# ---- calc_cmd_loader_flat ----
### M1 wires, calc_cmd_loader_flat

Drawn at 4 px/um. Supply wires on this layer in gray.
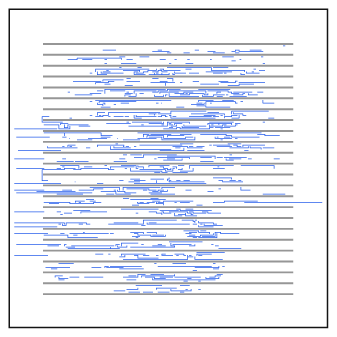
### The metal 2 layer, calc_cmd_loader_flat

Drawn at 3 px/um.
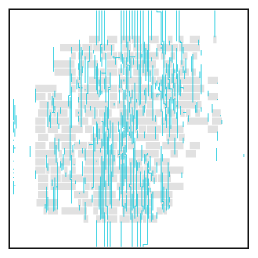
--- src/rtl/calc_cmd_loader_if.sv ---
// calc_cmd_loader_if: byte stream in, calculator operand/result lines, result stream out
interface calc_cmd_loader_if;
    logic [7:0] in_data;
    logic       in_valid;
    logic       in_ready;
    logic [7:0] calc_x;
    logic [7:0] calc_y;
    logic [1:0] calc_sel;
    logic [7:0] calc_out;
    logic [7:0] res_data;
    logic       res_valid;
    logic       res_ready;
    logic [7:0] done_count;
    logic       abort;
    modport master (
        output in_data, in_valid, calc_out, res_ready,
        input  in_ready, calc_x, calc_y, calc_sel, res_data, res_valid, done_count, abort
    );
    modport slave (
        input  in_data, in_valid, calc_out, res_ready,
        output in_ready, calc_x, calc_y, calc_sel, res_data, res_valid, done_count, abort
    );
endinterface

--- src/rtl/calc_cmd_loader.sv ---
// calc_cmd_loader: assembles header/x/y frames for the calculator and returns its result.
// Optional mid-frame idle timeout enabled by CALC_LOADER_TIMEOUT_EN.
module calc_cmd_loader #(
    parameter int TIMEOUT_CYCLES = 255
) (
    input logic clk,
    input logic rst,
    calc_cmd_loader_if.slave bus
);
    typedef enum logic [2:0] {S_HDR, S_X, S_Y, S_EXEC, S_RES} state_t;
    state_t st;
    logic acc;
    logic timeout;
    assign acc = bus.in_valid && bus.in_ready;
`ifdef CALC_LOADER_TIMEOUT_EN
    logic [7:0] idle;
    logic abort_q;
    assign timeout = (st == S_X || st == S_Y) && !acc && idle == 8'(TIMEOUT_CYCLES - 1);
    always_ff @(posedge clk) begin
        idle <= (rst || acc || timeout || !(st == S_X || st == S_Y)) ? 8'd0 : idle + 8'd1;
        abort_q <= !rst && timeout;
    end
    assign bus.abort = abort_q;
`else
    assign timeout = 1'b0;
    // without the timeout the loader can never abort; the parameter keeps its legal range
    assign bus.abort = TIMEOUT_CYCLES < 1;
`endif
    always_ff @(posedge clk) begin
        if (rst) begin
            st             <= S_HDR;
            bus.in_ready   <= 1'b1;
            bus.res_valid  <= 1'b0;
            bus.calc_x     <= '0;
            bus.calc_y     <= '0;
            bus.calc_sel   <= '0;
            bus.res_data   <= '0;
            bus.done_count <= '0;
        end else begin
            case (st)
                S_HDR: if (acc && bus.in_data[7:4] == 4'hA) begin
                    bus.calc_sel <= bus.in_data[1:0];
                    st           <= S_X;
                end
                S_X: if (acc) begin
                    bus.calc_x <= bus.in_data;
                    st         <= S_Y;
                end else if (timeout) st <= S_HDR;
                S_Y: if (acc) begin
                    bus.calc_y   <= bus.in_data;
                    bus.in_ready <= 1'b0;
                    st           <= S_EXEC;
                end else if (timeout) st <= S_HDR;
                S_EXEC: begin
                    bus.res_data  <= bus.calc_out;
                    bus.res_valid <= 1'b1;
                    st            <= S_RES;
                end
                S_RES: if (bus.res_ready) begin
                    bus.res_valid  <= 1'b0;
                    bus.in_ready   <= 1'b1;
                    bus.done_count <= bus.done_count + 8'd1;
                    st             <= S_HDR;
                end
                default: st <= S_HDR;
            endcase
        end
    end
endmodule

--- src/flat_wrapper.sv ---
// flat-port wrapper written by rule: the top's interface ports become plain ports
module calc_cmd_loader_flat 
#(
    parameter int TIMEOUT_CYCLES = 255
)
  (clk, rst, bus_in_data, bus_in_valid, bus_calc_out, bus_res_ready, bus_in_ready, bus_calc_x, bus_calc_y, bus_calc_sel, bus_res_data, bus_res_valid, bus_done_count, bus_abort);
  calc_cmd_loader_if bus_i ();
  input logic clk;
  input logic rst;
  input wire logic [$bits(bus_i.in_data)-1:0] bus_in_data;
  input wire logic [$bits(bus_i.in_valid)-1:0] bus_in_valid;
  input wire logic [$bits(bus_i.calc_out)-1:0] bus_calc_out;
  input wire logic [$bits(bus_i.res_ready)-1:0] bus_res_ready;
  output wire logic [$bits(bus_i.in_ready)-1:0] bus_in_ready;
  output wire logic [$bits(bus_i.calc_x)-1:0] bus_calc_x;
  output wire logic [$bits(bus_i.calc_y)-1:0] bus_calc_y;
  output wire logic [$bits(bus_i.calc_sel)-1:0] bus_calc_sel;
  output wire logic [$bits(bus_i.res_data)-1:0] bus_res_data;
  output wire logic [$bits(bus_i.res_valid)-1:0] bus_res_valid;
  output wire logic [$bits(bus_i.done_count)-1:0] bus_done_count;
  output wire logic [$bits(bus_i.abort)-1:0] bus_abort;
  assign bus_i.in_data = bus_in_data;
  assign bus_i.in_valid = bus_in_valid;
  assign bus_i.calc_out = bus_calc_out;
  assign bus_i.res_ready = bus_res_ready;
  assign bus_in_ready = bus_i.in_ready;
  assign bus_calc_x = bus_i.calc_x;
  assign bus_calc_y = bus_i.calc_y;
  assign bus_calc_sel = bus_i.calc_sel;
  assign bus_res_data = bus_i.res_data;
  assign bus_res_valid = bus_i.res_valid;
  assign bus_done_count = bus_i.done_count;
  assign bus_abort = bus_i.abort;
  calc_cmd_loader #(.TIMEOUT_CYCLES(TIMEOUT_CYCLES)) u_core (.clk(clk), .rst(rst), .bus(bus_i));
endmodule
--- config.mk ---
export PLATFORM = sky130hd
export DESIGN_NAME = calc_cmd_loader_flat
export DESIGN_NICKNAME = d
export VERILOG_FILES = /design/src/rtl/calc_cmd_loader_if.sv /design/src/rtl/calc_cmd_loader.sv /design/src/flat_wrapper.sv
export SDC_FILE = /design/constraint.sdc
export NUM_CORES = 1
export LEC_CHECK = 0
export CORE_MARGIN = 8
export CORE_UTILIZATION = 40
export DETAILED_ROUTE_END_ITERATION = 6
export GPL_ROUTABILITY_DRIVEN = 1
export MAX_ROUTING_LAYER = met4
export PLACE_DENSITY = 0.75
export SETUP_SLACK_MARGIN = 0.05
export SYNTH_ARGS = -nofsm -noshare
export SYNTH_HDL_FRONTEND = slang
export SYNTH_SLANG_ARGS = --single-unit
--- constraint.sdc ---
create_clock -name clk -period 1.3 [get_ports clk]
set_input_delay 0.195 -clock clk [delete_from_list [all_inputs] [get_ports clk]]
set_output_delay 0.195 -clock clk [all_outputs]
set_load 0.03 [all_outputs]
==> results.toml <==
# physical design summary
[synth]
synth.logic.top_family = "simple AND/OR/NAND/NOR gates"
syn-instance-count = 176
synth.yosys.seq_area_share = 0.489
netlist-cell-type-count = 33
yosysTopAreaCell = "dfxtp_1"
yosys_register_bits = 39
synth_top_area_share = 0.489
fp_nets = 197
synth.yosys.num_cells = 176
avgSynthCellArea_sq_um = 9.08
mux_area_frac = 0.0760
yosys-top-cells-area = "dfxtp_1 (49%), a21oi_1 (7.2%), mux2i_1 (6.9%)"
compound_area_frac = 0.160

[worst_setup_path]
critical_path.top_delay_family = "simple AND/OR/NAND/NOR gates"
critical_path.max_fanout = 7
r2r-end = "u_core.bus.done_count[4]$_SDFFE_PP0P_"
critPathBufInv = 1
worst_setup_path_end_kind = "flip-flop"
worstSetupEndpoint = "u_core.bus.done_count[4]$_SDFFE_PP0P_"
worstPathCellList = "nand4bb_4 -> buf_12 -> or3_4 -> a21oi_2"
setup.worst_path.start = "u_core.st[1]$_SDFFE_PP0P_"

[floorplanning]
io-pin-count = 57
design.core.area_sq_mm = 0.00391
die_height_um = 79.2
standard_cell_row_count = 23

[pwr]
power_frac_seq = 0.543
power_frac_clock = 0.372
pwr.group.sequential_mw = 1.19
power.share.switching = 0.225
vdd_drop_max_mv = 0.625
power.share.combinational = 0.085

[routing]
met1_wire_length_mm = 2.02
drt_drc_violations_left = 0
firstDrtPassIters = 4
drt.antenna.violating_nets = 0
vias_per_cell = 5.14
highest_layer = "met4"
first_iter_violations = 107

[finish]
nonClockBufferCount = 84
bufAreaShareNonClock = 0.290
area.growth.synth_to_final_pct = 61.9
lay_top_cells = "dfxtp_1 (28), buf_4 (25), clkdlybuf4s15_1 (23)"
layout.nets = 276
largest_cell_class = "logic gates"
seq_area_frac = 0.313
finish.utilization = 0.661

[place]
port-buffer-count = 55
place_inst = 293
globalplace.congestion = 0.824
place.detailed.hpwl_mm = 3.11

[cts]
cts_buffer_depth = 2
htreeDepth = 2

[final_timing]
fin_ws_ns = -0.0438
final-hold-violation-count = 0
setup_viol = 3
setup_repair_after_global_routing_missed_its_margin = "yes"
final_max_slew_viol_count = 0

[outcome]
outcome = "finished with violations"
failed_checks = "negative setup slack"

[global_route]
global_route_wire_length_before_repair_mm = 7.30
globalRouteOverflowTotal = 0

[worst_hold_path]
hold_path_class = "in2reg"

[flow_run]
warning_count = 29
About 'M1 wires' of calc_cmd_loader_flat:
longest straight run: 30.8 um
main direction: horizontal
nets with wire on the layer: 254
share of all routed wire: 45%
wire length on this layer: 2,020 um
global-route track usage on met1: 0.174
via count: 1,567
Total Wirelength: 4.52 mm

About 'The metal 2 layer' of calc_cmd_loader_flat:
longest straight run: 31.2 um
main direction: vertical
nets with wire on the layer: 229
met2 track utilization from global routing: 0.221

-- worst register-to-register path, delay by kind of cell, from the launching register on --
kind | cells | cell delay (ns)
flip-flops | 1 | 0.34
buffers and inverters | 1 | 0.18
AND-OR/OR-AND | 1 | 0.11
AND/OR/NAND/NOR | 2 | 0.65
-- cell usage after synthesis --
cell type,number
nor4bb_1,1
conb_1,1
nand3_1,19
and3b_1,1
buf_2,5
nor2b_1,3
nand3b_1,2
xor2_1,1
a22oi_1,1
or4_1,2
inv_1,3
or2_2,1
or3_1,3
dfxtp_1,39
nor4_1,1
nand2b_1,6
ha_1,1
a211oi_1,1
a31oi_1,1
nand2_1,5
o31ai_1,2
o2111ai_1,1
nor2_1,11
or4b_2,1
buf_4,1
nand4bb_4,1
nor4b_2,1
clkbuf_1,6
a21oi_1,23
mux2i_1,11
mux2_2,1
o21ai_0,19
nor3_1,1
-- routing by layer --
layer | vias up | track usage
met5 | - | -
met4 | 0 | 0.0759
met3 | 12 | 0.0497
met2 | 44 | 0.221
met1 | 728 | 0.174
li1 | 783 | -

# ---- uart_frame_rx_flat ----
**src/rtl/uart_frame_rx_if.sv**
```systemverilog
// Signal bundle between the UART frame receiver and its host.
// The host drives the serial line; the receiver drives everything else.
interface uart_frame_rx_if #(
    parameter int PAYLOAD_BYTES = 17
);
    logic                       uart_rxd;
    logic [7:0]                 byte_data;
    logic                       byte_valid;
    logic [PAYLOAD_BYTES*8-1:0] frame_data;
    logic                       frame_valid;
    logic                       err_frame;
    logic                       err_chk;
    logic                       err_timeout;
    logic                       busy;

    modport master (
        output uart_rxd,
        input  byte_data, byte_valid, frame_data, frame_valid,
        input  err_frame, err_chk, err_timeout, busy
    );

    modport slave (
        input  uart_rxd,
        output byte_data, byte_valid, frame_data, frame_valid,
        output err_frame, err_chk, err_timeout, busy
    );
endinterface

```
**src/rtl/uart_frame_rx.sv**
```systemverilog
// 8N1 UART byte receiver feeding a HEADER/payload/checksum frame assembler.
// The payload is published as one wide register once the checksum matches.
module uart_frame_rx #(
    parameter int          CLK_FREQ      = 50_000_000,
    parameter int          BAUD          = 115200,
    parameter int          PAYLOAD_BYTES = 17,
    parameter logic [7:0]  HEADER        = 8'hA5,
    parameter int          TIMEOUT_CLKS  = 10 * (CLK_FREQ / BAUD) * 4
) (
    input  logic           clk,
    input  logic           rst,
    uart_frame_rx_if.slave bus
);
    localparam int BIT_CNT = CLK_FREQ / BAUD;
    localparam int CW      = $clog2(BIT_CNT);
    localparam int IW      = $clog2(PAYLOAD_BYTES + 1);
    localparam int TW      = $clog2(TIMEOUT_CLKS + 1);
    localparam int FW      = PAYLOAD_BYTES * 8;

    typedef enum logic [1:0] {B_IDLE, B_START, B_DATA, B_STOP} b_state_t;
    typedef enum logic [1:0] {F_HDR, F_PAY, F_CHK} f_state_t;

    b_state_t        b_state, b_next;
    f_state_t        f_state, f_next;
    logic [2:0]      sync;
    logic            rxd, rxd_d, tick;
    logic [CW-1:0]   cnt;
    logic [2:0]      bit_idx;
    logic [7:0]      shreg, byte_data, acc;
    logic            byte_valid, err_frame, frame_valid, err_chk, err_timeout;
    logic [FW-1:0]   shadow, frame_data;
    logic [IW-1:0]   idx;
    logic [TW-1:0]   tcnt;
    logic            tmo_en, tmo_hit, good_chk, bad_chk;
    int              pos;

    // sync[2] is one cycle behind rxd, giving the falling-edge reference
    always_ff @(posedge clk or posedge rst)
        if (rst) sync <= 3'b111;
        else     sync <= {sync[1:0], bus.uart_rxd};

    assign rxd   = sync[1];
    assign rxd_d = sync[2];
    assign tick  = (b_state == B_START) ? (cnt == CW'(BIT_CNT / 2))
                                        : (cnt == CW'(BIT_CNT - 1));

    always_ff @(posedge clk or posedge rst)
        if (rst) b_state <= B_IDLE;
        else     b_state <= b_next;

    always_comb begin
        b_next = b_state;
        case (b_state)
            B_IDLE:  if (rxd_d && !rxd) b_next = B_START;
            B_START: if (tick) b_next = rxd ? B_IDLE : B_DATA;
            B_DATA:  if (tick && bit_idx == 3'd7) b_next = B_STOP;
            B_STOP:  if (tick) b_next = B_IDLE;
            default: b_next = B_IDLE;
        endcase
    end

    always_ff @(posedge clk or posedge rst)
        if (rst) begin
            cnt        <= '0;
            bit_idx    <= '0;
            shreg      <= '0;
            byte_data  <= '0;
            byte_valid <= 1'b0;
            err_frame  <= 1'b0;
        end else begin
            byte_valid <= 1'b0;
            err_frame  <= 1'b0;
            cnt        <= (b_state == B_IDLE || tick) ? '0 : cnt + 1'b1;
            if (b_state == B_START) bit_idx <= '0;
            if (b_state == B_DATA && tick) begin
                shreg   <= {rxd, shreg[7:1]};
                bit_idx <= bit_idx + 1'b1;
            end
            if (b_state == B_STOP && tick) begin
                if (rxd) begin
                    byte_data  <= shreg;
                    byte_valid <= 1'b1;
                end else begin
                    err_frame  <= 1'b1;
                end
            end
        end

    assign tmo_en = (f_state != F_HDR) && (b_state == B_IDLE);

    always_ff @(posedge clk or posedge rst)
        if (rst) f_state <= F_HDR;
        else     f_state <= f_next;

    // A bad stop bit or a finished byte takes priority over the timeout,
    // which keeps all result pulses mutually exclusive.
    always_comb begin
        f_next   = f_state;
        tmo_hit  = 1'b0;
        good_chk = 1'b0;
        bad_chk  = 1'b0;
        pos      = 8 * (PAYLOAD_BYTES - 1 - int'(idx));
        if (f_state != F_HDR && err_frame) begin
            f_next = F_HDR;
        end else if (byte_valid) begin
            case (f_state)
                F_HDR: if (byte_data == HEADER) f_next = F_PAY;
                F_PAY: if (int'(idx) == PAYLOAD_BYTES - 1) f_next = F_CHK;
                F_CHK: begin
                    f_next = F_HDR;
                    if (byte_data == acc) good_chk = 1'b1;
                    else                  bad_chk  = 1'b1;
                end
                default: f_next = F_HDR;
            endcase
        end else if (tmo_en && tcnt == TW'(TIMEOUT_CLKS - 1)) begin
            tmo_hit = 1'b1;
            f_next  = F_HDR;
        end
    end

    always_ff @(posedge clk or posedge rst)
        if (rst) begin
            acc         <= '0;
            idx         <= '0;
            shadow      <= '0;
            tcnt        <= '0;
            frame_data  <= '0;
            frame_valid <= 1'b0;
            err_chk     <= 1'b0;
            err_timeout <= 1'b0;
        end else begin
            frame_valid <= good_chk;
            err_chk     <= bad_chk;
            err_timeout <= tmo_hit;
            if (good_chk) frame_data <= shadow;
            if (byte_valid && f_state == F_HDR) begin
                acc <= '0;
                idx <= '0;
            end else if (byte_valid && f_state == F_PAY) begin
                shadow[pos +: 8] <= byte_data;
                acc              <= acc + byte_data;
                idx              <= idx + 1'b1;
            end
            if (byte_valid || err_frame || tmo_hit || f_state == F_HDR) tcnt <= '0;
            else if (tmo_en)                                           tcnt <= tcnt + 1'b1;
        end

    assign bus.byte_data   = byte_data;
    assign bus.byte_valid  = byte_valid;
    assign bus.frame_data  = frame_data;
    assign bus.frame_valid = frame_valid;
    assign bus.err_frame   = err_frame;
    assign bus.err_chk     = err_chk;
    assign bus.err_timeout = err_timeout;
    assign bus.busy        = (f_state != F_HDR);
endmodule

```
**src/flat_wrapper.sv**
```systemverilog
// flat-port wrapper written by rule: the top's interface ports become plain ports
module uart_frame_rx_flat 
#(
    parameter int          CLK_FREQ      = 50_000_000,
    parameter int          BAUD          = 115200,
    parameter int          PAYLOAD_BYTES = 17,
    parameter logic [7:0]  HEADER        = 8'hA5,
    parameter int          TIMEOUT_CLKS  = 10 * (CLK_FREQ / BAUD) * 4
)
  (clk, rst, bus_uart_rxd, bus_byte_data, bus_byte_valid, bus_frame_data, bus_frame_valid, bus_err_frame, bus_err_chk, bus_err_timeout, bus_busy);
  uart_frame_rx_if #(.PAYLOAD_BYTES(PAYLOAD_BYTES)) bus_i ();
  input  logic clk;
  input  logic rst;
  input wire logic [$bits(bus_i.uart_rxd)-1:0] bus_uart_rxd;
  output wire logic [$bits(bus_i.byte_data)-1:0] bus_byte_data;
  output wire logic [$bits(bus_i.byte_valid)-1:0] bus_byte_valid;
  output wire logic [$bits(bus_i.frame_data)-1:0] bus_frame_data;
  output wire logic [$bits(bus_i.frame_valid)-1:0] bus_frame_valid;
  output wire logic [$bits(bus_i.err_frame)-1:0] bus_err_frame;
  output wire logic [$bits(bus_i.err_chk)-1:0] bus_err_chk;
  output wire logic [$bits(bus_i.err_timeout)-1:0] bus_err_timeout;
  output wire logic [$bits(bus_i.busy)-1:0] bus_busy;
  assign bus_i.uart_rxd = bus_uart_rxd;
  assign bus_byte_data = bus_i.byte_data;
  assign bus_byte_valid = bus_i.byte_valid;
  assign bus_frame_data = bus_i.frame_data;
  assign bus_frame_valid = bus_i.frame_valid;
  assign bus_err_frame = bus_i.err_frame;
  assign bus_err_chk = bus_i.err_chk;
  assign bus_err_timeout = bus_i.err_timeout;
  assign bus_busy = bus_i.busy;
  uart_frame_rx #(.CLK_FREQ(CLK_FREQ), .BAUD(BAUD), .PAYLOAD_BYTES(PAYLOAD_BYTES), .HEADER(HEADER), .TIMEOUT_CLKS(TIMEOUT_CLKS)) u_core (.clk(clk), .rst(rst), .bus(bus_i));
endmodule
```
**config.mk**
```make
export PLATFORM = sky130hd
export DESIGN_NAME = uart_frame_rx_flat
export DESIGN_NICKNAME = d
export VERILOG_FILES = /design/src/rtl/uart_frame_rx_if.sv /design/src/rtl/uart_frame_rx.sv /design/src/flat_wrapper.sv
export SDC_FILE = /design/constraint.sdc
export NUM_CORES = 1
export LEC_CHECK = 0
export ABC_AREA = 1
export CAP_MARGIN = 20
export CORE_MARGIN = 4
export CORE_UTILIZATION = 30
export DETAILED_ROUTE_END_ITERATION = 10
export MAX_ROUTING_LAYER = met4
export PLACE_DENSITY = 0.52
export SLEW_MARGIN = 10
export SYNTH_ARGS = -nofsm -noshare
export SYNTH_HDL_FRONTEND = slang
export SYNTH_SLANG_ARGS = --single-unit
```
**constraint.sdc**
```tcl
create_clock -name clk -period 16 [get_ports clk]
set_input_delay 3.2 -clock clk [delete_from_list [all_inputs] [get_ports clk]]
set_output_delay 3.2 -clock clk [all_outputs]
set_load 0.01 [all_outputs]
```
### M1 wires, uart_frame_rx_flat

Drawn at 1.5 px/um. Supply wires on this layer in gray.
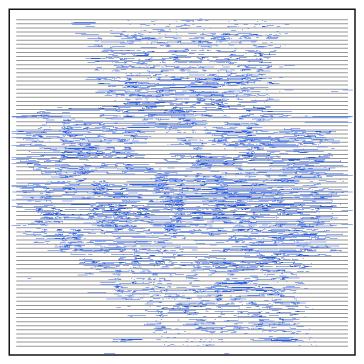
wire length on this layer: 19,200 um
longest straight run: 58.0 um
via count: 12,000
Total Wirelength: 41.2 mm
global-route track usage on met1: 0.216

==> results.toml <==
# physical design summary
[worst_setup_path]
timing.setup.critical_path_class = "reg2out"
max_stage_delay_ns = 0.56
start_kind = "flip-flop"
worstPathCellList = "inv_1 -> nand2_1 -> clkdlybuf4s50_1"

[synth]
synth_async_sr_flop_share = 1.00
yosysTopAreaCell = "dfrtp_1"
synth_top_area_share = 0.573
number_of_enable_flip_flop_cells = 0
synthFlopType = "dfrtp_1"

[routing]
detail_route.wl_per_cell_um = 16.0

[finish]
final-clk-cell-share = 0.0704
finish.utilization = 0.377
area.share.combinational = 0.307
mi_logic_area_sq_mm = 0.00558
inv_count = 92
layout.area.seq_sq_mm = 0.00851

[floorplanning]
fp.dieArea_sq_mm = 0.0527
standard_cell_row_count = 80
floorplan.die.width_um = 230
io-pin-count = 153

[place]
place.detailed.hpwl_mm = 27.1

[cts]
cts_hold_buffers = 0
cts_setup_buffers = 0
clock_sink_count = 340

[global_route]
grt_pass1_vias = 11700
grt_max_degree = 173
grt_antenna_before_repair = 0
global_route_wire_length_before_repair_mm = 66.8

[final_timing]
fmax_ghz = 0.201

[outcome]
outcome = "complete, no violations"

[pwr]
power.share.switching = 0.218

[worst_hold_path]
hold_path_depth = 0
### The metal 2 layer, uart_frame_rx_flat

Drawn at 1 px/um.
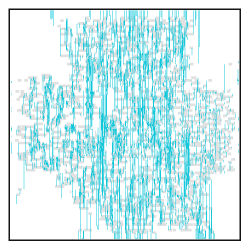
nets with wire on the layer: 1,450
wire length on this layer: 19,000 um
main direction: vertical
share of all routed wire: 46%
met2 track utilization from global routing: 0.249

## stage by stage
stage / hold slack (ns) / instance area [sq um] / power (mW) / std cells
final: 0.357 / 18200 / 1.81 / 2583
after global routing: 0.360 / 18200 / 1.88 / 2583
after CTS: 0.357 / 18100 / 1.84 / 2581
after detailed placement: 0.349 / 16800 / 0.926 / 2514
after global placement: 0.347 / 16800 / 0.924 / 2514
after floorplan: 0.345 / 14700 / 0.913 / 1769
## cell families (layout without fill, tap and decap cells)
group	Yosys count	after routing	synth area share
xor+xnor	5	5	0.00297
flops	340	340	0.578
simple gates	1145	1145	0.324
compound gates	103	103	0.0366
buf+inv	160	318	0.0443
fa+ha+maj	16	16	0.0141
## per-layer routing
layer	up-vias	GRT usage	part of all wire
li1	5893	-	-
met5	-	-	0
met1	5768	0.216	0.46
met2	259	0.249	0.46
met3	72	0.0321	0.047
met4	0	0.0472	0.027
## Yosys cell counts, types with 14 or more instances
cell,count
nand3_1,123
clkbuf_1,46
nor3_1,72
a21oi_1,14
nor2_1,70
nand2_1,822
ha_1,15
o21ai_0,50
inv_2,14
o21ai_1,27
buf_2,16
dfrtp_1,337
inv_1,77

# ---- vert_sweep_ctrl_flat ----
### Met3 routing, vert_sweep_ctrl_flat

Drawn at 8 px/um.
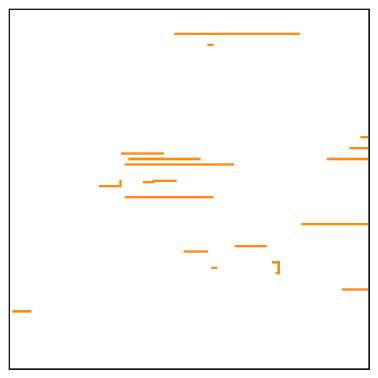
### Ports around the boundary, vert_sweep_ctrl_flat

Drawn at 8 px/um. Pins as bars across the die edge, other pins in gray.
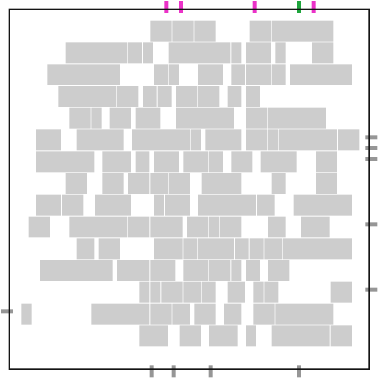
[config.mk]
export PLATFORM = sky130hd
export DESIGN_NAME = vert_sweep_ctrl_flat
export DESIGN_NICKNAME = d
export VERILOG_FILES = /design/src/rtl/vert_sweep_ctrl_if.sv /design/src/rtl/vert_sweep_ctrl.sv /design/src/flat_wrapper.sv
export SDC_FILE = /design/constraint.sdc
export NUM_CORES = 1
export LEC_CHECK = 0
export ABC_AREA = 0
export CAP_MARGIN = 20
export CORE_UTILIZATION = 45
export DETAILED_ROUTE_END_ITERATION = 10
export GPL_ROUTABILITY_DRIVEN = 0
export PLACE_DENSITY = 0.73
export SYNTH_ARGS = -nofsm -noshare
export SYNTH_HDL_FRONTEND = slang
export SYNTH_SLANG_ARGS = --single-unit
[constraint.sdc]
create_clock -name clk -period 2.1 [get_ports clk]
set_input_delay 0.525 -clock clk [delete_from_list [all_inputs] [get_ports clk]]
set_output_delay 0.525 -clock clk [all_outputs]
set_load 0.1 [all_outputs]
[src/rtl/vert_sweep_ctrl_if.sv]
`default_nettype none
// ============================================================================
// Module      : vert_sweep_ctrl_if
// Description : Signal bundle between the vertical sweep controller and its
//               surroundings (sweep request, limit counter, light comparator,
//               servo step commands and status).
// Revision    : 1.0 - initial release
// ============================================================================
interface vert_sweep_ctrl_if #(
    parameter int POS_W = 4
);
    logic             start;
    logic             cnt_d;
    logic             light_gt;
    logic             vs;
    logic             servo_up;
    logic             servo_dn;
    logic [POS_W-1:0] best_pos;
    logic             busy;
    logic             done;
    logic             err;

    // Environment side: issues requests and returns counter/comparator status
    modport master (
        output start, cnt_d, light_gt,
        input  vs, servo_up, servo_dn, best_pos, busy, done, err
    );

    // Controller side
    modport slave (
        input  start, cnt_d, light_gt,
        output vs, servo_up, servo_dn, best_pos, busy, done, err
    );
endinterface
`default_nettype wire

[src/rtl/vert_sweep_ctrl.sv]
`default_nettype none
// ============================================================================
// Module      : vert_sweep_ctrl
// Description : Vertical calibration sweep controller. Steps the servo up
//               while the limit counter reports in-range, remembers the
//               position of the brightest reading, then steps back down to
//               it. All outputs are registered.
//               Optional macro VSWEEP_TIMEOUT_EN adds a watchdog on the ARM
//               and SWEEP states that aborts to IDLE via TOUT and raises ERR.
// Revision    : 1.0 - initial release
// ============================================================================
module vert_sweep_ctrl #(
    parameter int POS_W   = 4,
    parameter int TIMEOUT = 64
) (
    input  logic              clk,
    input  logic              rst,
    vert_sweep_ctrl_if.slave  bus
);

`ifdef VSWEEP_TIMEOUT_EN
    typedef enum logic [2:0] {
        ST_IDLE   = 3'd0,
        ST_ARM    = 3'd1,
        ST_SWEEP  = 3'd2,
        ST_RETURN = 3'd3,
        ST_FIN    = 3'd4,
        ST_TOUT   = 3'd5
    } state_t;
`else
    typedef enum logic [2:0] {
        ST_IDLE   = 3'd0,
        ST_ARM    = 3'd1,
        ST_SWEEP  = 3'd2,
        ST_RETURN = 3'd3,
        ST_FIN    = 3'd4
    } state_t;
`endif

    localparam logic [POS_W-1:0] POS_MAX = '1;

    // A watchdog limit below one cycle is meaningless
    if (TIMEOUT < 1) begin : g_timeout_check
        $error("vert_sweep_ctrl: TIMEOUT must be at least 1");
    end

    state_t           state, state_nx;
    logic [POS_W-1:0] pos, pos_nx;
    logic [POS_W-1:0] best, best_nx;
    logic             vs, vs_nx;
    logic             up, up_nx;
    logic             dn, dn_nx;
    logic             busy, busy_nx;
    logic             done, done_nx;

`ifdef VSWEEP_TIMEOUT_EN
    localparam int WD_W = $clog2(TIMEOUT + 1);
    localparam logic [WD_W-1:0] WD_LAST = WD_W'(TIMEOUT - 1);

    logic [WD_W-1:0] wd, wd_nx;
    logic            err, err_nx;
    logic            wd_hit;

    assign wd_hit = (wd == WD_LAST);
`endif

    // Next-state and next-output computation; outputs follow the next state
    always_comb begin
        state_nx = state;
        pos_nx   = pos;
        best_nx  = best;
        up_nx    = 1'b0;
        dn_nx    = 1'b0;
`ifdef VSWEEP_TIMEOUT_EN
        err_nx   = err;
        wd_nx    = wd + WD_W'(1);
`endif
        case (state)
            ST_IDLE: begin
                if (bus.start) begin
                    state_nx = ST_ARM;
                    pos_nx   = '0;
                    best_nx  = '0;
`ifdef VSWEEP_TIMEOUT_EN
                    err_nx   = 1'b0;
`endif
                end
            end
            ST_ARM: begin
`ifdef VSWEEP_TIMEOUT_EN
                if (wd_hit) begin
                    state_nx = ST_TOUT;
                end else
`endif
                if (bus.cnt_d) begin
                    state_nx = ST_SWEEP;
                end
            end
            ST_SWEEP: begin
`ifdef VSWEEP_TIMEOUT_EN
                if (wd_hit) begin
                    state_nx = ST_TOUT;
                end else
`endif
                if (bus.cnt_d) begin
                    // Record the pre-step position; later hits overwrite
                    if (bus.light_gt) begin
                        best_nx = pos;
                    end
                    // Saturate at the top instead of wrapping
                    if (pos != POS_MAX) begin
                        up_nx  = 1'b1;
                        pos_nx = pos + POS_W'(1);
                    end
                end else begin
                    state_nx = ST_RETURN;
                end
            end
            ST_RETURN: begin
                if (pos != best) begin
                    dn_nx  = 1'b1;
                    pos_nx = pos - POS_W'(1);
                end else begin
                    state_nx = ST_FIN;
                end
            end
            ST_FIN: begin
                state_nx = ST_IDLE;
            end
`ifdef VSWEEP_TIMEOUT_EN
            ST_TOUT: begin
                state_nx = ST_IDLE;
            end
`endif
            default: begin
                state_nx = ST_IDLE;
            end
        endcase

`ifdef VSWEEP_TIMEOUT_EN
        // Restart the watchdog whenever a new state is entered
        if (state_nx != state) begin
            wd_nx = '0;
        end
        if (state_nx == ST_TOUT) begin
            err_nx = 1'b1;
        end
`endif

        vs_nx   = (state_nx == ST_ARM) || (state_nx == ST_SWEEP);
        busy_nx = (state_nx != ST_IDLE);
        done_nx = (state_nx == ST_FIN);
    end

    // State, position and registered outputs
    always_ff @(posedge clk) begin
        if (rst) begin
            state <= ST_IDLE;
            pos   <= '0;
            best  <= '0;
            vs    <= 1'b0;
            up    <= 1'b0;
            dn    <= 1'b0;
            busy  <= 1'b0;
            done  <= 1'b0;
        end else begin
            state <= state_nx;
            pos   <= pos_nx;
            best  <= best_nx;
            vs    <= vs_nx;
            up    <= up_nx;
            dn    <= dn_nx;
            busy  <= busy_nx;
            done  <= done_nx;
        end
    end

`ifdef VSWEEP_TIMEOUT_EN
    // Watchdog counter and sticky error flag
    always_ff @(posedge clk) begin
        if (rst) begin
            wd  <= '0;
            err <= 1'b0;
        end else begin
            wd  <= wd_nx;
            err <= err_nx;
        end
    end

    assign bus.err = err;
`else
    assign bus.err = 1'b0;
`endif

    assign bus.vs       = vs;
    assign bus.servo_up = up;
    assign bus.servo_dn = dn;
    assign bus.best_pos = best;
    assign bus.busy     = busy;
    assign bus.done     = done;

endmodule
`default_nettype wire

[src/flat_wrapper.sv]
// flat-port wrapper written by rule: the top's interface ports become plain ports
module vert_sweep_ctrl_flat 
#(
    parameter int POS_W   = 4,
    parameter int TIMEOUT = 64
)
  (clk, rst, bus_start, bus_cnt_d, bus_light_gt, bus_vs, bus_servo_up, bus_servo_dn, bus_best_pos, bus_busy, bus_done, bus_err);
  vert_sweep_ctrl_if #(.POS_W(POS_W)) bus_i ();
  input  logic clk;
  input  logic rst;
  input wire logic [$bits(bus_i.start)-1:0] bus_start;
  input wire logic [$bits(bus_i.cnt_d)-1:0] bus_cnt_d;
  input wire logic [$bits(bus_i.light_gt)-1:0] bus_light_gt;
  output wire logic [$bits(bus_i.vs)-1:0] bus_vs;
  output wire logic [$bits(bus_i.servo_up)-1:0] bus_servo_up;
  output wire logic [$bits(bus_i.servo_dn)-1:0] bus_servo_dn;
  output wire logic [$bits(bus_i.best_pos)-1:0] bus_best_pos;
  output wire logic [$bits(bus_i.busy)-1:0] bus_busy;
  output wire logic [$bits(bus_i.done)-1:0] bus_done;
  output wire logic [$bits(bus_i.err)-1:0] bus_err;
  assign bus_i.start = bus_start;
  assign bus_i.cnt_d = bus_cnt_d;
  assign bus_i.light_gt = bus_light_gt;
  assign bus_vs = bus_i.vs;
  assign bus_servo_up = bus_i.servo_up;
  assign bus_servo_dn = bus_i.servo_dn;
  assign bus_best_pos = bus_i.best_pos;
  assign bus_busy = bus_i.busy;
  assign bus_done = bus_i.done;
  assign bus_err = bus_i.err;
  vert_sweep_ctrl #(.POS_W(POS_W), .TIMEOUT(TIMEOUT)) u_core (.clk(clk), .rst(rst), .bus(bus_i));
endmodule
==> results.toml <==
# physical design summary
[finish]
final-clk-cell-share = 0.0318
clkbuf_count = 4
area.growth.synth_to_final_pct = 38.2
mostFrequentLayoutCell = "buf_4"
lay_top_cells = "buf_4 (25), dfxtp_1 (11), a21oi_1 (7)"
bufAreaShareNonClock = 0.200

[synth]
synth.yosys.seq_area_share = 0.388
mux_area_frac = 0
synth_top_cells_by_count = "dfxtp_1 (16), a21oi_1 (8), nand2_1 (6), nand3_1 (6), nor2_1 (6)"
synth_top_area_share = 0.388
synth_async_sr_flop_share = 0
synthFlopType = "dfxtp_1"
xor_share = 0.0637

[worst_setup_path]
ff2ff_path_depth = 6
critical_path.slowest_cell = "dfxtp_1"
critical_path_required_ns = 2.34
worstSetupEndpoint = "u_core.pos[2]$_SDFFE_PP0P_"
regToRegStartpoint = "u_core.pos[2]$_SDFFE_PP0P_"

[outcome]
outcome = "complete, no violations"

[global_route]
global_route_wire_length_before_repair_mm = 2.97
grt_util_all_layers = 0.210
globalRouteOverflowTotal = 0

[final_timing]
final.setup.tns_ns = 0
layout_worst_path_cycle_share = 0.985
finalCriticalPeriod_ns = 2.07

[routing]
vias_per_cell = 5.45

[cts]
cts_buffer_depth = 2
worst_setup_hold_path_clk_slew_ns = 0.10
clock_tree.root_cell = "clkbuf_4"
tritoncts = "yes"
clock_sink_count = 16

[worst_hold_path]
holdCritStartpoint = "u_core.bus.best_pos[3]$_SDFFE_PP0P_"
timing.hold.worst_endpoint = "u_core.bus.best_pos[3]$_SDFFE_PP0P_"
hold_path_depth = 2

[flow_run]
warning_count = 28

[pwr]
leakage_nw = 0.491

[floorplanning]
floorplan.tapcells = 25
About 'Met3 routing' of vert_sweep_ctrl_flat:
share of all routed wire: 4.6%
nets with wire on the layer: 14
main direction: horizontal
longest straight run: 15.4 um
GR met3 Demand/Resource: 0.0480
Total Wirelength: 1.95 mm
via count: 785

About 'Ports around the boundary' of vert_sweep_ctrl_flat:
| port | color | pins | direction | edge |
|---|---|---|---|---|
| `bus_best_pos` | magenta | 4 | output | top |
| `clk` | green | 1 | input | top |
vertical extent of the die: 44.8 um
width of the die: 44.8 um
Port Buffer Count: 13

[registers in the layout, indices dropped and copies added, names as in the netlist]
| name | flops |
|---|---|
| u_core.pos | 4 |
| u_core.bus.servo_dn | 1 |
| u_core.bus.done | 1 |
| u_core.bus.vs | 1 |
| u_core.bus.best_pos | 4 |
| u_core.bus.busy | 1 |
| u_core.bus.servo_up | 1 |
| u_core.state | 3 |
[power by group]
| group | internal (mW) | total, mW | switching (mW) |
|---|---|---|---|
| logic | 0.0603 | 0.160 | 0.0992 |
| clock network | 0.106 | 0.219 | 0.113 |
| registers | 0.312 | 0.316 | 0.00374 |
| total | 0.478 | 0.694 | 0.216 |
[stage by stage]
step	power, mW	hold slack [ns]	instances	instance area (sq um)
after global placement	0.475	0.454	139	1060
final	0.694	0.474	144	1140
after detailed placement	0.477	0.464	139	1060
after CTS	0.685	0.479	143	1100
after global routing	0.716	0.498	144	1140
after floorplan	0.431	0.457	92	852
[routing by layer]
layer	GRT usage	up-vias	wire length [um]
met4	0.115	0	46
met5	0	-	0
li1	-	384	-
met3	0.0480	5	90
met1	0.268	369	927
met2	0.329	27	889

# ---- fetch_unit ----
### The metal 2 layer, fetch_unit

Drawn at 2 px/um.
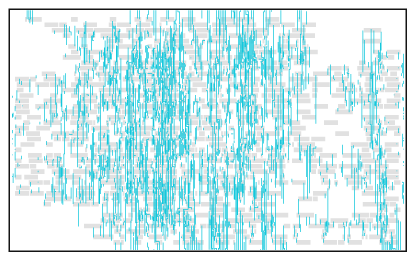
### M1 wires, fetch_unit

Drawn at 2 px/um. Supply wires on this layer in gray.
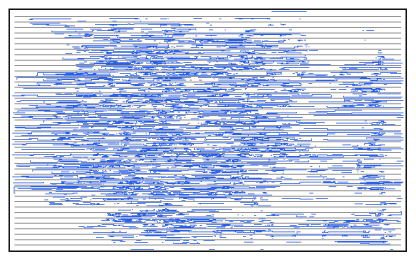
**src/rtl/cpu_types_pkg.sv**
```systemverilog
// Shared CPU types: machine word, opcode encodings and the fetch-stage state enum.
package cpu_types_pkg;

  typedef logic [31:0] word_t;

  typedef enum logic [5:0] {
    RTYPE = 6'h00,
    HALT  = 6'h3F
  } opcode_t;

  typedef enum logic [1:0] {
    FETCH   = 2'd0,
    HOLD    = 2'd1,
    DISCARD = 2'd2,
    HALTED  = 2'd3
  } fetch_state_t;

  function automatic logic is_halt(input word_t instr);
    return opcode_t'(instr[31:26]) == HALT;
  endfunction

endpackage

```
**src/rtl/fetch_unit.sv**
```systemverilog
// Instruction-fetch stage: owns the PC, talks to a blocking icache and feeds the
// fetch/decode latch, with a one-word hold register, stale-miss discard and HALT stop.
module fetch_unit
  import cpu_types_pkg::*;
#(
  parameter word_t PC_INIT = 32'h0000_0000
) (
  input  logic        CLK,
  input  logic        nRST,
  input  logic        stall_i,
  input  logic        redirect_i,
  input  logic [31:0] redirect_pc_i,
  input  logic        ihit_i,
  input  logic [31:0] imemload_i,
  output logic        imemREN_o,
  output logic [31:0] imemaddr_o,
  output logic        valid_o,
  output logic        en_o,
  output logic [31:0] instr_o,
  output logic [31:0] curr_pc_o,
  output logic [31:0] npc_o
);

  fetch_state_t state_q, state_d;
  word_t        pc_q, pc_d;
  word_t        stale_addr_q, stale_addr_d;
  word_t        hold_instr_q, hold_instr_d;
  word_t        hold_pc_q, hold_pc_d;
  word_t        target;

  assign target = redirect_pc_i & 32'hFFFF_FFFC;

  always_comb begin
    state_d      = state_q;
    pc_d         = pc_q;
    stale_addr_d = stale_addr_q;
    hold_instr_d = hold_instr_q;
    hold_pc_d    = hold_pc_q;
    imemREN_o    = 1'b0;
    imemaddr_o   = pc_q;
    valid_o      = 1'b0;
    instr_o      = imemload_i;
    curr_pc_o    = pc_q;
    npc_o        = pc_q + 32'd4;

    unique case (state_q)
      FETCH: begin
        imemREN_o = 1'b1;
        valid_o   = ihit_i & ~redirect_i;
        if (redirect_i) begin
          pc_d = target;
          // A pending miss must still be drained before the new address can be issued.
          if (!ihit_i) begin
            stale_addr_d = pc_q;
            state_d      = DISCARD;
          end
        end else if (ihit_i) begin
          pc_d = pc_q + 32'd4;
          if (stall_i) begin
            hold_instr_d = imemload_i;
            hold_pc_d    = pc_q;
            state_d      = HOLD;
          end else if (is_halt(imemload_i)) begin
            state_d = HALTED;
          end
        end
      end

      HOLD: begin
        valid_o   = ~redirect_i;
        instr_o   = hold_instr_q;
        curr_pc_o = hold_pc_q;
        npc_o     = hold_pc_q + 32'd4;
        if (redirect_i) begin
          pc_d    = target;
          state_d = FETCH;
        end else if (!stall_i) begin
          state_d = is_halt(hold_instr_q) ? HALTED : FETCH;
        end
      end

      DISCARD: begin
        imemREN_o  = 1'b1;
        imemaddr_o = stale_addr_q;
        if (redirect_i) pc_d = target;
        if (ihit_i) state_d = FETCH;
      end

      HALTED: begin
        if (redirect_i) begin
          pc_d    = target;
          state_d = FETCH;
        end
      end

      default: state_d = FETCH;
    endcase
  end

  assign en_o = valid_o & ~stall_i;

  always_ff @(posedge CLK or negedge nRST) begin
    if (!nRST) begin
      state_q      <= FETCH;
      pc_q         <= PC_INIT;
      stale_addr_q <= '0;
      hold_instr_q <= '0;
      hold_pc_q    <= '0;
    end else begin
      state_q      <= state_d;
      pc_q         <= pc_d;
      stale_addr_q <= stale_addr_d;
      hold_instr_q <= hold_instr_d;
      hold_pc_q    <= hold_pc_d;
    end
  end

endmodule
```
**config.mk**
```make
export PLATFORM = sky130hd
export DESIGN_NAME = fetch_unit
export DESIGN_NICKNAME = d
export VERILOG_FILES = /design/src/rtl/cpu_types_pkg.sv /design/src/rtl/fetch_unit.sv
export SDC_FILE = /design/constraint.sdc
export NUM_CORES = 1
export LEC_CHECK = 0
export CAP_MARGIN = 40
export CORE_ASPECT_RATIO = 0.6
export CORE_MARGIN = 2
export CORE_UTILIZATION = 35
export CTS_CLUSTER_DIAMETER = 200
export DETAILED_ROUTE_END_ITERATION = 8
export SYNTH_ARGS = -nofsm -noshare
export SYNTH_HDL_FRONTEND = slang
export SYNTH_SLANG_ARGS = --single-unit
```
**constraint.sdc**
```tcl
create_clock -name CLK -period 2.8 [get_ports CLK]
set_input_delay 0.28 -clock CLK [delete_from_list [all_inputs] [get_ports CLK]]
set_output_delay 0.28 -clock CLK [all_outputs]
set_load 0.1 [all_outputs]
```
==> results.toml <==
# physical design summary
[outcome]
outcome = "finished with violations"
failed_checks = "negative setup slack"

[synth]
synth_top_cells_by_count = "nand2_1 (232), dfrtp_1 (124), mux2_2 (118), clkbuf_1 (56), o21ai_0 (36)"
yosysTopAreaCell = "dfrtp_1"
synth.logic.top_family = "simple AND/OR/NAND/NOR gates"

[routing]
highest_layer = "met4"
first_iter_violations = 638
firstDrtPassIters = 5
met2_length_mm = 10.3
met1_wire_length_mm = 13.8

[cts]
cts_buffer_depth = 2
cts_hold_buffers = 1

[finish]
nonClockBufferCount = 262
area.growth.synth_to_final_pct = 59.8
lay_top_cells = "nand2_1 (201), buf_12 (123), mux2_2 (118), dfrtp_1 (118), buf_4 (67)"
mi_logic_area_sq_mm = 0.00479
fillCellCount = 1852
bufAreaShareNonClock = 0.297
comb_cells = 665

[worst_setup_path]
ff2ff_path_depth = 7
critical_path_required_ns = 2.52
setup.worst_path.start = "pc_q[6]$_DFFE_PN0P_"
worst_ep_arrival_time_ns = 2.58
r2r-end = "pc_q[27]$_DFFE_PN0P_"
r2r_slack_ns = 0.64
worst_setup_path_end_kind = "primary output"
critical_path.slowest_cell = "or4_4"

[floorplanning]
design.core.area_sq_mm = 0.0221
effective_utilization_at_floorplan = 0.357

[final_timing]
final-hold-violation-count = 0
layout_worst_path_cycle_share = 1.02
setup_viol = 2
setup_repair_after_global_routing_missed_its_margin = "yes"
fin_ws_ns = -0.0637
max-slew-margin-rel = 0.421

[place]
place.detailed.hpwl_mm = 19.0

[global_route]
grt_max_degree = 69
grt_util_all_layers = 0.222
## Picture notes: 'The metal 2 layer' of fetch_unit
wire length on this layer: 10,300 um
nets with wire on the layer: 921
main direction: vertical
via count: 7,146
Total Wirelength: 26.6 mm
met2 track utilization from global routing: 0.283

## Picture notes: 'M1 wires' of fetch_unit
wire length on this layer: 13,800 um
nets with wire on the layer: 1,001
longest straight run: 63.5 um
share of all routed wire: 52%
main direction: horizontal
global-route track usage on met1: 0.363

how the worst min path moves through the flow:
stage,startpoint,endpoint,cells after the start
CTS,nRST,hold_instr_q[17]$_DFFE_PN0P_,2
floorplan,nRST,hold_instr_q[0]$_DFFE_PN0P_,0
detailed placement,nRST,hold_instr_q[17]$_DFFE_PN0P_,1
global route,nRST,hold_instr_q[15]$_DFFE_PN0P_,2
global placement,nRST,hold_instr_q[17]$_DFFE_PN0P_,1
finish,nRST,hold_instr_q[17]$_DFFE_PN0P_,2
through the flow:
stage                     setup TNS (ns)  area (sq um)  setup slack, ns  hold slack, ns
after floorplan                    -8.89          8100           -0.708         -0.0156
after global placement                 0         11600            0.324           0.279
after detailed placement               0         11600            0.298           0.281
after CTS                         -0.219         12400          -0.0844           0.380
after global routing              -0.486         12600           -0.136           0.412
final                            -0.0664         12600          -0.0637           0.368
flip-flops by register name (all words and copies together) (netlist names):
register and cells:
hold_instr_q 32, hold_pc_q 30, stale_addr_q 30, pc_q 30
state_q 2

# ---- symbol_encoder_flat ----
**config.mk**
```make
export PLATFORM = sky130hd
export DESIGN_NAME = symbol_encoder_flat
export DESIGN_NICKNAME = d
export VERILOG_FILES = /design/src/rtl/symbol_encoder_if.sv /design/src/rtl/symbol_encoder.sv /design/src/flat_wrapper.sv
export SDC_FILE = /design/constraint.sdc
export NUM_CORES = 1
export LEC_CHECK = 0
export ABC_AREA = 1
export CORE_ASPECT_RATIO = 1.5
export CORE_MARGIN = 1.5
export CORE_UTILIZATION = 52
export DETAILED_ROUTE_END_ITERATION = 6
export HOLD_SLACK_MARGIN = 0.02
export PLACE_DENSITY = 0.81
export RECOVER_POWER = 25
export SYNTH_ARGS = -nofsm -noshare
export SYNTH_HDL_FRONTEND = slang
export SYNTH_SLANG_ARGS = --single-unit
```
**constraint.sdc**
```tcl
create_clock -name clk_i -period 3.8 [get_ports clk_i]
set_input_delay 0.57 -clock clk_i [delete_from_list [all_inputs] [get_ports clk_i]]
set_output_delay 0.57 -clock clk_i [all_outputs]
set_load 0.02 [all_outputs]
```
**src/rtl/symbol_encoder_if.sv**
```systemverilog
// Stream bundle between the bit-plane transform, the symbol encoder and the bit packer.
// master drives base/plane words and the packer ready; slave is the encoder.
interface symbol_encoder_if #(
    parameter int unsigned DATA_W     = 8,
    parameter int unsigned BLOCK_SIZE = 8,
    parameter int unsigned LOG_DATA_W = $clog2(DATA_W)
) ();
    logic [DATA_W-1:0]     base;
    logic                  base_vld;
    logic                  base_rdy;
    logic [BLOCK_SIZE-2:0] dbx;
    logic [BLOCK_SIZE-2:0] dbp;
    logic                  plane_vld;
    logic                  plane_rdy;
    logic [DATA_W-1:0]     data;
    logic [LOG_DATA_W:0]   len;
    logic                  vld;
    logic                  rdy;

    modport master (
        output base, base_vld, dbx, dbp, plane_vld, rdy,
        input  base_rdy, plane_rdy, data, len, vld
    );

    modport slave (
        input  base, base_vld, dbx, dbp, plane_vld, rdy,
        output base_rdy, plane_rdy, data, len, vld
    );
endinterface

```
**src/rtl/symbol_encoder.sv**
```systemverilog
// EBPC symbol encoder: base word plus DATA_W+1 bit planes per block into MSB-aligned symbols.
// Optional block bit-count statistics are enabled with the EBPC_ENC_STATS_EN macro.
module symbol_encoder #(
    parameter int unsigned DATA_W     = 8,
    parameter int unsigned BLOCK_SIZE = 8,
    parameter int unsigned LOG_DATA_W = $clog2(DATA_W)
) (
    input  logic            clk_i,
    input  logic            rst_ni,
    input  logic            clr_i,
    symbol_encoder_if.slave bus,
    output logic            idle_o
`ifdef EBPC_ENC_STATS_EN
    ,
    output logic [2*DATA_W-1:0] blk_bits_o,
    output logic                blk_bits_vld_o
`endif
);
    localparam int unsigned PW    = BLOCK_SIZE - 1;
    localparam int unsigned IDX_W = $clog2(BLOCK_SIZE - 1);
    localparam int unsigned LEN_W = LOG_DATA_W + 1;
    localparam int unsigned CNT_W = $clog2(DATA_W + 1);

    typedef enum logic [1:0] {StIdle, StEnc, StFlush} state_e;

    state_e              state_q;
    logic [CNT_W-1:0]    plane_cnt_q;
    logic [LEN_W-1:0]    zero_cnt_q;
    logic [DATA_W-1:0]   data_q;
    logic [LEN_W-1:0]    len_q;
    logic                vld_q;

    logic                slot_free, plane_zero;
    logic                base_rdy, plane_rdy, base_acc, plane_acc;
    logic                emit;
    logic [DATA_W-1:0]   emit_data, plane_sym, run_sym;
    logic [LEN_W-1:0]    emit_len, plane_len, run_len;
    logic [IDX_W-1:0]    low_idx;
    logic [LOG_DATA_W-1:0] run_m2;
`ifdef EBPC_ENC_STATS_EN
    logic                emit_first, emit_last, last_q;
    logic [2*DATA_W-1:0] acc_q;
`endif

    // Plane symbol, in code priority order
    always_comb begin
        low_idx = '0;
        for (int i = int'(PW) - 1; i >= 0; i--) begin
            if (bus.dbx[i]) low_idx = IDX_W'(i);
        end
        plane_sym = '0;
        if (&bus.dbx) begin
            plane_len = LEN_W'(5);
        end else if (bus.dbp == '0) begin
            plane_sym[DATA_W-1 -: 5] = 5'b00001;
            plane_len                = LEN_W'(5);
        end else if ($countones(bus.dbx) == 2 && (bus.dbx & (bus.dbx >> 1)) != '0) begin
            plane_sym[DATA_W-1 -: 5]     = 5'b00010;
            plane_sym[DATA_W-6 -: IDX_W] = low_idx;
            plane_len                    = LEN_W'(5 + IDX_W);
        end else if ($countones(bus.dbx) == 1) begin
            plane_sym[DATA_W-1 -: 5]     = 5'b00011;
            plane_sym[DATA_W-6 -: IDX_W] = low_idx;
            plane_len                    = LEN_W'(5 + IDX_W);
        end else begin
            plane_sym[DATA_W-1]      = 1'b1;
            plane_sym[DATA_W-2 -: PW] = bus.dbx;
            plane_len                = LEN_W'(BLOCK_SIZE);
        end
    end

    always_comb begin
        run_m2  = LOG_DATA_W'(zero_cnt_q - LEN_W'(2));
        run_sym = '0;
        if (zero_cnt_q == LEN_W'(1)) begin
            run_sym[DATA_W-1 -: 2] = 2'b01;
            run_len                = LEN_W'(2);
        end else begin
            run_sym[DATA_W-1 -: 3]          = 3'b001;
            run_sym[DATA_W-4 -: LOG_DATA_W] = run_m2;
            run_len                         = LEN_W'(3 + LOG_DATA_W);
        end
    end

    // Handshake and emit decision
    always_comb begin
        slot_free  = !vld_q || bus.rdy;
        plane_zero = (bus.dbx == '0);
        base_rdy   = 1'b0;
        plane_rdy  = 1'b0;
        emit       = 1'b0;
        emit_data  = plane_sym;
        emit_len   = plane_len;
`ifdef EBPC_ENC_STATS_EN
        emit_first = 1'b0;
        emit_last  = 1'b0;
`endif
        if (!clr_i) begin
            unique case (state_q)
                StIdle: begin
                    base_rdy = slot_free;
                    if (bus.base_vld && slot_free) begin
                        emit      = 1'b1;
                        emit_data = bus.base;
                        emit_len  = LEN_W'(DATA_W);
`ifdef EBPC_ENC_STATS_EN
                        emit_first = 1'b1;
`endif
                    end
                end
                StEnc: begin
                    if (plane_zero) begin
                        plane_rdy = 1'b1;
                    end else if (zero_cnt_q != '0) begin
                        // Pending run goes out first; the plane waits a cycle
                        if (bus.plane_vld && slot_free) begin
                            emit      = 1'b1;
                            emit_data = run_sym;
                            emit_len  = run_len;
                        end
                    end else begin
                        plane_rdy = slot_free;
                        if (bus.plane_vld && slot_free) begin
                            emit = 1'b1;
`ifdef EBPC_ENC_STATS_EN
                            emit_last = (plane_cnt_q == CNT_W'(DATA_W));
`endif
                        end
                    end
                end
                StFlush: begin
                    if (slot_free) begin
                        emit      = 1'b1;
                        emit_data = run_sym;
                        emit_len  = run_len;
`ifdef EBPC_ENC_STATS_EN
                        emit_last = 1'b1;
`endif
                    end
                end
                default: ;
            endcase
        end
        base_acc  = bus.base_vld && base_rdy;
        plane_acc = bus.plane_vld && plane_rdy;
    end

    always_ff @(posedge clk_i) begin
        if (!rst_ni || clr_i) begin
            state_q     <= StIdle;
            plane_cnt_q <= '0;
            zero_cnt_q  <= '0;
            vld_q       <= 1'b0;
            data_q      <= '0;
            len_q       <= '0;
`ifdef EBPC_ENC_STATS_EN
            last_q      <= 1'b0;
            acc_q       <= '0;
`endif
        end else begin
            if (emit) begin
                data_q <= emit_data;
                len_q  <= emit_len;
                vld_q  <= 1'b1;
`ifdef EBPC_ENC_STATS_EN
                last_q <= emit_last;
                acc_q  <= emit_first ? (2*DATA_W)'(emit_len)
                                     : acc_q + (2*DATA_W)'(emit_len);
`endif
            end else if (bus.rdy) begin
                vld_q <= 1'b0;
            end
            unique case (state_q)
                StIdle: begin
                    if (base_acc) begin
                        plane_cnt_q <= '0;
                        state_q     <= StEnc;
                    end
                end
                StEnc: begin
                    if (plane_acc) begin
                        plane_cnt_q <= plane_cnt_q + CNT_W'(1);
                        if (plane_zero) zero_cnt_q <= zero_cnt_q + LEN_W'(1);
                        if (plane_cnt_q == CNT_W'(DATA_W)) begin
                            state_q <= plane_zero ? StFlush : StIdle;
                        end
                    end else if (emit) begin
                        zero_cnt_q <= '0;
                    end
                end
                StFlush: begin
                    if (emit) begin
                        zero_cnt_q <= '0;
                        state_q    <= StIdle;
                    end
                end
                default: state_q <= StIdle;
            endcase
        end
    end

    assign bus.base_rdy  = base_rdy;
    assign bus.plane_rdy = plane_rdy;
    assign bus.data      = data_q;
    assign bus.len       = len_q;
    assign bus.vld       = vld_q;
    assign idle_o        = (state_q == StIdle) && !vld_q;
`ifdef EBPC_ENC_STATS_EN
    assign blk_bits_o     = acc_q;
    assign blk_bits_vld_o = vld_q && bus.rdy && last_q;
`endif
endmodule

```
**src/flat_wrapper.sv**
```systemverilog
// flat-port wrapper written by rule: the top's interface ports become plain ports
module symbol_encoder_flat 
#(
    parameter int unsigned DATA_W     = 8,
    parameter int unsigned BLOCK_SIZE = 8,
    parameter int unsigned LOG_DATA_W = $clog2(DATA_W)
)
  (clk_i, rst_ni, clr_i, idle_o, bus_base, bus_base_vld, bus_dbx, bus_dbp, bus_plane_vld, bus_rdy, bus_base_rdy, bus_plane_rdy, bus_data, bus_len, bus_vld);
  symbol_encoder_if #(.DATA_W(DATA_W), .BLOCK_SIZE(BLOCK_SIZE), .LOG_DATA_W(LOG_DATA_W)) bus_i ();
  input  logic clk_i;
  input  logic rst_ni;
  input  logic clr_i;
  output logic idle_o;
  input wire logic [$bits(bus_i.base)-1:0] bus_base;
  input wire logic [$bits(bus_i.base_vld)-1:0] bus_base_vld;
  input wire logic [$bits(bus_i.dbx)-1:0] bus_dbx;
  input wire logic [$bits(bus_i.dbp)-1:0] bus_dbp;
  input wire logic [$bits(bus_i.plane_vld)-1:0] bus_plane_vld;
  input wire logic [$bits(bus_i.rdy)-1:0] bus_rdy;
  output wire logic [$bits(bus_i.base_rdy)-1:0] bus_base_rdy;
  output wire logic [$bits(bus_i.plane_rdy)-1:0] bus_plane_rdy;
  output wire logic [$bits(bus_i.data)-1:0] bus_data;
  output wire logic [$bits(bus_i.len)-1:0] bus_len;
  output wire logic [$bits(bus_i.vld)-1:0] bus_vld;
  assign bus_i.base = bus_base;
  assign bus_i.base_vld = bus_base_vld;
  assign bus_i.dbx = bus_dbx;
  assign bus_i.dbp = bus_dbp;
  assign bus_i.plane_vld = bus_plane_vld;
  assign bus_i.rdy = bus_rdy;
  assign bus_base_rdy = bus_i.base_rdy;
  assign bus_plane_rdy = bus_i.plane_rdy;
  assign bus_data = bus_i.data;
  assign bus_len = bus_i.len;
  assign bus_vld = bus_i.vld;
  symbol_encoder #(.DATA_W(DATA_W), .BLOCK_SIZE(BLOCK_SIZE), .LOG_DATA_W(LOG_DATA_W)) u_core (.clk_i(clk_i), .rst_ni(rst_ni), .clr_i(clr_i), .bus(bus_i), .idle_o(idle_o));
endmodule
```
### M1 wires, symbol_encoder_flat

Drawn at 4 px/um. Supply wires on this layer in gray.
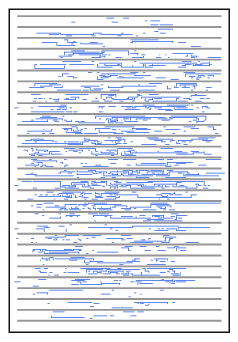
main direction: horizontal
share of all routed wire: 36%
longest straight run: 14.7 um
via count: 2,186
global-route track usage on met1: 0.266

### The metal 2 layer, symbol_encoder_flat

Drawn at 3 px/um.
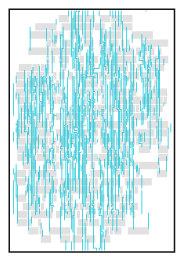
share of all routed wire: 55%
main direction: vertical
longest straight run: 45.2 um
nets with wire on the layer: 336
wire length on this layer: 2,930 um
Total Wirelength: 5.31 mm
met2 track utilization from global routing: 0.502

==> results.toml <==
# physical design summary
[synth]
synthFlopType = "dfxtp_1"
number_of_enable_flip_flop_cells = 0
synth.yosys.num_cells = 314
synth_top_cells_by_count = "nand2_1 (63), inv_1 (50), nor2_1 (35), nand3_1 (26), dfxtp_1 (23)"
yosys.cell_count.top_type = "nand2_1"
yosysWarnings = 0

[final_timing]
fin_worst_hold_slack_ns = 0.468
finalCriticalPeriod_ns = 3.39

[global_route]
global_route_wire_length_before_repair_mm = 8.65
grt_util_all_layers = 0.266

[routing]
highest_layer = "met4"
first_iter_violations = 58
firstDrtPassIters = 7

[cts]
cts_setup_buffers = 0
htreeDepth = 1
cts_hold_buffers = 0

[floorplanning]
io-pin-count = 44

[worst_setup_path]
r2r_slack_ns = 1.81
max_stage_delay_ns = 0.53
worst-path-stages = 17

[outcome]
outcome = "complete, no violations"

[place]
detailed_place.area_sq_mm = 0.00258
place.detailed.hpwl_mm = 4.38
post-place-ws_ns = 0.156
place_inst = 404
### Met3 routing, symbol_encoder_flat

Drawn at 4 px/um.
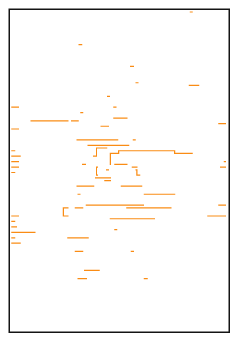
main direction: horizontal
share of all routed wire: 3.6%
wire length on this layer: 190 um
longest straight run: 14.3 um
GR met3 Demand/Resource: 0.0223

cell type report:
type | instances | area [sq um] | area share
clock inverter | 1 | 5.00 | 0.00191
timing repair buffer | 50 | 483 | 0.184
tap | 45 | 56.3 | 0.0214
clock buffer | 3 | 41.3 | 0.0157
inverter | 54 | 204 | 0.0777
sequential | 23 | 460 | 0.175
multi-input combinational | 232 | 1380 | 0.524
cell usage in the layout, fill, tap and decap left out, types with 2 or more instances in the layout:
cell,synthesis,layout
fa_1,3,3
nand2_1,63,63
o21ai_2,2,2
clkdlybuf4s50_1,0,34
o21ai_1,4,4
xor2_1,3,3
dfxtp_1,23,23
inv_1,50,50
nand3_2,4,4
nand4_1,4,4
nor3_1,2,2
nor2_4,2,2
inv_2,3,3
nor2_2,3,3
nand3_1,26,26
buf_4,1,7
dlygate4sd3_1,0,9
a21oi_1,21,21
a31oi_1,2,2
nor2_1,35,35
nand2_2,8,8
o21ai_0,17,17
ha_1,20,20
clkinv_2,1,2
clkbuf_8,0,3
routing by layer:
layer  global-route usage  vias up
li1                     -     1105
met1                0.266      975
met2                0.502       82
met3               0.0223       24
met4                0.140        0
met5                    0        -

# ---- mc6809_clk_rst_gen ----
--- src/rtl/mc6809_clk_pkg.sv ---
// Shared definitions for the 6809 clock/reset generator: sequencer states and
// the quarter-phase to {E,Q} mapping.
package mc6809_clk_pkg;

   typedef enum logic [1:0] {
      ST_WAIT = 2'd0,
      ST_FILT = 2'd1,
      ST_HOLD = 2'd2,
      ST_RUN  = 2'd3
   } state_t;

   // {E,Q} per quarter-phase; Q leads E by one quarter
   localparam logic [1:0] EQ_PH0 = 2'b00;
   localparam logic [1:0] EQ_PH1 = 2'b01;
   localparam logic [1:0] EQ_PH2 = 2'b11;
   localparam logic [1:0] EQ_PH3 = 2'b10;

   function automatic logic [1:0] phase_to_eq(input logic [1:0] phase);
      logic [1:0] eq;
      case (phase)
         2'd0:    eq = EQ_PH0;
         2'd1:    eq = EQ_PH1;
         2'd2:    eq = EQ_PH2;
         default: eq = EQ_PH3;
      endcase
      return eq;
   endfunction

endpackage

--- src/rtl/mc6809_clk_rst_gen_lock_sync.sv ---
// Two-flop synchronizer for a single asynchronous level, reset to 0.
module lock_sync (
   input  logic clk,
   input  logic rst_n,
   input  logic d,
   output logic q
);

   logic meta;

   always_ff @(posedge clk or negedge rst_n) begin
      if (!rst_n) begin
         meta <= 1'b0;
         q    <= 1'b0;
      end else begin
         meta <= d;
         q    <= meta;
      end
   end

endmodule

--- src/rtl/mc6809_clk_rst_gen.sv ---
// 6809 E/Q quadrature clock-enable generator and CPU reset sequencer.
//   state | meaning
//   WAIT  | no lock seen; CPU held in reset
//   FILT  | lock present, counting LOCK_FILTER stable cycles
//   HOLD  | filter passed, counting RST_E_CYCLES E falling edges
//   RUN   | CPU released, READY high
module mc6809_clk_rst_gen #(
   parameter int DIV          = 4,
   parameter int LOCK_FILTER  = 1024,
   parameter int RST_E_CYCLES = 16
) (
   input  logic CLK,
   input  logic RESET_n,
   input  logic LOCKED,
   output logic E,
   output logic Q,
   output logic E_RISE,
   output logic E_FALL,
   output logic Q_RISE,
   output logic Q_FALL,
   output logic CPU_RESET_n,
   output logic READY
);

   import mc6809_clk_pkg::*;

   localparam int QW = $clog2(DIV + 1);
   localparam int FW = $clog2(LOCK_FILTER + 1);
   localparam int EW = $clog2(RST_E_CYCLES + 1);

   localparam logic [QW-1:0] Q_LAST = QW'(DIV - 1);
   localparam logic [FW-1:0] F_LAST = FW'(LOCK_FILTER - 1);
   localparam logic [FW-1:0] F_MAX  = FW'(LOCK_FILTER);
   localparam logic [EW-1:0] E_LAST = EW'(RST_E_CYCLES - 1);

   logic [QW-1:0] qcnt;
   logic [1:0]    phase;
   logic [1:0]    phase_nxt;
   logic [1:0]    eq_nxt;
   logic          qwrap;
   logic          lock_s;

   state_t        state;
   logic [FW-1:0] fcnt;
   logic [EW-1:0] ecnt;

   assign qwrap     = (qcnt == Q_LAST);
   assign phase_nxt = qwrap ? phase + 2'd1 : phase;
   assign eq_nxt    = phase_to_eq(phase_nxt);

   // Free-running phase generator; only RESET_n ever disturbs it
   always_ff @(posedge CLK or negedge RESET_n) begin
      if (!RESET_n) begin
         qcnt   <= '0;
         phase  <= 2'd0;
         E      <= 1'b0;
         Q      <= 1'b0;
         E_RISE <= 1'b0;
         E_FALL <= 1'b0;
         Q_RISE <= 1'b0;
         Q_FALL <= 1'b0;
      end else begin
         qcnt   <= qwrap ? '0 : qcnt + QW'(1);
         phase  <= phase_nxt;
         E      <= eq_nxt[1];
         Q      <= eq_nxt[0];
         E_RISE <=  eq_nxt[1] & ~E;
         E_FALL <= ~eq_nxt[1] &  E;
         Q_RISE <=  eq_nxt[0] & ~Q;
         Q_FALL <= ~eq_nxt[0] &  Q;
      end
   end

   lock_sync u_lock_sync (
      .clk   (CLK),
      .rst_n (RESET_n),
      .d     (LOCKED),
      .q     (lock_s)
   );

   always_ff @(posedge CLK or negedge RESET_n) begin
      if (!RESET_n) begin
         state       <= ST_WAIT;
         fcnt        <= '0;
         ecnt        <= '0;
         CPU_RESET_n <= 1'b0;
         READY       <= 1'b0;
      end else if (!lock_s) begin
         state       <= ST_WAIT;
         CPU_RESET_n <= 1'b0;
         READY       <= 1'b0;
      end else begin
         case (state)
            ST_WAIT: begin
               state       <= ST_FILT;
               fcnt        <= '0;
               CPU_RESET_n <= 1'b0;
               READY       <= 1'b0;
            end
            ST_FILT: begin
               CPU_RESET_n <= 1'b0;
               READY       <= 1'b0;
               if (fcnt == F_LAST) begin
                  state <= ST_HOLD;
                  ecnt  <= '0;
               end else if (fcnt != F_MAX) begin
                  fcnt <= fcnt + FW'(1);
               end
            end
            ST_HOLD: begin
               // E_FALL is the registered strobe, so release lands one CLK after it
               if (E_FALL) begin
                  if (ecnt == E_LAST) begin
                     state       <= ST_RUN;
                     CPU_RESET_n <= 1'b1;
                     READY       <= 1'b1;
                  end else begin
                     ecnt <= ecnt + EW'(1);
                  end
               end
            end
            ST_RUN: begin
               CPU_RESET_n <= 1'b1;
               READY       <= 1'b1;
            end
            default: begin
               state       <= ST_WAIT;
               CPU_RESET_n <= 1'b0;
               READY       <= 1'b0;
            end
         endcase
      end
   end

endmodule

--- config.mk ---
export PLATFORM = sky130hd
export DESIGN_NAME = mc6809_clk_rst_gen
export DESIGN_NICKNAME = d
export VERILOG_FILES = /design/src/rtl/mc6809_clk_pkg.sv /design/src/rtl/mc6809_clk_rst_gen_lock_sync.sv /design/src/rtl/mc6809_clk_rst_gen.sv
export SDC_FILE = /design/constraint.sdc
export NUM_CORES = 1
export LEC_CHECK = 0
export ABC_AREA = 1
export CORE_MARGIN = 5
export CORE_UTILIZATION = 30
export DETAILED_ROUTE_END_ITERATION = 12
export GPL_TIMING_DRIVEN = 0
export PLACE_DENSITY = 0.45
export SYNTH_ARGS = -nofsm -noshare
export SYNTH_HDL_FRONTEND = slang
export SYNTH_HIERARCHICAL = 1
export SYNTH_SLANG_ARGS = --single-unit
--- constraint.sdc ---
create_clock -name CLK -period 2.9 [get_ports CLK]
set_input_delay 0.58 -clock CLK [delete_from_list [all_inputs] [get_ports CLK]]
set_output_delay 0.58 -clock CLK [all_outputs]
set_load 0.02 [all_outputs]
### M1 wires, mc6809_clk_rst_gen

Drawn at 4 px/um. Supply wires on this layer in gray.
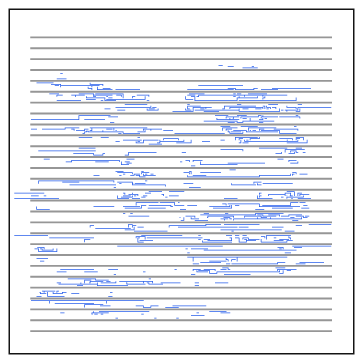
longest straight run: 28.1 um
main direction: horizontal
via count: 1,315
global-route track usage on met1: 0.140

### The metal 2 layer, mc6809_clk_rst_gen

Drawn at 3 px/um.
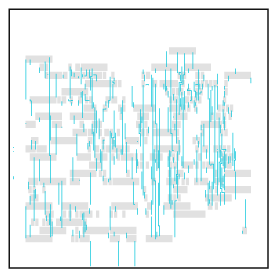
wire length on this layer: 1,470 um
nets with wire on the layer: 171
longest straight run: 42.2 um
Total Wirelength: 3.42 mm
met2 track utilization from global routing: 0.162

### Met3 routing, mc6809_clk_rst_gen

Drawn at 4 px/um.
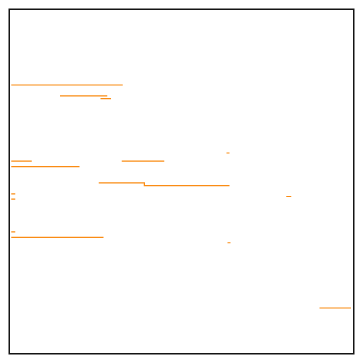
share of all routed wire: 4.1%
nets with wire on the layer: 12
longest straight run: 27.6 um
main direction: horizontal
GR met3 Demand/Resource: 0.0307

worst paths after layout:
check | startpoint | to | slack [ns] | cells past startpoint
worst max-delay path | READY$_DFFE_PN0P_ | READY | 0.95 | 2
worst min-delay path | RESET_n | Q_RISE$_DFF_PN0_ | 0.35 | 1
worst max register to register | ecnt[0]$_DFFE_PN0P_ | state[0]$_DFFE_PN0P_ | 1.21 | 7
worst min register to register | u_lock_sync/meta$_DFF_PN0_ | u_lock_sync/q$_DFF_PN0_ | 0.35 | 0
max in group asynchronous | RESET_n | u_lock_sync/q$_DFF_PN0_ | 2.08 | 1
min in group CLK | u_lock_sync/meta$_DFF_PN0_ | u_lock_sync/q$_DFF_PN0_ | 0.35 | 0
layout make-up:
type	instances	area [sq um]	share of cell area
tap	72	90.1	0.0446
clock buffer	5	68.8	0.0341
multi-input combinational	155	806	0.399
buffer	5	37.5	0.0186
clock inverter	3	43.8	0.0217
inverter	27	101	0.0502
sequential	31	776	0.384
timing repair buffer	10	95.1	0.0471
cell families after synthesis:
kind of cell | share of synthesized area
adders and majority gates | 0.0655
xor gates and xnor gates | 0.0305
DFF | 0.451
and+or+nand+nor | 0.336
AOI/OAI and AO/OA | 0.0364
buffers and inverters | 0.0807
==> results.toml <==
# physical design summary
[finish]
mostFrequentLayoutCell = "nand2_1"
fillCellCount = 602
finish.utilization = 0.364
registers.top_by_ff_count = "fcnt"
area.growth.synth_to_final_pct = 17.3
largest_registers = "fcnt: 11 flops, ecnt: 5 flops, qcnt: 3 flops"
antennaDiodeCount = 0
layout.nets = 247
drive_gt1_frac = 0.0847

[final_timing]
final.setup.tns_ns = 0
max-slew-margin-rel = 0.519
final-hold-violation-count = 0
setup_repair_after_global_routing_missed_its_margin = "no"
fin_worst_hold_slack_ns = 0.352
finalCriticalPeriod_ns = 1.95
layout_worst_path_cycle_share = 0.671

[global_route]
grt_util_all_layers = 0.105
grt_antenna_before_repair = 0
globalRouteOverflowTotal = 0
global_route_wire_length_before_repair_mm = 6.18

[pwr]
pwr.group.sequential_mw = 0.523
power.share.combinational = 0.279
p_sw_mw = 0.453
power_density_mw_per_mm2 = 652
power_clock_mw = 0.425
totalPowerFinal_mw = 1.32
power.share.switching = 0.344
power.group.top = "registers"

[cts]
worst_setup_hold_path_clk_slew_ns = 0.07
tritoncts = "yes"
cts_made_buffers = 5
cts_setup_buffers = 0

[synth]
avgSynthCellArea_sq_um = 7.89
yosys-top-cells-area = "dfrtp_1 (45%), nand2_1 (14%), nand3_1 (6.7%)"
synth.yosys.seq_area_share = 0.451
netlist_area_sq_mm = 0.00172
netlist-cell-type-count = 24
yosys.cell_count.top_type = "nand2_1"
yosysWarnings = 6
number_of_enable_flip_flop_cells = 0
synth_top_cells_by_count = "nand2_1 (66), dfrtp_1 (31), inv_1 (27), nor2_1 (26), nand3_1 (23)"
synthFlopType = "dfrtp_1"
yosysTopAreaCell = "dfrtp_1"
yosys_register_bits = 31

[routing]
firstDrtPassIters = 4
vias_per_cell = 4.27
met3RoutedLength_um = 140
met2_length_mm = 1.47
first_iter_violations = 47
drt.antenna.violating_nets = 0
detail_route.wl_per_cell_um = 11.1
met1_wire_length_mm = 1.77

[floorplanning]
die_height_um = 85.7
effective_utilization_at_floorplan = 0.311
io-pin-count = 11
standard_cell_row_count = 27

[worst_setup_path]
worstPathCellList = "buf_4 -> clkdlybuf4s50_1"
start_kind = "flip-flop"
max_stage_delay_ns = 0.59
critical_path.max_fanout = 3
worst_setup_path_end_kind = "primary output"
timing.setup.critical_path_class = "reg2out"
critPathBufInv = 2

[place]
post-place-ws_ns = 1.21
port-buffer-count = 10
place_inst = 300

[flow_run]
warning_count = 30
cap_viol_max_count = 0

[worst_hold_path]
hold_path_class = "in2async"

[outcome]
outcome = "complete, no violations"

# ---- svf_bias_spi_tx_flat ----
File: config.mk
export PLATFORM = sky130hd
export DESIGN_NAME = svf_bias_spi_tx_flat
export DESIGN_NICKNAME = d
export VERILOG_FILES = /design/src/rtl/svf_ctrl_pkg.sv /design/src/rtl/svf_bias_spi_tx_if.sv /design/src/rtl/svf_phase_timer.sv /design/src/rtl/svf_bias_spi_tx.sv /design/src/flat_wrapper.sv
export SDC_FILE = /design/constraint.sdc
export NUM_CORES = 1
export LEC_CHECK = 0
export ABC_CLOCK_PERIOD_IN_PS = 2500
export CORE_ASPECT_RATIO = 1.2
export CORE_MARGIN = 5
export CORE_UTILIZATION = 51
export DETAILED_ROUTE_END_ITERATION = 16
export PLACE_DENSITY = 0.77
export SETUP_SLACK_MARGIN = 0.2
export SLEW_MARGIN = 20
export SYNTH_ARGS = -nofsm -noshare
export SYNTH_HDL_FRONTEND = slang
export SYNTH_HIERARCHICAL = 1
export SYNTH_SLANG_ARGS = --single-unit
File: constraint.sdc
create_clock -name clk -period 2.5 [get_ports clk]
set_input_delay 0.5 -clock clk [delete_from_list [all_inputs] [get_ports clk]]
set_output_delay 0.5 -clock clk [all_outputs]
set_load 0.1 [all_outputs]
File: src/rtl/svf_ctrl_pkg.sv
// -----------------------------------------------------------------------------
// svf_ctrl_pkg
// Shared definitions for the SVF bias-DAC control link: frame geometry, the
// serial transmitter state encoding and the {Q, fc} frame-packing helper.
// -----------------------------------------------------------------------------
package svf_ctrl_pkg;

   localparam int FRAME_BITS = 8;
   localparam int FC_BITS    = 4;
   localparam int Q_BITS     = 4;

   typedef enum logic [2:0] {
      IDLE,
      BIT_LO,
      BIT_HI,
      GAP,
      LOAD
   } state_t;

   // Q occupies the upper nibble so it is shifted out first.
   function automatic logic [FRAME_BITS-1:0] pack_frame(input logic [Q_BITS-1:0]  q,
                                                        input logic [FC_BITS-1:0] fc);
      return {q, fc};
   endfunction

endpackage

File: src/rtl/svf_bias_spi_tx_if.sv
// -----------------------------------------------------------------------------
// svf_bias_spi_tx_if
// Write handshake into the bias SPI transmitter.
//   wr_valid : a word is offered on wr_fc / wr_q
//   wr_ready : the transmitter accepts a word on this cycle's rising edge
//   wr_fc    : fc code, frame bits [3:0]
//   wr_q     : Q code, frame bits [7:4]
// master = word producer, slave = transmitter.
// -----------------------------------------------------------------------------
interface svf_bias_spi_tx_if;
   import svf_ctrl_pkg::*;

   logic               wr_valid;
   logic               wr_ready;
   logic [FC_BITS-1:0] wr_fc;
   logic [Q_BITS-1:0]  wr_q;

   modport master (output wr_valid, output wr_fc, output wr_q, input  wr_ready);
   modport slave  (input  wr_valid, input  wr_fc, input  wr_q, output wr_ready);

endinterface

File: src/rtl/svf_phase_timer.sv
// -----------------------------------------------------------------------------
// svf_phase_timer
// Measures one SCK/LOAD phase: HALF clk cycles from the cycle after restart.
//   clk, rst_n : clock, asynchronous active-low reset
//   restart    : start a new phase (loads HALF-1)
//   expire     : high in the last cycle of a phase, for one cycle only
// The owner restarts the timer in the expiring cycle to chain phases; if it
// does not, the timer stops and expire stays low.
// -----------------------------------------------------------------------------
module svf_phase_timer #(
   parameter int unsigned HALF = 2
) (
   input  logic clk,
   input  logic rst_n,
   input  logic restart,
   output logic expire
);

   localparam logic [7:0] RELOAD = 8'(HALF - 1);

   logic [7:0] count_q;
   logic       running_q;

   // NOTE: state registers use non-blocking assignments so every flop samples
   // pre-edge values, independent of the order blocks are evaluated in.
   always_ff @(posedge clk or negedge rst_n) begin
      if (!rst_n) begin
         count_q   <= '0;
         running_q <= 1'b0;
      end else if (restart) begin
         count_q   <= RELOAD;
         running_q <= 1'b1;
      end else if (count_q != 8'd0) begin
         count_q   <= count_q - 8'd1;
      end else begin
         running_q <= 1'b0;
      end
   end

   assign expire = running_q && (count_q == 8'd0);

endmodule

File: src/rtl/svf_bias_spi_tx.sv
// -----------------------------------------------------------------------------
// svf_bias_spi_tx
// Serialises a {Q, fc} word into the SDI/SCK/LOAD frame of the SVF bias shift
// register: eight bits MSB first (one SCK rise each), a GAP phase, then a LOAD
// phase. A one-entry holding buffer accepts the next word during a frame so
// frames can run back to back with no idle cycles.
//   clk, rst_n : clock, asynchronous active-low reset
//   wr         : write handshake (slave side), wr_ready = !pend_valid
//   sdi        : serial data, changes only while sck is low
//   sck        : serial clock, HALF cycles low then HALF cycles high per bit
//   load       : latch strobe, high for HALF cycles after the GAP phase
//   busy       : a frame is in progress
//   done       : one-cycle pulse in the cycle after the last LOAD cycle
// HALF = clk cycles per phase, 2..255.
// -----------------------------------------------------------------------------
module svf_bias_spi_tx
   import svf_ctrl_pkg::*;
#(
   parameter int unsigned HALF = 2
) (
   input  logic                   clk,
   input  logic                   rst_n,
   svf_bias_spi_tx_if.slave       wr,
   output logic                   sdi,
   output logic                   sck,
   output logic                   load,
   output logic                   busy,
   output logic                   done
);

   if (HALF < 2 || HALF > 255) begin : g_half_check
      $error("svf_bias_spi_tx: HALF must be within 2..255");
   end

   localparam logic [2:0] LAST_BIT = 3'(FRAME_BITS - 1);

   state_t                state_q, state_d;
   logic [FRAME_BITS-1:0] shift_q, shift_d;
   logic [2:0]            bit_cnt_q, bit_cnt_d;
   logic                  pend_valid_q;
   logic [FRAME_BITS-1:0] pend_word_q;

   logic                  accept;
   logic                  pend_load;
   logic                  consume;
   logic                  restart;
   logic                  expire;
   logic                  frame_end;
   logic [FRAME_BITS-1:0] word_in;
   logic                  in_bit;
   logic                  sdi_d, sck_d, load_d, busy_d;

   svf_phase_timer #(.HALF(HALF)) u_phase_timer (
      .clk     (clk),
      .rst_n   (rst_n),
      .restart (restart),
      .expire  (expire)
   );

   assign wr.wr_ready = ~pend_valid_q;
   assign accept      = wr.wr_valid & ~pend_valid_q;
   assign word_in     = pack_frame(wr.wr_q, wr.wr_fc);
   // An idle transmitter takes the word straight into the shifter; otherwise
   // it lands in the holding buffer.
   assign pend_load   = accept && (state_q != IDLE);

   always_comb begin
      // NOTE: every signal written here gets a default first, so no path can
      // leave it unassigned and infer a latch.
      state_d   = state_q;
      shift_d   = shift_q;
      bit_cnt_d = bit_cnt_q;
      restart   = 1'b0;
      consume   = 1'b0;
      frame_end = 1'b0;
      unique case (state_q)
         IDLE: begin
            if (pend_valid_q || accept) begin
               state_d   = BIT_LO;
               shift_d   = pend_valid_q ? pend_word_q : word_in;
               bit_cnt_d = LAST_BIT;
               restart   = 1'b1;
               consume   = pend_valid_q;
            end
         end
         BIT_LO: begin
            if (expire) begin
               state_d = BIT_HI;
               restart = 1'b1;
            end
         end
         BIT_HI: begin
            if (expire) begin
               restart = 1'b1;
               if (bit_cnt_q != 3'd0) begin
                  shift_d   = {shift_q[FRAME_BITS-2:0], 1'b0};
                  bit_cnt_d = bit_cnt_q - 3'd1;
                  state_d   = BIT_LO;
               end else begin
                  state_d   = GAP;
               end
            end
         end
         GAP: begin
            if (expire) begin
               state_d = LOAD;
               restart = 1'b1;
            end
         end
         LOAD: begin
            if (expire) begin
               frame_end = 1'b1;
               if (pend_valid_q) begin
                  state_d   = BIT_LO;
                  shift_d   = pend_word_q;
                  bit_cnt_d = LAST_BIT;
                  restart   = 1'b1;
                  consume   = 1'b1;
               end else begin
                  state_d   = IDLE;
               end
            end
         end
         default: state_d = IDLE;
      endcase
   end

   // Outputs are decoded from the next state and registered alongside it, so
   // they change on the same edge as the state with no input-to-output path.
   // shift_d only moves when leaving BIT_HI, which keeps sdi stable while sck=1.
   assign in_bit = (state_d == BIT_LO) || (state_d == BIT_HI);
   assign sdi_d  = in_bit & shift_d[FRAME_BITS-1];
   assign sck_d  = (state_d == BIT_HI);
   assign load_d = (state_d == LOAD);
   assign busy_d = (state_d != IDLE);

   always_ff @(posedge clk or negedge rst_n) begin
      if (!rst_n) begin
         state_q      <= IDLE;
         shift_q      <= '0;
         bit_cnt_q    <= '0;
         pend_valid_q <= 1'b0;
         // NOTE: the holding word is guarded by pend_valid and would not need a
         // reset; it is cleared anyway so the post-reset state is deterministic.
         pend_word_q  <= '0;
         sdi          <= 1'b0;
         sck          <= 1'b0;
         load         <= 1'b0;
         busy         <= 1'b0;
         done         <= 1'b0;
      end else begin
         state_q   <= state_d;
         shift_q   <= shift_d;
         bit_cnt_q <= bit_cnt_d;
         sdi       <= sdi_d;
         sck       <= sck_d;
         load      <= load_d;
         busy      <= busy_d;
         done      <= frame_end;
         // A refill in the consuming cycle keeps the buffer full.
         if (pend_load) begin
            pend_valid_q <= 1'b1;
            pend_word_q  <= word_in;
         end else if (consume) begin
            pend_valid_q <= 1'b0;
         end
      end
   end

endmodule

File: src/flat_wrapper.sv
// flat-port wrapper written by rule: the top's interface ports become plain ports
module svf_bias_spi_tx_flat import svf_ctrl_pkg::*;
#(
   parameter int unsigned HALF = 2
)
  (clk, rst_n, sdi, sck, load, busy, done, wr_wr_valid, wr_wr_fc, wr_wr_q, wr_wr_ready);
  svf_bias_spi_tx_if wr_i ();
  input  logic clk;
  input  logic rst_n;
  output logic sdi;
  output logic sck;
  output logic load;
  output logic busy;
  output logic done;
  input wire logic [$bits(wr_i.wr_valid)-1:0] wr_wr_valid;
  input wire logic [$bits(wr_i.wr_fc)-1:0] wr_wr_fc;
  input wire logic [$bits(wr_i.wr_q)-1:0] wr_wr_q;
  output wire logic [$bits(wr_i.wr_ready)-1:0] wr_wr_ready;
  assign wr_i.wr_valid = wr_wr_valid;
  assign wr_i.wr_fc = wr_wr_fc;
  assign wr_i.wr_q = wr_wr_q;
  assign wr_wr_ready = wr_i.wr_ready;
  svf_bias_spi_tx #(.HALF(HALF)) u_core (.clk(clk), .rst_n(rst_n), .wr(wr_i), .sdi(sdi), .sck(sck), .load(load), .busy(busy), .done(done));
endmodule
### M1 wires, svf_bias_spi_tx_flat

Drawn at 4 px/um. Supply wires on this layer in gray.
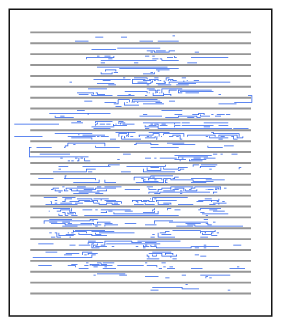
longest straight run: 23.5 um
main direction: horizontal
via count: 1,392
Total Wirelength: 3.85 mm
global-route track usage on met1: 0.211

==> results.toml <==
# physical design summary
[finish]
antennaDiodeCount = 0
largest_cell_class = "sequential cells"
mi_logic_area_sq_um = 863
layout.nets = 209
inv_count = 15
lay_top_cells = "dfrtp_1 (37), buf_4 (14), inv_1 (14)"
clkbuf_count = 7

[pwr]
p_sw_mw = 1.09
power.share.switching = 0.394
power_density_mw_per_mm2 = 1250
leakage_nw = 0.981
power_frac_seq = 0.374

[global_route]
groute.layer.met3.usage = 0.0487
grt_antenna_before_repair = 0
grt_pass1_vias = 1522

[cts]
htreeDepth = 2
cts_made_buffers = 5
cts_setup_buffers = 1

[worst_setup_path]
worstSetupEndpoint = "u_core/shift_q[3]$_DFFE_PN0P_"
critical_path.slowest_cell = "dfrtp_1"
max_stage_delay_ns = 0.37
timing.setup.critical_path_class = "reg2reg"
setup.worst_path.start = "u_core/u_phase_timer/count_q[1]$_DFFE_PN0P_"
r2r_slack_ns = 0.33
critical_path.max_fanout = 6
worst-path-stages = 9
worst_setup_path_end_kind = "flip-flop"

[worst_hold_path]
hold_path_depth = 1
holdCritStartpoint = "u_core/u_phase_timer/running_q$_DFFE_PN0P_"

[outcome]
outcome = "complete, no violations"

[final_timing]
final-hold-violation-count = 0
setup_viol = 0
final_max_slew_viol_count = 0
fin_worst_skew_ns = 0.00445
max-slew-margin-rel = 0.672

[synth]
synth_top_area_share = 0.495
synth.yosys.num_cells = 170
netlist_area_sq_mm = 0.00187
yosys-top-cells-area = "dfrtp_1 (50%), mux2_1 (5.4%), a22oi_1 (3.6%)"
synth_async_sr_flop_share = 1.00
avgSynthCellArea_sq_um = 11.0
synthFlopType = "dfrtp_1"
fp_nets = 185

[place]
globalplace.congestion = 0.866
post-place-ws_ns = 0.159
place_inst = 225

[routing]
met2_length_mm = 1.99
detail_route.wl_per_cell_um = 16.4
met1_wire_length_mm = 1.60
vias_per_cell = 5.95
drt_drc_violations_left = 0
drt.antenna.violating_nets = 0

[floorplanning]
floorplan.tapcells = 39
standard_cell_row_count = 24
fp.dieArea_sq_mm = 0.00498

[flow_run]
warning_count = 30
### The metal 2 layer, svf_bias_spi_tx_flat

Drawn at 4 px/um.
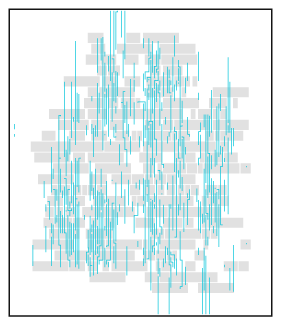
share of all routed wire: 52%
longest straight run: 32.5 um
met2 track utilization from global routing: 0.287

-- power groups by stage --
stage               clock, mW  combinational (mW)  sequential [mW]
global route            0.580                1.32             1.06
floorplan                   0               0.815             1.11
global placement            0                1.12             1.02
finish                  0.527                1.20             1.03
detailed placement          0                1.17             1.04
CTS                     0.541                1.19             1.03
-- logic make-up after synthesis --
| kind of cell | after synthesis | synth area share |
|---|---|---|
| AND-OR/OR-AND | 51 | 0.204 |
| adder cells (fa/ha/maj) | 4 | 0.0268 |
| buffers and inverters | 22 | 0.0555 |
| flip-flops | 37 | 0.495 |
| multiplexers | 11 | 0.0663 |
| AND/OR/NAND/NOR | 45 | 0.152 |
-- synthesized netlist by cell type (2+ instances only) --
master,number
a211o_1,2
a21o_1,5
a21oi_1,9
a21oi_2,2
a222oi_1,6
a22o_1,2
a22oi_1,9
and3_1,2
buf_6,2
dfrtp_1,37
ha_1,4
inv_1,15
mux2_1,9
mux2_2,2
nand2_1,9
nand2b_1,5
nor2_1,8
nor2b_1,2
nor3_1,2
o21ai_0,3
o21ai_1,2
o21bai_1,2
o22ai_1,2
or2_1,2
or3_1,2
or4_1,3

# ---- instr_fetch_unit ----
### M1 wires, instr_fetch_unit

Drawn at 4 px/um. Supply wires on this layer in gray.
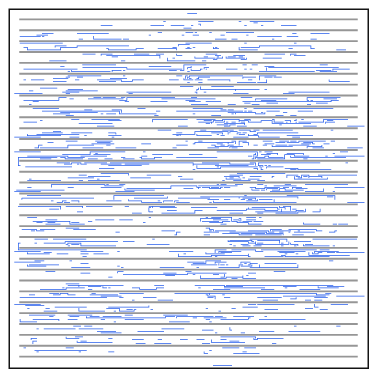
### The metal 2 layer, instr_fetch_unit

Drawn at 3 px/um.
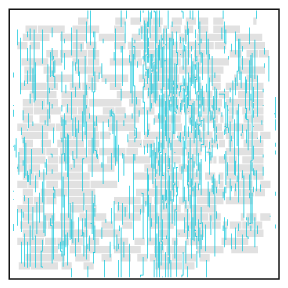
## src/rtl/ifu_pkg.sv

```systemverilog
// Shared types and sizing for the instruction fetch unit.
// Buffer depth is set by IFU_PREFETCH_EN: defined gives two entries, undefined gives one.
package ifu_pkg;

  typedef enum logic [1:0] {
    S_LO,
    S_HI,
    S_WR
  } state_e;

  typedef struct packed {
    logic [15:0] pc;
    logic [15:0] instr;
  } entry_t;

`ifdef IFU_PREFETCH_EN
  localparam int DEPTH = 2;
`else
  localparam int DEPTH = 1;
`endif

  localparam int CNT_W = $clog2(DEPTH + 1);
  localparam int PTR_W = (DEPTH > 1) ? $clog2(DEPTH) : 1;

  localparam logic [15:0] DEFAULT_RESET_PC = 16'h0000;

endpackage

```

## src/rtl/fetch_buffer.sv

```systemverilog
// Small circular FIFO of fetched instructions with a registered head.
// Its depth follows IFU_PREFETCH_EN through ifu_pkg::DEPTH.
module fetch_buffer
  import ifu_pkg::*;
(
  input  logic             clk,
  input  logic             rst_n,
  input  logic             push,
  input  entry_t           push_entry,
  input  logic             pop,
  input  logic             flush,
  output logic [CNT_W-1:0] count,
  output logic             head_valid,
  output entry_t           head
);

  entry_t           mem_q [DEPTH];
  entry_t           mem_d [DEPTH];
  logic [PTR_W-1:0] rd_ptr_q, rd_ptr_d;
  logic [PTR_W-1:0] wr_ptr_q, wr_ptr_d;
  logic [CNT_W-1:0] count_q, count_d;
  entry_t           head_q, head_d;
  logic             valid_q, valid_d;

  function automatic logic [PTR_W-1:0] ptr_inc(input logic [PTR_W-1:0] p);
    return (p == PTR_W'(DEPTH - 1)) ? '0 : p + PTR_W'(1);
  endfunction

  always_comb begin
    mem_d    = mem_q;
    rd_ptr_d = rd_ptr_q;
    wr_ptr_d = wr_ptr_q;
    count_d  = count_q;
    if (flush) begin
      rd_ptr_d = '0;
      wr_ptr_d = '0;
      count_d  = '0;
    end else begin
      if (push) begin
        mem_d[wr_ptr_q] = push_entry;
        wr_ptr_d        = ptr_inc(wr_ptr_q);
      end
      if (pop) begin
        rd_ptr_d = ptr_inc(rd_ptr_q);
      end
      if (push && !pop) begin
        count_d = count_q + CNT_W'(1);
      end else if (!push && pop) begin
        count_d = count_q - CNT_W'(1);
      end
    end
    // Head is precomputed from next-state so the output is a plain flop.
    valid_d = (count_d != '0);
    head_d  = valid_d ? mem_d[rd_ptr_d] : head_q;
  end

  always_ff @(posedge clk or negedge rst_n) begin
    if (!rst_n) begin
      mem_q    <= '{default: '0};
      rd_ptr_q <= '0;
      wr_ptr_q <= '0;
      count_q  <= '0;
      head_q   <= '0;
      valid_q  <= 1'b0;
    end else begin
      mem_q    <= mem_d;
      rd_ptr_q <= rd_ptr_d;
      wr_ptr_q <= wr_ptr_d;
      count_q  <= count_d;
      head_q   <= head_d;
      valid_q  <= valid_d;
    end
  end

  assign count      = count_q;
  assign head_valid = valid_q;
  assign head       = head_q;

endmodule

```

## src/rtl/instr_fetch_unit.sv

```systemverilog
// Fetches 16-bit instructions as two byte reads and hands them out over valid/ready.
// Define IFU_PREFETCH_EN to allow one instruction of prefetch while the head waits.
module instr_fetch_unit
  import ifu_pkg::*;
#(
  parameter logic [15:0] RESET_PC = DEFAULT_RESET_PC
) (
  input  logic        Clock,
  input  logic        Reset,
  output logic [15:0] Mem_Address,
  output logic        Mem_CS,
  output logic        Mem_WR,
  input  logic [7:0]  Mem_Data,
  output logic        IR_Valid,
  input  logic        IR_Ready,
  output logic [15:0] IROut,
  output logic [15:0] IR_PC,
  input  logic        Redirect,
  input  logic [15:0] Redirect_PC
);

  state_e           state_q, state_d;
  logic [15:0]      pc_q, pc_d;
  logic [7:0]       lo_q, lo_d;
  logic             push;
  logic             pop;
  logic             has_space;
  logic [CNT_W-1:0] count;
  logic             head_valid;
  entry_t           head;
  entry_t           push_entry;

  assign has_space  = (count < CNT_W'(DEPTH));
  assign pop        = head_valid & IR_Ready;
  assign push_entry = '{pc: pc_q, instr: {Mem_Data, lo_q}};

  always_comb begin
    state_d = state_q;
    pc_d    = pc_q;
    lo_d    = lo_q;
    push    = 1'b0;
    case (state_q)
      S_LO: if (has_space) state_d = S_HI;
      S_HI: begin
        lo_d    = Mem_Data;
        state_d = S_WR;
      end
      S_WR: begin
        push    = 1'b1;
        pc_d    = pc_q + 16'd2;
        state_d = S_LO;
      end
      default: state_d = S_LO;
    endcase
    // A redirect drops the half-built word and any byte still returning.
    if (Redirect) begin
      push    = 1'b0;
      pc_d    = Redirect_PC;
      state_d = S_LO;
    end
  end

  always_ff @(posedge Clock or negedge Reset) begin
    if (!Reset) begin
      state_q <= S_LO;
      pc_q    <= RESET_PC;
      lo_q    <= 8'h00;
    end else begin
      state_q <= state_d;
      pc_q    <= pc_d;
      lo_q    <= lo_d;
    end
  end

  // Chip select is forced inactive while reset is held.
  always_comb begin
    Mem_CS      = 1'b1;
    Mem_Address = pc_q;
    if (Reset) begin
      case (state_q)
        S_LO: Mem_CS = !has_space;
        S_HI: begin
          Mem_CS      = 1'b0;
          Mem_Address = pc_q + 16'd1;
        end
        default: Mem_CS = 1'b1;
      endcase
    end
  end

  assign Mem_WR = 1'b0;

  fetch_buffer u_buffer (
    .clk        (Clock),
    .rst_n      (Reset),
    .push       (push),
    .push_entry (push_entry),
    .pop        (pop),
    .flush      (Redirect),
    .count      (count),
    .head_valid (head_valid),
    .head       (head)
  );

  assign IR_Valid = head_valid;
  assign IROut    = head.instr;
  assign IR_PC    = head.pc;

endmodule

```

## config.mk

```make
export PLATFORM = sky130hd
export DESIGN_NAME = instr_fetch_unit
export DESIGN_NICKNAME = d
export VERILOG_FILES = /design/src/rtl/ifu_pkg.sv /design/src/rtl/fetch_buffer.sv /design/src/rtl/instr_fetch_unit.sv
export SDC_FILE = /design/constraint.sdc
export NUM_CORES = 1
export LEC_CHECK = 0
export CAP_MARGIN = 5
export CORE_MARGIN = 2
export CORE_UTILIZATION = 55
export DETAILED_ROUTE_END_ITERATION = 10
export HOLD_SLACK_MARGIN = 0.02
export PLACE_DENSITY = 0.84
export REMOVE_ABC_BUFFERS = 1
export SYNTH_ARGS = -nofsm -noshare
export SYNTH_HDL_FRONTEND = slang
export SYNTH_SLANG_ARGS = --single-unit
```

## constraint.sdc

```tcl
create_clock -name Clock -period 5.2 [get_ports Clock]
set_clock_uncertainty 0.05 [all_clocks]
set_input_delay 1.04 -clock Clock [delete_from_list [all_inputs] [get_ports Clock]]
set_output_delay 1.04 -clock Clock [all_outputs]
set_load 0.01 [all_outputs]
```

==> results.toml <==
# physical design summary
[outcome]
outcome = "complete, no violations"

[synth]
yosysTopAreaCell = "dfrtp_1"
yosys_register_bits = 91
mux_area_frac = 0.210
netlist_area_sq_mm = 0.00401
yosysWarnings = 0
synth.yosys.num_cells = 311
compound_area_frac = 0.0231
yosys-top-cells-area = "dfrtp_1 (57%), mux2_2 (20%), xnor2_1 (4.1%)"
synth.yosys.seq_area_share = 0.568
avgSynthCellArea_sq_um = 12.9
ys_chip_area_sq_mm = 0.00401

[cts]
tritoncts = "yes"
cts_hold_buffers = 0
clock_sink_count = 91
worst_setup_hold_path_clk_slew_ns = 0.08
cts_made_buffers = 9
cts_repair_resize_count = 0
htreeDepth = 3

[routing]
vias_per_cell = 5.39
first_iter_violations = 106
firstDrtPassIters = 4
drt_drc_violations_left = 0

[pwr]
pwr.group.sequential_mw = 1.10
totalPowerFinal_mw = 2.34
vdd_drop_max_mv = 0.291
power_clock_mw = 0.500
p_sw_mw = 0.646
power.share.switching = 0.276

[floorplanning]
io-pin-count = 79
fp.dieArea_sq_mm = 0.00799
standard_cell_row_count = 31
floorplan.die.width_um = 89.4
effective_utilization_at_floorplan = 0.562

[global_route]
grt_antenna_before_repair = 0
grt_util_all_layers = 0.220
grt_max_degree = 41
global_route_wire_length_before_repair_mm = 13.1
grt_pass1_vias = 2741
globalRouteOverflowTotal = 0

[finish]
area.growth.synth_to_final_pct = 25.2
post-route-cell-area_sq_mm = 0.00502
lay_top_cells = "dfrtp_1 (91), clkdlybuf4s50_1 (76), mux2_2 (71)"
mostFrequentLayoutCell = "dfrtp_1"
antennaDiodeCount = 0

[place]
post-place-ws_ns = 1.12
port-buffer-count = 77
place.detailed.hpwl_mm = 5.44
place_inst = 469

[worst_setup_path]
regToRegStartpoint = "state_q[1]$_DFFE_PN0P_"
r2r_slack_ns = 2.62
setup.worst_path.start = "Reset"
critical_path_required_ns = 4.11
worst_ep_arrival_time_ns = 2.96
start_kind = "primary input"
worst_setup_path_end_kind = "primary output"
r2r-end = "u_buffer.head[3]$_DFFE_PN0P_"
worstSetupEndpoint = "Mem_Address[14]"
ff2ff_path_depth = 4

[final_timing]
final.setup.tns_ns = 0
worst_pin_slew_ns = 1.01
finalCriticalPeriod_ns = 4.05

[worst_hold_path]
timing.hold.worst_endpoint = "u_buffer.mem_q[21]$_DFF_PN0_"
hold_path_depth = 1

[flow_run]
warning_count = 25
cap_viol_max_count = 0
## Picture notes: 'M1 wires' of instr_fetch_unit
nets with wire on the layer: 363
longest straight run: 35.4 um
main direction: horizontal
share of all routed wire: 43%
global-route track usage on met1: 0.268
Total Wirelength: 8.07 mm
via count: 2,607

## Picture notes: 'The metal 2 layer' of instr_fetch_unit
share of all routed wire: 50%
longest straight run: 52.7 um
wire length on this layer: 4,030 um
main direction: vertical
nets with wire on the layer: 373
met2 track utilization from global routing: 0.375

[routing by layer]
layer | track usage | share of wire
met3 | 0.0508 | 0.050
met2 | 0.375 | 0.50
met1 | 0.268 | 0.43
met4 | 0.0923 | 0.019
met5 | 0 | 0
[synth_stat cells (all sizes together)]
library cell,n
nand3b,3
nor4,6
clkbuf,8
nand2b,5
mux2,74
buf,13
nand4,7
dfrtp,91
inv,1
and4,1
conb,1
xnor2,20
nand4b,2
a41oi,1
o21ai,13
a221o,1
a211o,1
nor3,7
nor2b,2
mux2i,1
ha,2
nor2,10
xor2,8
nand2,28
nand3,5
[cell type report]
type                    count  area (sq um)  area share
clock buffers              12           165      0.0329
flip-flops and latches     91          2280       0.453
inverters                   1          3.75    0.000747
clock inverters             3          46.3     0.00922
well taps                  99           124      0.0247
multi-input cells         198          1620       0.322
repair buffers             80           791       0.157
[critical path, delay by kind of cell]
family / cells / cell delay [ns]
xor+xnor: 1 / 0.16
buf+inv: 2 / 0.89
simple gates: 3 / 0.87
[flip-flops by register name, indices dropped and copies added (netlist names)]
| signal | cells |
|---|---|
| u_buffer.head | 32 |
| u_buffer.mem_q | 32 |
| pc_q | 16 |
| lo_q | 8 |
| state_q | 2 |
| u_buffer.count | 1 |

# ---- max31855_spi_responder ----
==> src/rtl/max31855_spi_responder.sv <==
// MAX31855-style SPI read-frame responder; pin inputs are oversampled in the clk domain.
// Define MAX31855_CONV_TIMER_EN to refresh the snapshot once per emulated conversion instead of every cycle.
module max31855_spi_responder #(
    parameter int CONV_CYCLES = 800,
    parameter int CBITS       = 12
) (
    input  logic        clk,
    input  logic        rst,
    input  logic        cs_n,
    input  logic        sck,
    input  logic [13:0] tc_temp_in,
    input  logic [11:0] junction_temp_in,
    input  logic [2:0]  fault_in,
    output logic        miso,
    output logic        miso_oe,
    output logic        frame_done,
    output logic        busy
);

    typedef enum logic [1:0] {
        IDLE  = 2'd0,
        SHIFT = 2'd1
    } state_t;

    if ((2 ** CBITS) <= CONV_CYCLES) begin : g_bad_cbits
        $error("CBITS too narrow for CONV_CYCLES");
    end

    logic        cs_meta_q, cs_sync_q, cs_prev_q;
    logic        sck_meta_q, sck_sync_q, sck_prev_q;
    logic        cs_fall, cs_rise, sck_rise, sck_fall;
    logic [31:0] packed_d;
    logic [31:0] snap_q;
    logic [31:0] shift_q;
    logic [5:0]  bit_cnt_q, bit_cnt_d;
    logic        miso_q, miso_oe_q, frame_done_q, busy_q;
    state_t      state_q;

    // cs_n synchronizer resets high so leaving reset never looks like a select
    always_ff @(posedge clk) begin
        if (rst) begin
            cs_meta_q  <= 1'b1;
            cs_sync_q  <= 1'b1;
            cs_prev_q  <= 1'b1;
            sck_meta_q <= 1'b0;
            sck_sync_q <= 1'b0;
            sck_prev_q <= 1'b0;
        end else begin
            cs_meta_q  <= cs_n;
            cs_sync_q  <= cs_meta_q;
            cs_prev_q  <= cs_sync_q;
            sck_meta_q <= sck;
            sck_sync_q <= sck_meta_q;
            sck_prev_q <= sck_sync_q;
        end
    end

    assign cs_fall  = cs_prev_q & ~cs_sync_q;
    assign cs_rise  = ~cs_prev_q & cs_sync_q;
    assign sck_rise = ~sck_prev_q & sck_sync_q;
    assign sck_fall = sck_prev_q & ~sck_sync_q;

    assign packed_d = {tc_temp_in, 1'b0, |fault_in, junction_temp_in, 1'b0, fault_in};

`ifdef MAX31855_CONV_TIMER_EN
    localparam logic [CBITS-1:0] CONV_LAST = CBITS'(CONV_CYCLES - 1);
    logic [CBITS-1:0] conv_q;

    always_ff @(posedge clk) begin
        if (rst) begin
            conv_q <= '0;
            snap_q <= '0;
        end else if (cs_fall) begin
            conv_q <= '0;
        end else if (cs_sync_q) begin
            if (conv_q == CONV_LAST) begin
                conv_q <= '0;
                snap_q <= packed_d;
            end else begin
                conv_q <= conv_q + 1'b1;
            end
        end
    end
`else
    always_ff @(posedge clk) begin
        if (rst) begin
            snap_q <= '0;
        end else if (cs_sync_q) begin
            snap_q <= packed_d;
        end
    end
`endif

    // A rising sck still counts even when cs_n rises in the same cycle
    always_comb begin
        bit_cnt_d = bit_cnt_q;
        if (sck_rise && (bit_cnt_q < 6'd32)) begin
            bit_cnt_d = bit_cnt_q + 6'd1;
        end
    end

    always_ff @(posedge clk) begin
        if (rst) begin
            state_q      <= IDLE;
            shift_q      <= '0;
            bit_cnt_q    <= '0;
            miso_q       <= 1'b0;
            miso_oe_q    <= 1'b0;
            frame_done_q <= 1'b0;
            busy_q       <= 1'b0;
        end else begin
            frame_done_q <= 1'b0;
            case (state_q)
                IDLE: begin
                    miso_q    <= 1'b0;
                    miso_oe_q <= 1'b0;
                    busy_q    <= 1'b0;
                    if (cs_fall) begin
                        shift_q   <= snap_q;
                        miso_q    <= snap_q[31];
                        bit_cnt_q <= '0;
                        miso_oe_q <= 1'b1;
                        busy_q    <= 1'b1;
                        state_q   <= SHIFT;
                    end
                end
                SHIFT: begin
                    bit_cnt_q <= bit_cnt_d;
                    if (cs_rise) begin
                        miso_q       <= 1'b0;
                        miso_oe_q    <= 1'b0;
                        busy_q       <= 1'b0;
                        frame_done_q <= (bit_cnt_d == 6'd32);
                        state_q      <= IDLE;
                    end else if (sck_fall) begin
                        shift_q <= {shift_q[30:0], 1'b0};
                        miso_q  <= shift_q[30];
                    end
                end
                default: begin
                    miso_q    <= 1'b0;
                    miso_oe_q <= 1'b0;
                    busy_q    <= 1'b0;
                    state_q   <= IDLE;
                end
            endcase
        end
    end

    assign miso       = miso_q;
    assign miso_oe    = miso_oe_q;
    assign frame_done = frame_done_q;
    assign busy       = busy_q;

endmodule
==> config.mk <==
export PLATFORM = sky130hd
export DESIGN_NAME = max31855_spi_responder
export DESIGN_NICKNAME = d
export VERILOG_FILES = /design/src/rtl/max31855_spi_responder.sv
export SDC_FILE = /design/constraint.sdc
export NUM_CORES = 1
export LEC_CHECK = 0
export CAP_MARGIN = 40
export CORE_MARGIN = 1.5
export CORE_UTILIZATION = 62
export CTS_BUF_LIST = sky130_fd_sc_hd__clkbuf_4 sky130_fd_sc_hd__clkbuf_8
export DETAILED_ROUTE_END_ITERATION = 12
export GPL_TIMING_DRIVEN = 0
export PLACE_DENSITY = 0.84
export SLEW_MARGIN = 20
export SYNTH_ARGS = -nofsm -noshare
export SYNTH_HDL_FRONTEND = slang
export SYNTH_SLANG_ARGS = --single-unit
==> constraint.sdc <==
create_clock -name clk -period 3.6 [get_ports clk]
set_clock_uncertainty 0.05 [all_clocks]
set_input_delay 1.08 -clock clk [delete_from_list [all_inputs] [get_ports clk]]
set_output_delay 1.08 -clock clk [all_outputs]
set_load 0.1 [all_outputs]
### Ports around the boundary, max31855_spi_responder

Drawn at 4 px/um. Pins as bars across the die edge, other pins in gray.
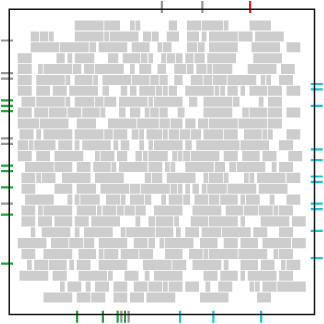
| port | color | pins | direction | edge |
|---|---|---|---|---|
| `junction_temp_in` | green | 12 | input | 8 left, 4 bottom |
| `frame_done` | red | 1 | output | top |
| `tc_temp_in` | cyan | 14 | input | 11 right, 3 bottom |
all pins by edge: 14 left, 11 right, 9 bottom, 3 top
Port Buffer Count: 35
vertical extent of the die: 76.0 um

### Met3 routing, max31855_spi_responder

Drawn at 4 px/um.
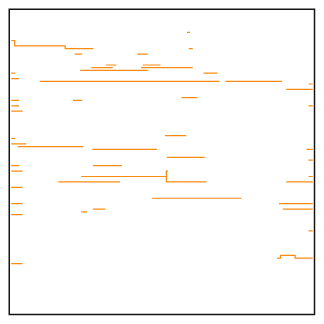
longest straight run: 44.6 um
wire length on this layer: 333 um
nets with wire on the layer: 41
GR met3 Demand/Resource: 0.0398
via count: 2,520
Total Wirelength: 6.79 mm

==> results.toml <==
# physical design summary
[outcome]
outcome = "complete, no violations"

[synth]
yosysTopAreaCell = "dfxtp_1"
synth_top_area_share = 0.467
yosys_register_bits = 77
xor_share = 0.0106
synth.cellmix.simpleShare = 0.151
netlist_area_sq_mm = 0.00330
synth.logic.top_family = "multiplexers"
ys_chip_area_sq_mm = 0.00330
number_of_enable_flip_flop_cells = 0
yosys.cell_count.top_type = "dfxtp_1"

[pwr]
leakage_nw = 1.58
power_density_mw_per_mm2 = 448
power.share.switching = 0.233
power_clock_mw = 0.662

[worst_setup_path]
critPathBufInv = 3
r2r_slack_ns = 1.94
timing.setup.critical_path_class = "reg2out"
critical_path.slowest_cell = "clkdlybuf4s50_1"
critical_path_required_ns = 2.47
worstPathCellList = "buf_4 -> clkdlybuf4s50_1 -> buf_8"
max_stage_delay_ns = 0.50
regToRegStartpoint = "cs_prev_q$_SDFF_PP1_"
worst_ep_arrival_time_ns = 1.58
worst_setup_path_end_kind = "primary output"

[final_timing]
setup_viol = 0
fmax_ghz = 0.369
setup_repair_after_global_routing_missed_its_margin = "no"
final.setup.tns_ns = 0

[floorplanning]
standard_cell_row_count = 26
floorplan.die.width_um = 76.0

[finish]
mostFrequentLayoutCell = "dfxtp_1"
finish.utilization = 0.784

[cts]
clock_tree.root_cell = "clkbuf_8"

[global_route]
grt_pass1_vias = 2519
grt_util_all_layers = 0.251

[routing]
drt_drc_violations_left = 0
vias_per_cell = 5.61

[flow_run]
warning_count = 26

[worst_hold_path]
holdCritStartpoint = "cs_meta_q$_SDFF_PP1_"
hold_path_class = "reg2reg"

[place]
place.detailed.hpwl_mm = 4.76
-- per-layer routing --
layer  routed length (um)  GRT usage
met5                    0          0
met4                   85      0.107
met3                  333     0.0398
met2                 3430      0.429
met1                 2950      0.315
-- through the flow --
stage / instance area, sq um / cells
after floorplan: 3300 / 325
after global placement: 3740 / 430
after detailed placement: 3800 / 434
after CTS: 4000 / 449
after global routing: 4000 / 449
final: 4000 / 449
-- layout make-up --
cell class	count	area share
clock inverters	1	0.00750
repair buffers	39	0.103
clock buffers	14	0.0435
inverters	1	0.000938
well taps	70	0.0219
multi-input cells	219	0.405
flip-flops and latches	77	0.385
plain buffers	28	0.0331
-- flip-flops by register name, summed over array words and instances, names as in the netlist --
register    count
frame_done      1
sck_sync_q      1
bit_cnt_q       6
cs_meta_q       1
snap_q         30
sck_prev_q      1
cs_prev_q       1
sck_meta_q      1
busy            1
shift_q        31
miso            1
state_q         1
cs_sync_q       1
-- final timing paths --
check | depth (start not counted) | to
worst max-delay path | 3 | miso_oe
worst max register to register | 5 | shift_q[14]$_SDFFE_PP0P_
worst min register to register | 1 | cs_sync_q$_SDFF_PP1_
worst min-delay path | 1 | cs_sync_q$_SDFF_PP1_

# ---- pc_stack_unit ----
### M1 wires, pc_stack_unit

Drawn at 4 px/um. Supply wires on this layer in gray.
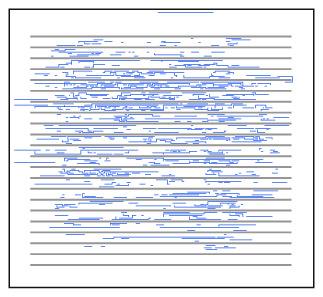
### The metal 2 layer, pc_stack_unit

Drawn at 4 px/um.
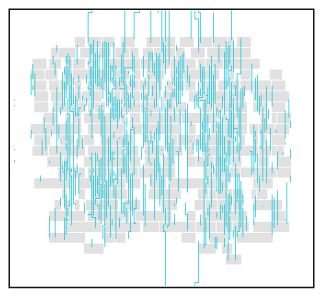
<file path="src/rtl/pc_stack_unit.sv">
`default_nettype none
// ============================================================================
// Module   : pc_stack_unit
// Brief    : Fetch-stage program counter with increment, jump, relative branch
//            and a hardware call/return stack with sticky over/underflow flags.
// Revision : 1.0 - initial release
// ============================================================================
module pc_stack_unit #(
    parameter int unsigned ADDR_W      = 5,
    parameter int unsigned STACK_DEPTH = 4,
    parameter int unsigned RESET_VEC   = 0
) (
    input  logic                             clk,
    input  logic                             rst_n,
    input  logic                             en,
    input  logic [2:0]                       op,
    input  logic [ADDR_W-1:0]                target,
    input  logic [ADDR_W-1:0]                offset,
    input  logic                             clr_err,
    output logic [ADDR_W-1:0]                pc_count,
    output logic [ADDR_W-1:0]                ret_addr,
    output logic [$clog2(STACK_DEPTH+1)-1:0] depth,
    output logic                             stack_full,
    output logic                             stack_empty,
    output logic                             ovf_err,
    output logic                             unf_err
);

    localparam int unsigned c_DEPTH_W = $clog2(STACK_DEPTH + 1);
    localparam int unsigned c_IDX_W   = (STACK_DEPTH > 1) ? $clog2(STACK_DEPTH) : 1;

    localparam logic [ADDR_W-1:0]    c_RESET_PC = ADDR_W'(RESET_VEC);
    localparam logic [c_DEPTH_W-1:0] c_FULL     = c_DEPTH_W'(STACK_DEPTH);
    localparam logic [c_DEPTH_W-1:0] c_ONE      = c_DEPTH_W'(1);

    localparam logic [2:0] c_OP_HOLD   = 3'b000;
    localparam logic [2:0] c_OP_INC    = 3'b001;
    localparam logic [2:0] c_OP_JUMP   = 3'b010;
    localparam logic [2:0] c_OP_BRANCH = 3'b011;
    localparam logic [2:0] c_OP_CALL   = 3'b100;
    localparam logic [2:0] c_OP_RET    = 3'b101;

    logic [ADDR_W-1:0]    r_pc;
    logic [ADDR_W-1:0]    r_stack [STACK_DEPTH];
    logic [c_DEPTH_W-1:0] r_depth;
    logic                 r_ovf;
    logic                 r_unf;

    logic                 w_full;
    logic                 w_empty;
    logic [c_IDX_W-1:0]   w_top_idx;
    logic [c_IDX_W-1:0]   w_push_idx;
    logic [ADDR_W-1:0]    w_pc_inc;
    logic [ADDR_W-1:0]    w_pc_nxt;
    logic                 w_push;
    logic                 w_pop;
    logic                 w_set_ovf;
    logic                 w_set_unf;

    assign w_full     = (r_depth == c_FULL);
    assign w_empty    = (r_depth == '0);
    assign w_top_idx  = c_IDX_W'(r_depth - c_ONE);
    assign w_push_idx = c_IDX_W'(r_depth);
    assign w_pc_inc   = r_pc + ADDR_W'(1);

    // Decode the op into next PC plus push/pop/fault strobes; stall masks all.
    always_comb begin
        w_pc_nxt  = r_pc;
        w_push    = 1'b0;
        w_pop     = 1'b0;
        w_set_ovf = 1'b0;
        w_set_unf = 1'b0;
        if (en) begin
            case (op)
                c_OP_HOLD:   w_pc_nxt = r_pc;
                c_OP_INC:    w_pc_nxt = w_pc_inc;
                c_OP_JUMP:   w_pc_nxt = target;
                // Two's-complement add wraps naturally in ADDR_W bits.
                c_OP_BRANCH: w_pc_nxt = r_pc + offset;
                c_OP_CALL: begin
                    if (w_full) begin
                        w_set_ovf = 1'b1;
                    end else begin
                        w_push   = 1'b1;
                        w_pc_nxt = target;
                    end
                end
                c_OP_RET: begin
                    if (w_empty) begin
                        w_set_unf = 1'b1;
                    end else begin
                        w_pop    = 1'b1;
                        w_pc_nxt = r_stack[w_top_idx];
                    end
                end
                default:     w_pc_nxt = r_pc;
            endcase
        end
    end

    // PC, stack pointer and return-address storage.
    always_ff @(posedge clk or negedge rst_n) begin
        if (!rst_n) begin
            r_pc    <= c_RESET_PC;
            r_depth <= '0;
            for (int i = 0; i < int'(STACK_DEPTH); i++) begin
                r_stack[i] <= '0;
            end
        end else begin
            r_pc <= w_pc_nxt;
            if (w_push) begin
                r_stack[w_push_idx] <= w_pc_inc;
                r_depth             <= r_depth + c_ONE;
            end else if (w_pop) begin
                r_depth <= r_depth - c_ONE;
            end
        end
    end

    // Sticky error flags: a fault in the same cycle as a clear keeps the flag set.
    always_ff @(posedge clk or negedge rst_n) begin
        if (!rst_n) begin
            r_ovf <= 1'b0;
            r_unf <= 1'b0;
        end else begin
            r_ovf <= w_set_ovf | (r_ovf & ~clr_err);
            r_unf <= w_set_unf | (r_unf & ~clr_err);
        end
    end

    assign pc_count    = r_pc;
    assign ret_addr    = w_empty ? '0 : r_stack[w_top_idx];
    assign depth       = r_depth;
    assign stack_full  = w_full;
    assign stack_empty = w_empty;
    assign ovf_err     = r_ovf;
    assign unf_err     = r_unf;

endmodule
`default_nettype wire

</file>
<file path="config.mk">
export PLATFORM = sky130hd
export DESIGN_NAME = pc_stack_unit
export DESIGN_NICKNAME = d
export VERILOG_FILES = /design/src/rtl/pc_stack_unit.sv
export SDC_FILE = /design/constraint.sdc
export NUM_CORES = 1
export LEC_CHECK = 0
export CAP_MARGIN = 20
export CORE_ASPECT_RATIO = 0.9
export CORE_MARGIN = 5
export CORE_UTILIZATION = 47
export CTS_CLUSTER_DIAMETER = 40
export DETAILED_ROUTE_END_ITERATION = 12
export PLACE_DENSITY = 0.86
export SYNTH_ARGS = -nofsm -noshare
export SYNTH_HDL_FRONTEND = slang
export SYNTH_SLANG_ARGS = --single-unit
</file>
<file path="constraint.sdc">
create_clock -name clk -period 2.1 [get_ports clk]
set_input_delay 0.315 -clock clk [delete_from_list [all_inputs] [get_ports clk]]
set_output_delay 0.315 -clock clk [all_outputs]
set_load 0.005 [all_outputs]
</file>
==> results.toml <==
# physical design summary
[place]
globalplace.congestion = 0.826
port-buffer-count = 33
place_inst = 277
place.detailed.hpwl_mm = 3.24
detailed_place.area_sq_mm = 0.00234
post-place-ws_ns = -0.103

[finish]
finalNonFillerCells = 298
antennaDiodeCount = 0
drive_gt1_frac = 0.294
mostFrequentLayoutCell = "dfrtp_1"
layout.nets = 279

[cts]
clock_tree.root_cell = "clkbuf_8"
htreeDepth = 2
clock_sink_count = 30
worstSkewPairLatency_ns = 0.30
cts_buffer_depth = 2
cts_hold_buffers = 0

[final_timing]
fin_worst_hold_slack_ns = 0.411
max-slew-margin-rel = 0.696
fin_worst_skew_ns = 0.00725
setup_repair_after_global_routing_missed_its_margin = "yes"
fmax_ghz = 0.487
worst_pin_slew_ns = 0.454
fin_ws_ns = 0.0449

[synth]
synth_async_sr_flop_share = 1.00
yosysTopAreaCell = "dfrtp_1"
ys_chip_area_sq_mm = 0.00183
netlist_area_sq_mm = 0.00183
synth_top_cells_by_count = "dfrtp_1 (30), o21ai_0 (25), nand2_1 (21), a21oi_1 (11)"
yosys_register_bits = 30
fp_nets = 212

[floorplanning]
effective_utilization_at_floorplan = 0.490
floorplan.die.width_um = 75.8

[outcome]
outcome = "complete, no violations"

[worst_hold_path]
hold_path_class = "in2async"

[worst_setup_path]
regToRegStartpoint = "depth[0]$_DFFE_PN0P_"
path_common_cell = "buf_6"
start_kind = "flip-flop"
worstPathCellList = "inv_2 -> ha_4 -> buf_6 -> mux4_2 -> and2_4 -> buf_6"
worstSetupEndpoint = "ret_addr[1]"
critical_path.max_fanout = 3
critPathBufInv = 3
worst_ep_arrival_time_ns = 1.74

[routing]
firstDrtPassIters = 4
first_iter_violations = 84

[pwr]
totalPowerFinal_mw = 3.82
vdd_drop_max_mv = 0.718

[global_route]
grt_pass1_vias = 1697
global_route_wire_length_before_repair_mm = 8.28

[flow_run]
cap_viol_max_count = 0
## Picture notes: 'M1 wires' of pc_stack_unit
main direction: horizontal
wire length on this layer: 2,010 um
share of all routed wire: 41%
global-route track usage on met1: 0.279
via count: 1,670
Total Wirelength: 4.92 mm

## Picture notes: 'The metal 2 layer' of pc_stack_unit
share of all routed wire: 49%
nets with wire on the layer: 241
longest straight run: 22.8 um
main direction: vertical
met2 track utilization from global routing: 0.315

==> power breakdown <==
part           leakage [nW]  switching, mW  internal (mW)
combinational         0.766          0.888           1.36
clock                0.0504          0.247          0.353
sequential            0.385          0.176          0.801
total                  1.20           1.31           2.51
==> timing repair <==
| item | CTS | global route |
|---|---|---|
| endpoints found under the setup margin | 7 | 7 |
| pin swaps | 2 | 6 |
| buffers inserted | 12 | 2 |
| resized | 34 | 9 |
==> final cells by class <==
type                    instances  area (sq um)
inverters                      10          37.5
clock inverters                 3          45.0
flip-flops and latches         30           751
clock buffers                   5          68.8
multi-input cells             137          1030
repair buffers                 67           613
well taps                      46          57.6
fillers                       279          1130
==> registers in the layout, summed over array words and instances (netlist names) <==
signal and flops:
depth 3, unf_err 1, r_stack 20, pc_count 5
ovf_err 1
==> per-layer routing <==
metal,wire length [um],GRT usage
met5,0,0
met4,102,0.0641
met3,409,0.0638
met2,2400,0.315
met1,2010,0.279
==> kinds of logic after synthesis <==
family | synth area share
buffers and inverters | 0.0410
adders and majority gates | 0.0793
xor gates and xnor gates | 0.0479
muxes | 0.0923
DFF | 0.410
and+or+nand+nor | 0.148
AOI/OAI and AO/OA | 0.181

# ---- alu_result_writeback ----
### M1 wires, alu_result_writeback

Drawn at 4 px/um. Supply wires on this layer in gray.
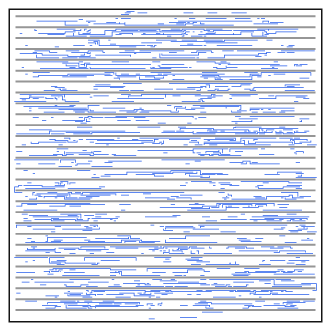
### The metal 2 layer, alu_result_writeback

Drawn at 4 px/um.
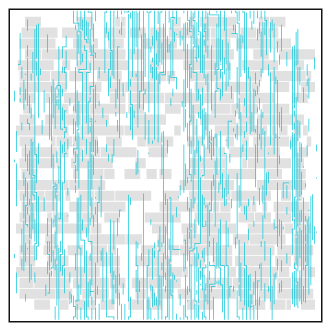
### Met3 routing, alu_result_writeback

Drawn at 4 px/um.
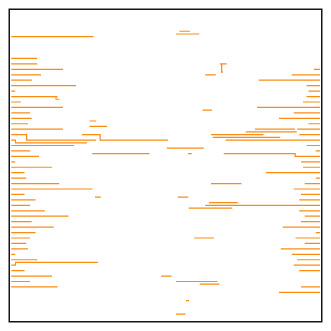
$ cat src/rtl/alu_result_writeback.sv
// ALU result writeback stage: captures the 64-bit ALU result into Z and
// drains it over a 32-bit valid/ready write port (GEN, or LO then HI).
module alu_result_writeback #(
    parameter int REG_SIZE = 32
) (
    input  logic                  clk,
    input  logic                  clr_n,
    input  logic                  start,
    input  logic [3:0]            ctrl_sig,
    input  logic [2*REG_SIZE-1:0] c_data_in,
    input  logic                  wb_ready,
    output logic                  wb_valid,
    output logic [1:0]            wb_dest,
    output logic [REG_SIZE-1:0]   wb_data,
    output logic [REG_SIZE-1:0]   z_hi,
    output logic [REG_SIZE-1:0]   z_lo,
    output logic                  z_flag,
    output logic                  n_flag,
    output logic                  busy,
    output logic                  done
);

    typedef enum logic [2:0] {
        IDLE,
        WR_GEN,
        WR_LO,
        WR_HI,
        DONE
    } state_e;

    state_e              state_q, state_d;
    logic [REG_SIZE-1:0] z_hi_q, z_hi_d;
    logic [REG_SIZE-1:0] z_lo_q, z_lo_d;
    logic                z_flag_q, z_flag_d;
    logic                n_flag_q, n_flag_d;

    logic op_wide;
    logic op_bad;

    assign op_wide = (ctrl_sig[3:1] == 3'b100);
    assign op_bad  = (ctrl_sig[3:2] == 2'b11);

    always_ff @(posedge clk or negedge clr_n) begin
        if (!clr_n) begin
            state_q  <= IDLE;
            z_hi_q   <= '0;
            z_lo_q   <= '0;
            z_flag_q <= 1'b0;
            n_flag_q <= 1'b0;
        end else begin
            state_q  <= state_d;
            z_hi_q   <= z_hi_d;
            z_lo_q   <= z_lo_d;
            z_flag_q <= z_flag_d;
            n_flag_q <= n_flag_d;
        end
    end

    always_comb begin
        state_d  = state_q;
        z_hi_d   = z_hi_q;
        z_lo_d   = z_lo_q;
        z_flag_d = z_flag_q;
        n_flag_d = n_flag_q;
        unique case (state_q)
            IDLE: begin
                if (start) begin
                    z_hi_d = c_data_in[2*REG_SIZE-1:REG_SIZE];
                    z_lo_d = c_data_in[REG_SIZE-1:0];
                    unique case (1'b1)
                        op_bad: begin
                            z_flag_d = 1'b0;
                            n_flag_d = 1'b0;
                            state_d  = DONE;
                        end
                        op_wide: begin
                            z_flag_d = (c_data_in == '0);
                            n_flag_d = c_data_in[2*REG_SIZE-1];
                            state_d  = WR_LO;
                        end
                        default: begin
                            z_flag_d = (c_data_in[REG_SIZE-1:0] == '0);
                            n_flag_d = c_data_in[REG_SIZE-1];
                            state_d  = WR_GEN;
                        end
                    endcase
                end
            end
            WR_GEN:  if (wb_ready) state_d = DONE;
            WR_LO:   if (wb_ready) state_d = WR_HI;
            WR_HI:   if (wb_ready) state_d = DONE;
            DONE:    state_d = IDLE;
            default: state_d = IDLE;
        endcase
    end

    always_comb begin
        wb_valid = 1'b0;
        wb_dest  = 2'b00;
        wb_data  = '0;
        unique case (state_q)
            WR_GEN: begin
                wb_valid = 1'b1;
                wb_data  = z_lo_q;
            end
            WR_LO: begin
                wb_valid = 1'b1;
                wb_dest  = 2'b01;
                wb_data  = z_lo_q;
            end
            WR_HI: begin
                wb_valid = 1'b1;
                wb_dest  = 2'b10;
                wb_data  = z_hi_q;
            end
            default: ;
        endcase
    end

    assign z_hi   = z_hi_q;
    assign z_lo   = z_lo_q;
    assign z_flag = z_flag_q;
    assign n_flag = n_flag_q;
    assign busy   = (state_q != IDLE);
    assign done   = (state_q == DONE);

endmodule

$ cat config.mk
export PLATFORM = sky130hd
export DESIGN_NAME = alu_result_writeback
export DESIGN_NICKNAME = d
export VERILOG_FILES = /design/src/rtl/alu_result_writeback.sv
export SDC_FILE = /design/constraint.sdc
export NUM_CORES = 1
export LEC_CHECK = 0
export CAP_MARGIN = 20
export CORE_UTILIZATION = 63
export CTS_CLUSTER_DIAMETER = 80
export DETAILED_ROUTE_END_ITERATION = 8
export DONT_BUFFER_PORTS = 1
export PLACE_DENSITY_LB_ADDON = 0.1
export SYNTH_ARGS = -nofsm -noshare
export SYNTH_HDL_FRONTEND = slang
export SYNTH_SLANG_ARGS = --single-unit
export TNS_END_PERCENT = 30
$ cat constraint.sdc
create_clock -name clk -period 2 [get_ports clk]
set_input_delay 0.2 -clock clk [delete_from_list [all_inputs] [get_ports clk]]
set_output_delay 0.2 -clock clk [all_outputs]
set_load 0.01 [all_outputs]
==> results.toml <==
# physical design summary
[worst_setup_path]
r2r-end = "z_flag$_DFFE_PN0P_"
ff2ff_path_depth = 6
start_kind = "flip-flop"
regToRegStartpoint = "state_q[1]$_DFFE_PN0P_"
worstPathCellList = "buf_4 -> a22oi_1 -> nor2_1"
critical_path.slowest_cell = "dfrtp_1"
critPathBufInv = 1

[finish]
mi_logic_area_sq_mm = 0.00175
final-clk-cell-share = 0.0557
nonClockBufferCount = 22
lay_top_cells = "mux2_2 (92), dfrtp_1 (68), nor2_1 (38)"

[flow_run]
warning_count = 27
cap_viol_max_count = 0

[final_timing]
max-slew-margin-rel = 0.655
setup_viol = 0
fin_worst_skew_ns = 0.00568
worst_pin_slew_ns = 0.513

[synth]
fp_nets = 377
yosys-top-cells-area = "dfrtp_1 (48%), mux2_2 (29%), a22oi_1 (6.6%)"
avgSynthCellArea_sq_um = 11.8
netlist_area_sq_mm = 0.00361

[routing]
detail_route.wl_per_cell_um = 22.9
drt_drc_violations_left = 0
drt.antenna.violating_nets = 0
firstDrtPassIters = 4
first_iter_violations = 191

[outcome]
outcome = "complete, no violations"

[pwr]
vdd_drop_max_mv = 1.03
comb_power_mw = 2.88
power_clock_mw = 1.29

[global_route]
grt_util_all_layers = 0.307
grt_pass1_vias = 2730
grt_max_degree = 70

[cts]
worstSkewPairLatency_ns = 0.34
htreeDepth = 3
cts_made_buffers = 9
cts_hold_buffers = 9

[worst_hold_path]
holdCritStartpoint = "c_data_in[45]"

[floorplanning]
effective_utilization_at_floorplan = 0.656
Notes on 'M1 wires' of alu_result_writeback above:
wire length on this layer: 3,650 um
main direction: horizontal
share of all routed wire: 41%
nets with wire on the layer: 347
longest straight run: 25.3 um
global-route track usage on met1: 0.381
Total Wirelength: 8.94 mm
via count: 2,647

Notes on 'The metal 2 layer' of alu_result_writeback above:
longest straight run: 32.1 um
nets with wire on the layer: 353
share of all routed wire: 48%
wire length on this layer: 4,330 um
met2 track utilization from global routing: 0.496

Notes on 'Met3 routing' of alu_result_writeback above:
wire length on this layer: 821 um
main direction: horizontal
longest straight run: 28.3 um
nets with wire on the layer: 101
share of all routed wire: 9.2%
GR met3 Demand/Resource: 0.107

-- logic make-up after synthesis --
family / count (synthesis) / share of synthesized area
mux: 96 / 0.299
simple gates: 72 / 0.103
flops: 69 / 0.478
compound gates: 40 / 0.0817
buf+inv: 28 / 0.0384
-- per-stage QoR --
| step | power [mW] | worst slack [ns] | utilization |
|---|---|---|---|
| floorplan | 5.38 | 0.406 | - |
| global placement | 5.88 | 0.283 | 0.667 |
| detailed placement | 5.99 | 0.238 | 0.667 |
| CTS | 7.33 | 0.137 | 0.731 |
| global route | 7.75 | 0.0405 | 0.734 |
| finish | 7.34 | 0.149 | 0.734 |
-- state kept, by name, summed over array words and instances, names as in the netlist --
register	count
z_lo	32
z_hi	32
z_flag	1
state_q	3
n_flag	1
-- cell usage after synthesis (all sizes together) --
library cell,number
inv,3
buf,10
and2,1
mux2,96
nor2b,2
nand3b,1
or3,2
nand4,4
and3b,1
clkbuf,15
a2bb2oi,2
nor2,38
nor3,1
nand3,1
dfrtp,69
o21ai,1
nor4,16
a21oi,3
nand2,2
nor4b,1
a22oi,32
a221oi,2
nor3b,2


## Gallery

Placed standard cells.
(a)
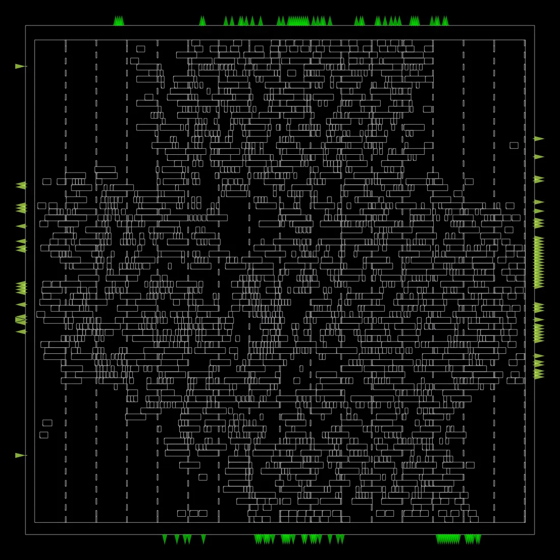
(b)
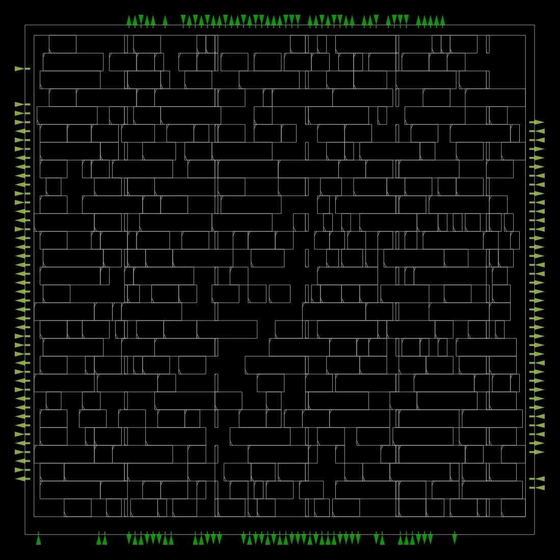
(c)
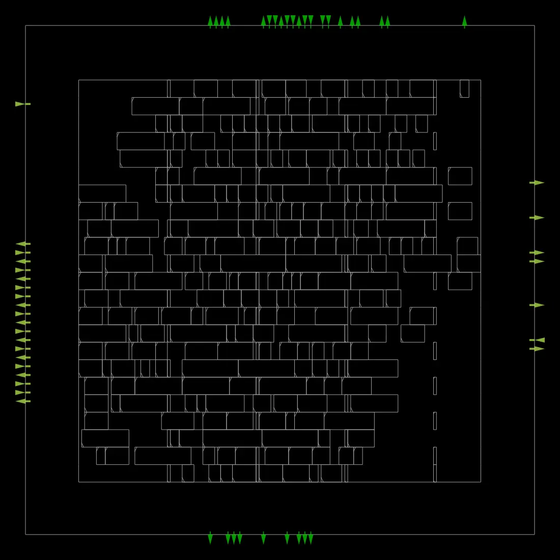
(d)
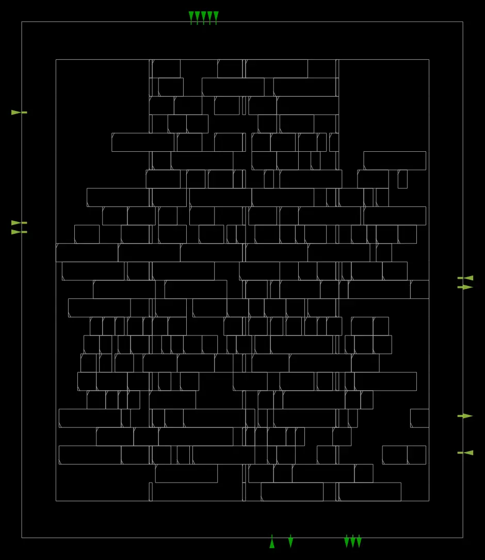
(e)
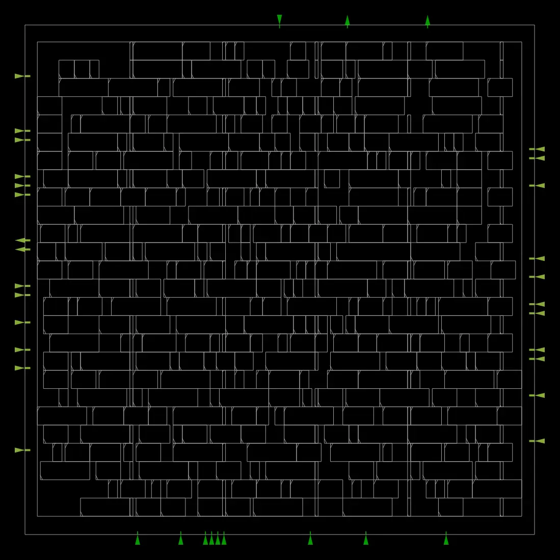
(f)
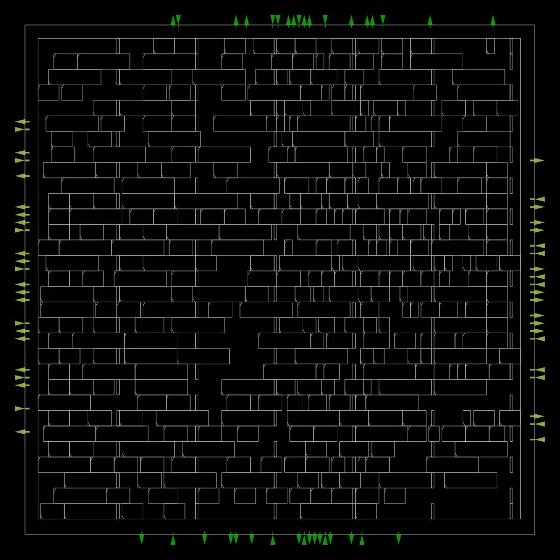
(e) comes from max31855_spi_responder.
(d) comes from svf_bias_spi_tx_flat.
(b) comes from alu_result_writeback.
(f) comes from instr_fetch_unit.
(a) comes from uart_frame_rx_flat.
(c) comes from calc_cmd_loader_flat.
- most sequential cells: (a)
- most cells: (a)


==> gallery <==
Met3 routing.
panel A
Drawn at 4 px/um.
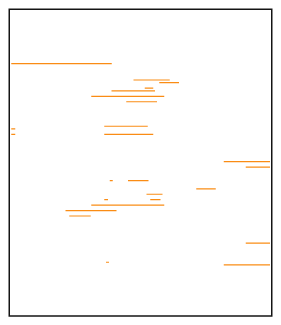
panel B
Drawn at 4 px/um.
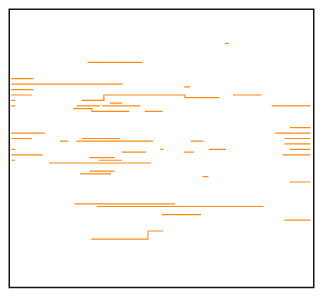
panel C
Drawn at 4 px/um.
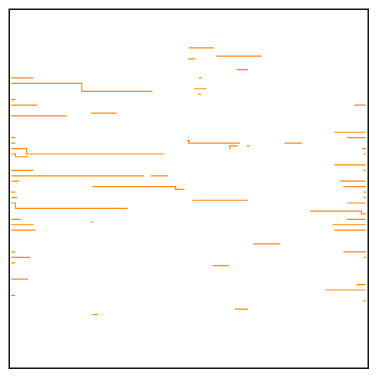
panel D
Drawn at 1.5 px/um.
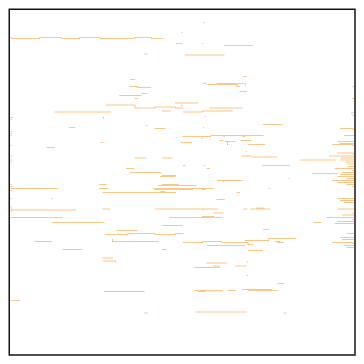
panel E
Drawn at 4 px/um.
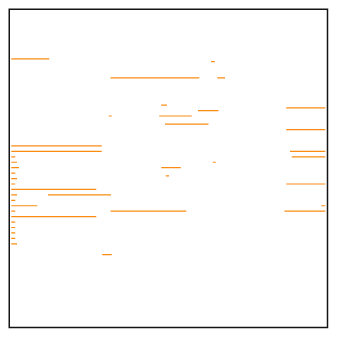
panel F
Drawn at 2 px/um.
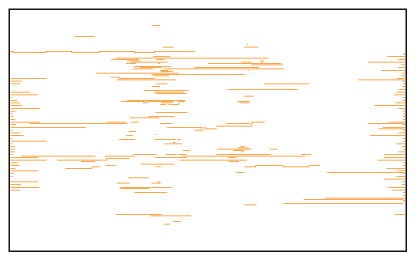
- largest die: panel D
- panel B = pc_stack_unit
- panel E = calc_cmd_loader_flat
- panel F = fetch_unit
- panel C = instr_fetch_unit
- panel A = svf_bias_spi_tx_flat
- panel D = uart_frame_rx_flat

No activity file was given, so power comes from the tool's default toggle rates.
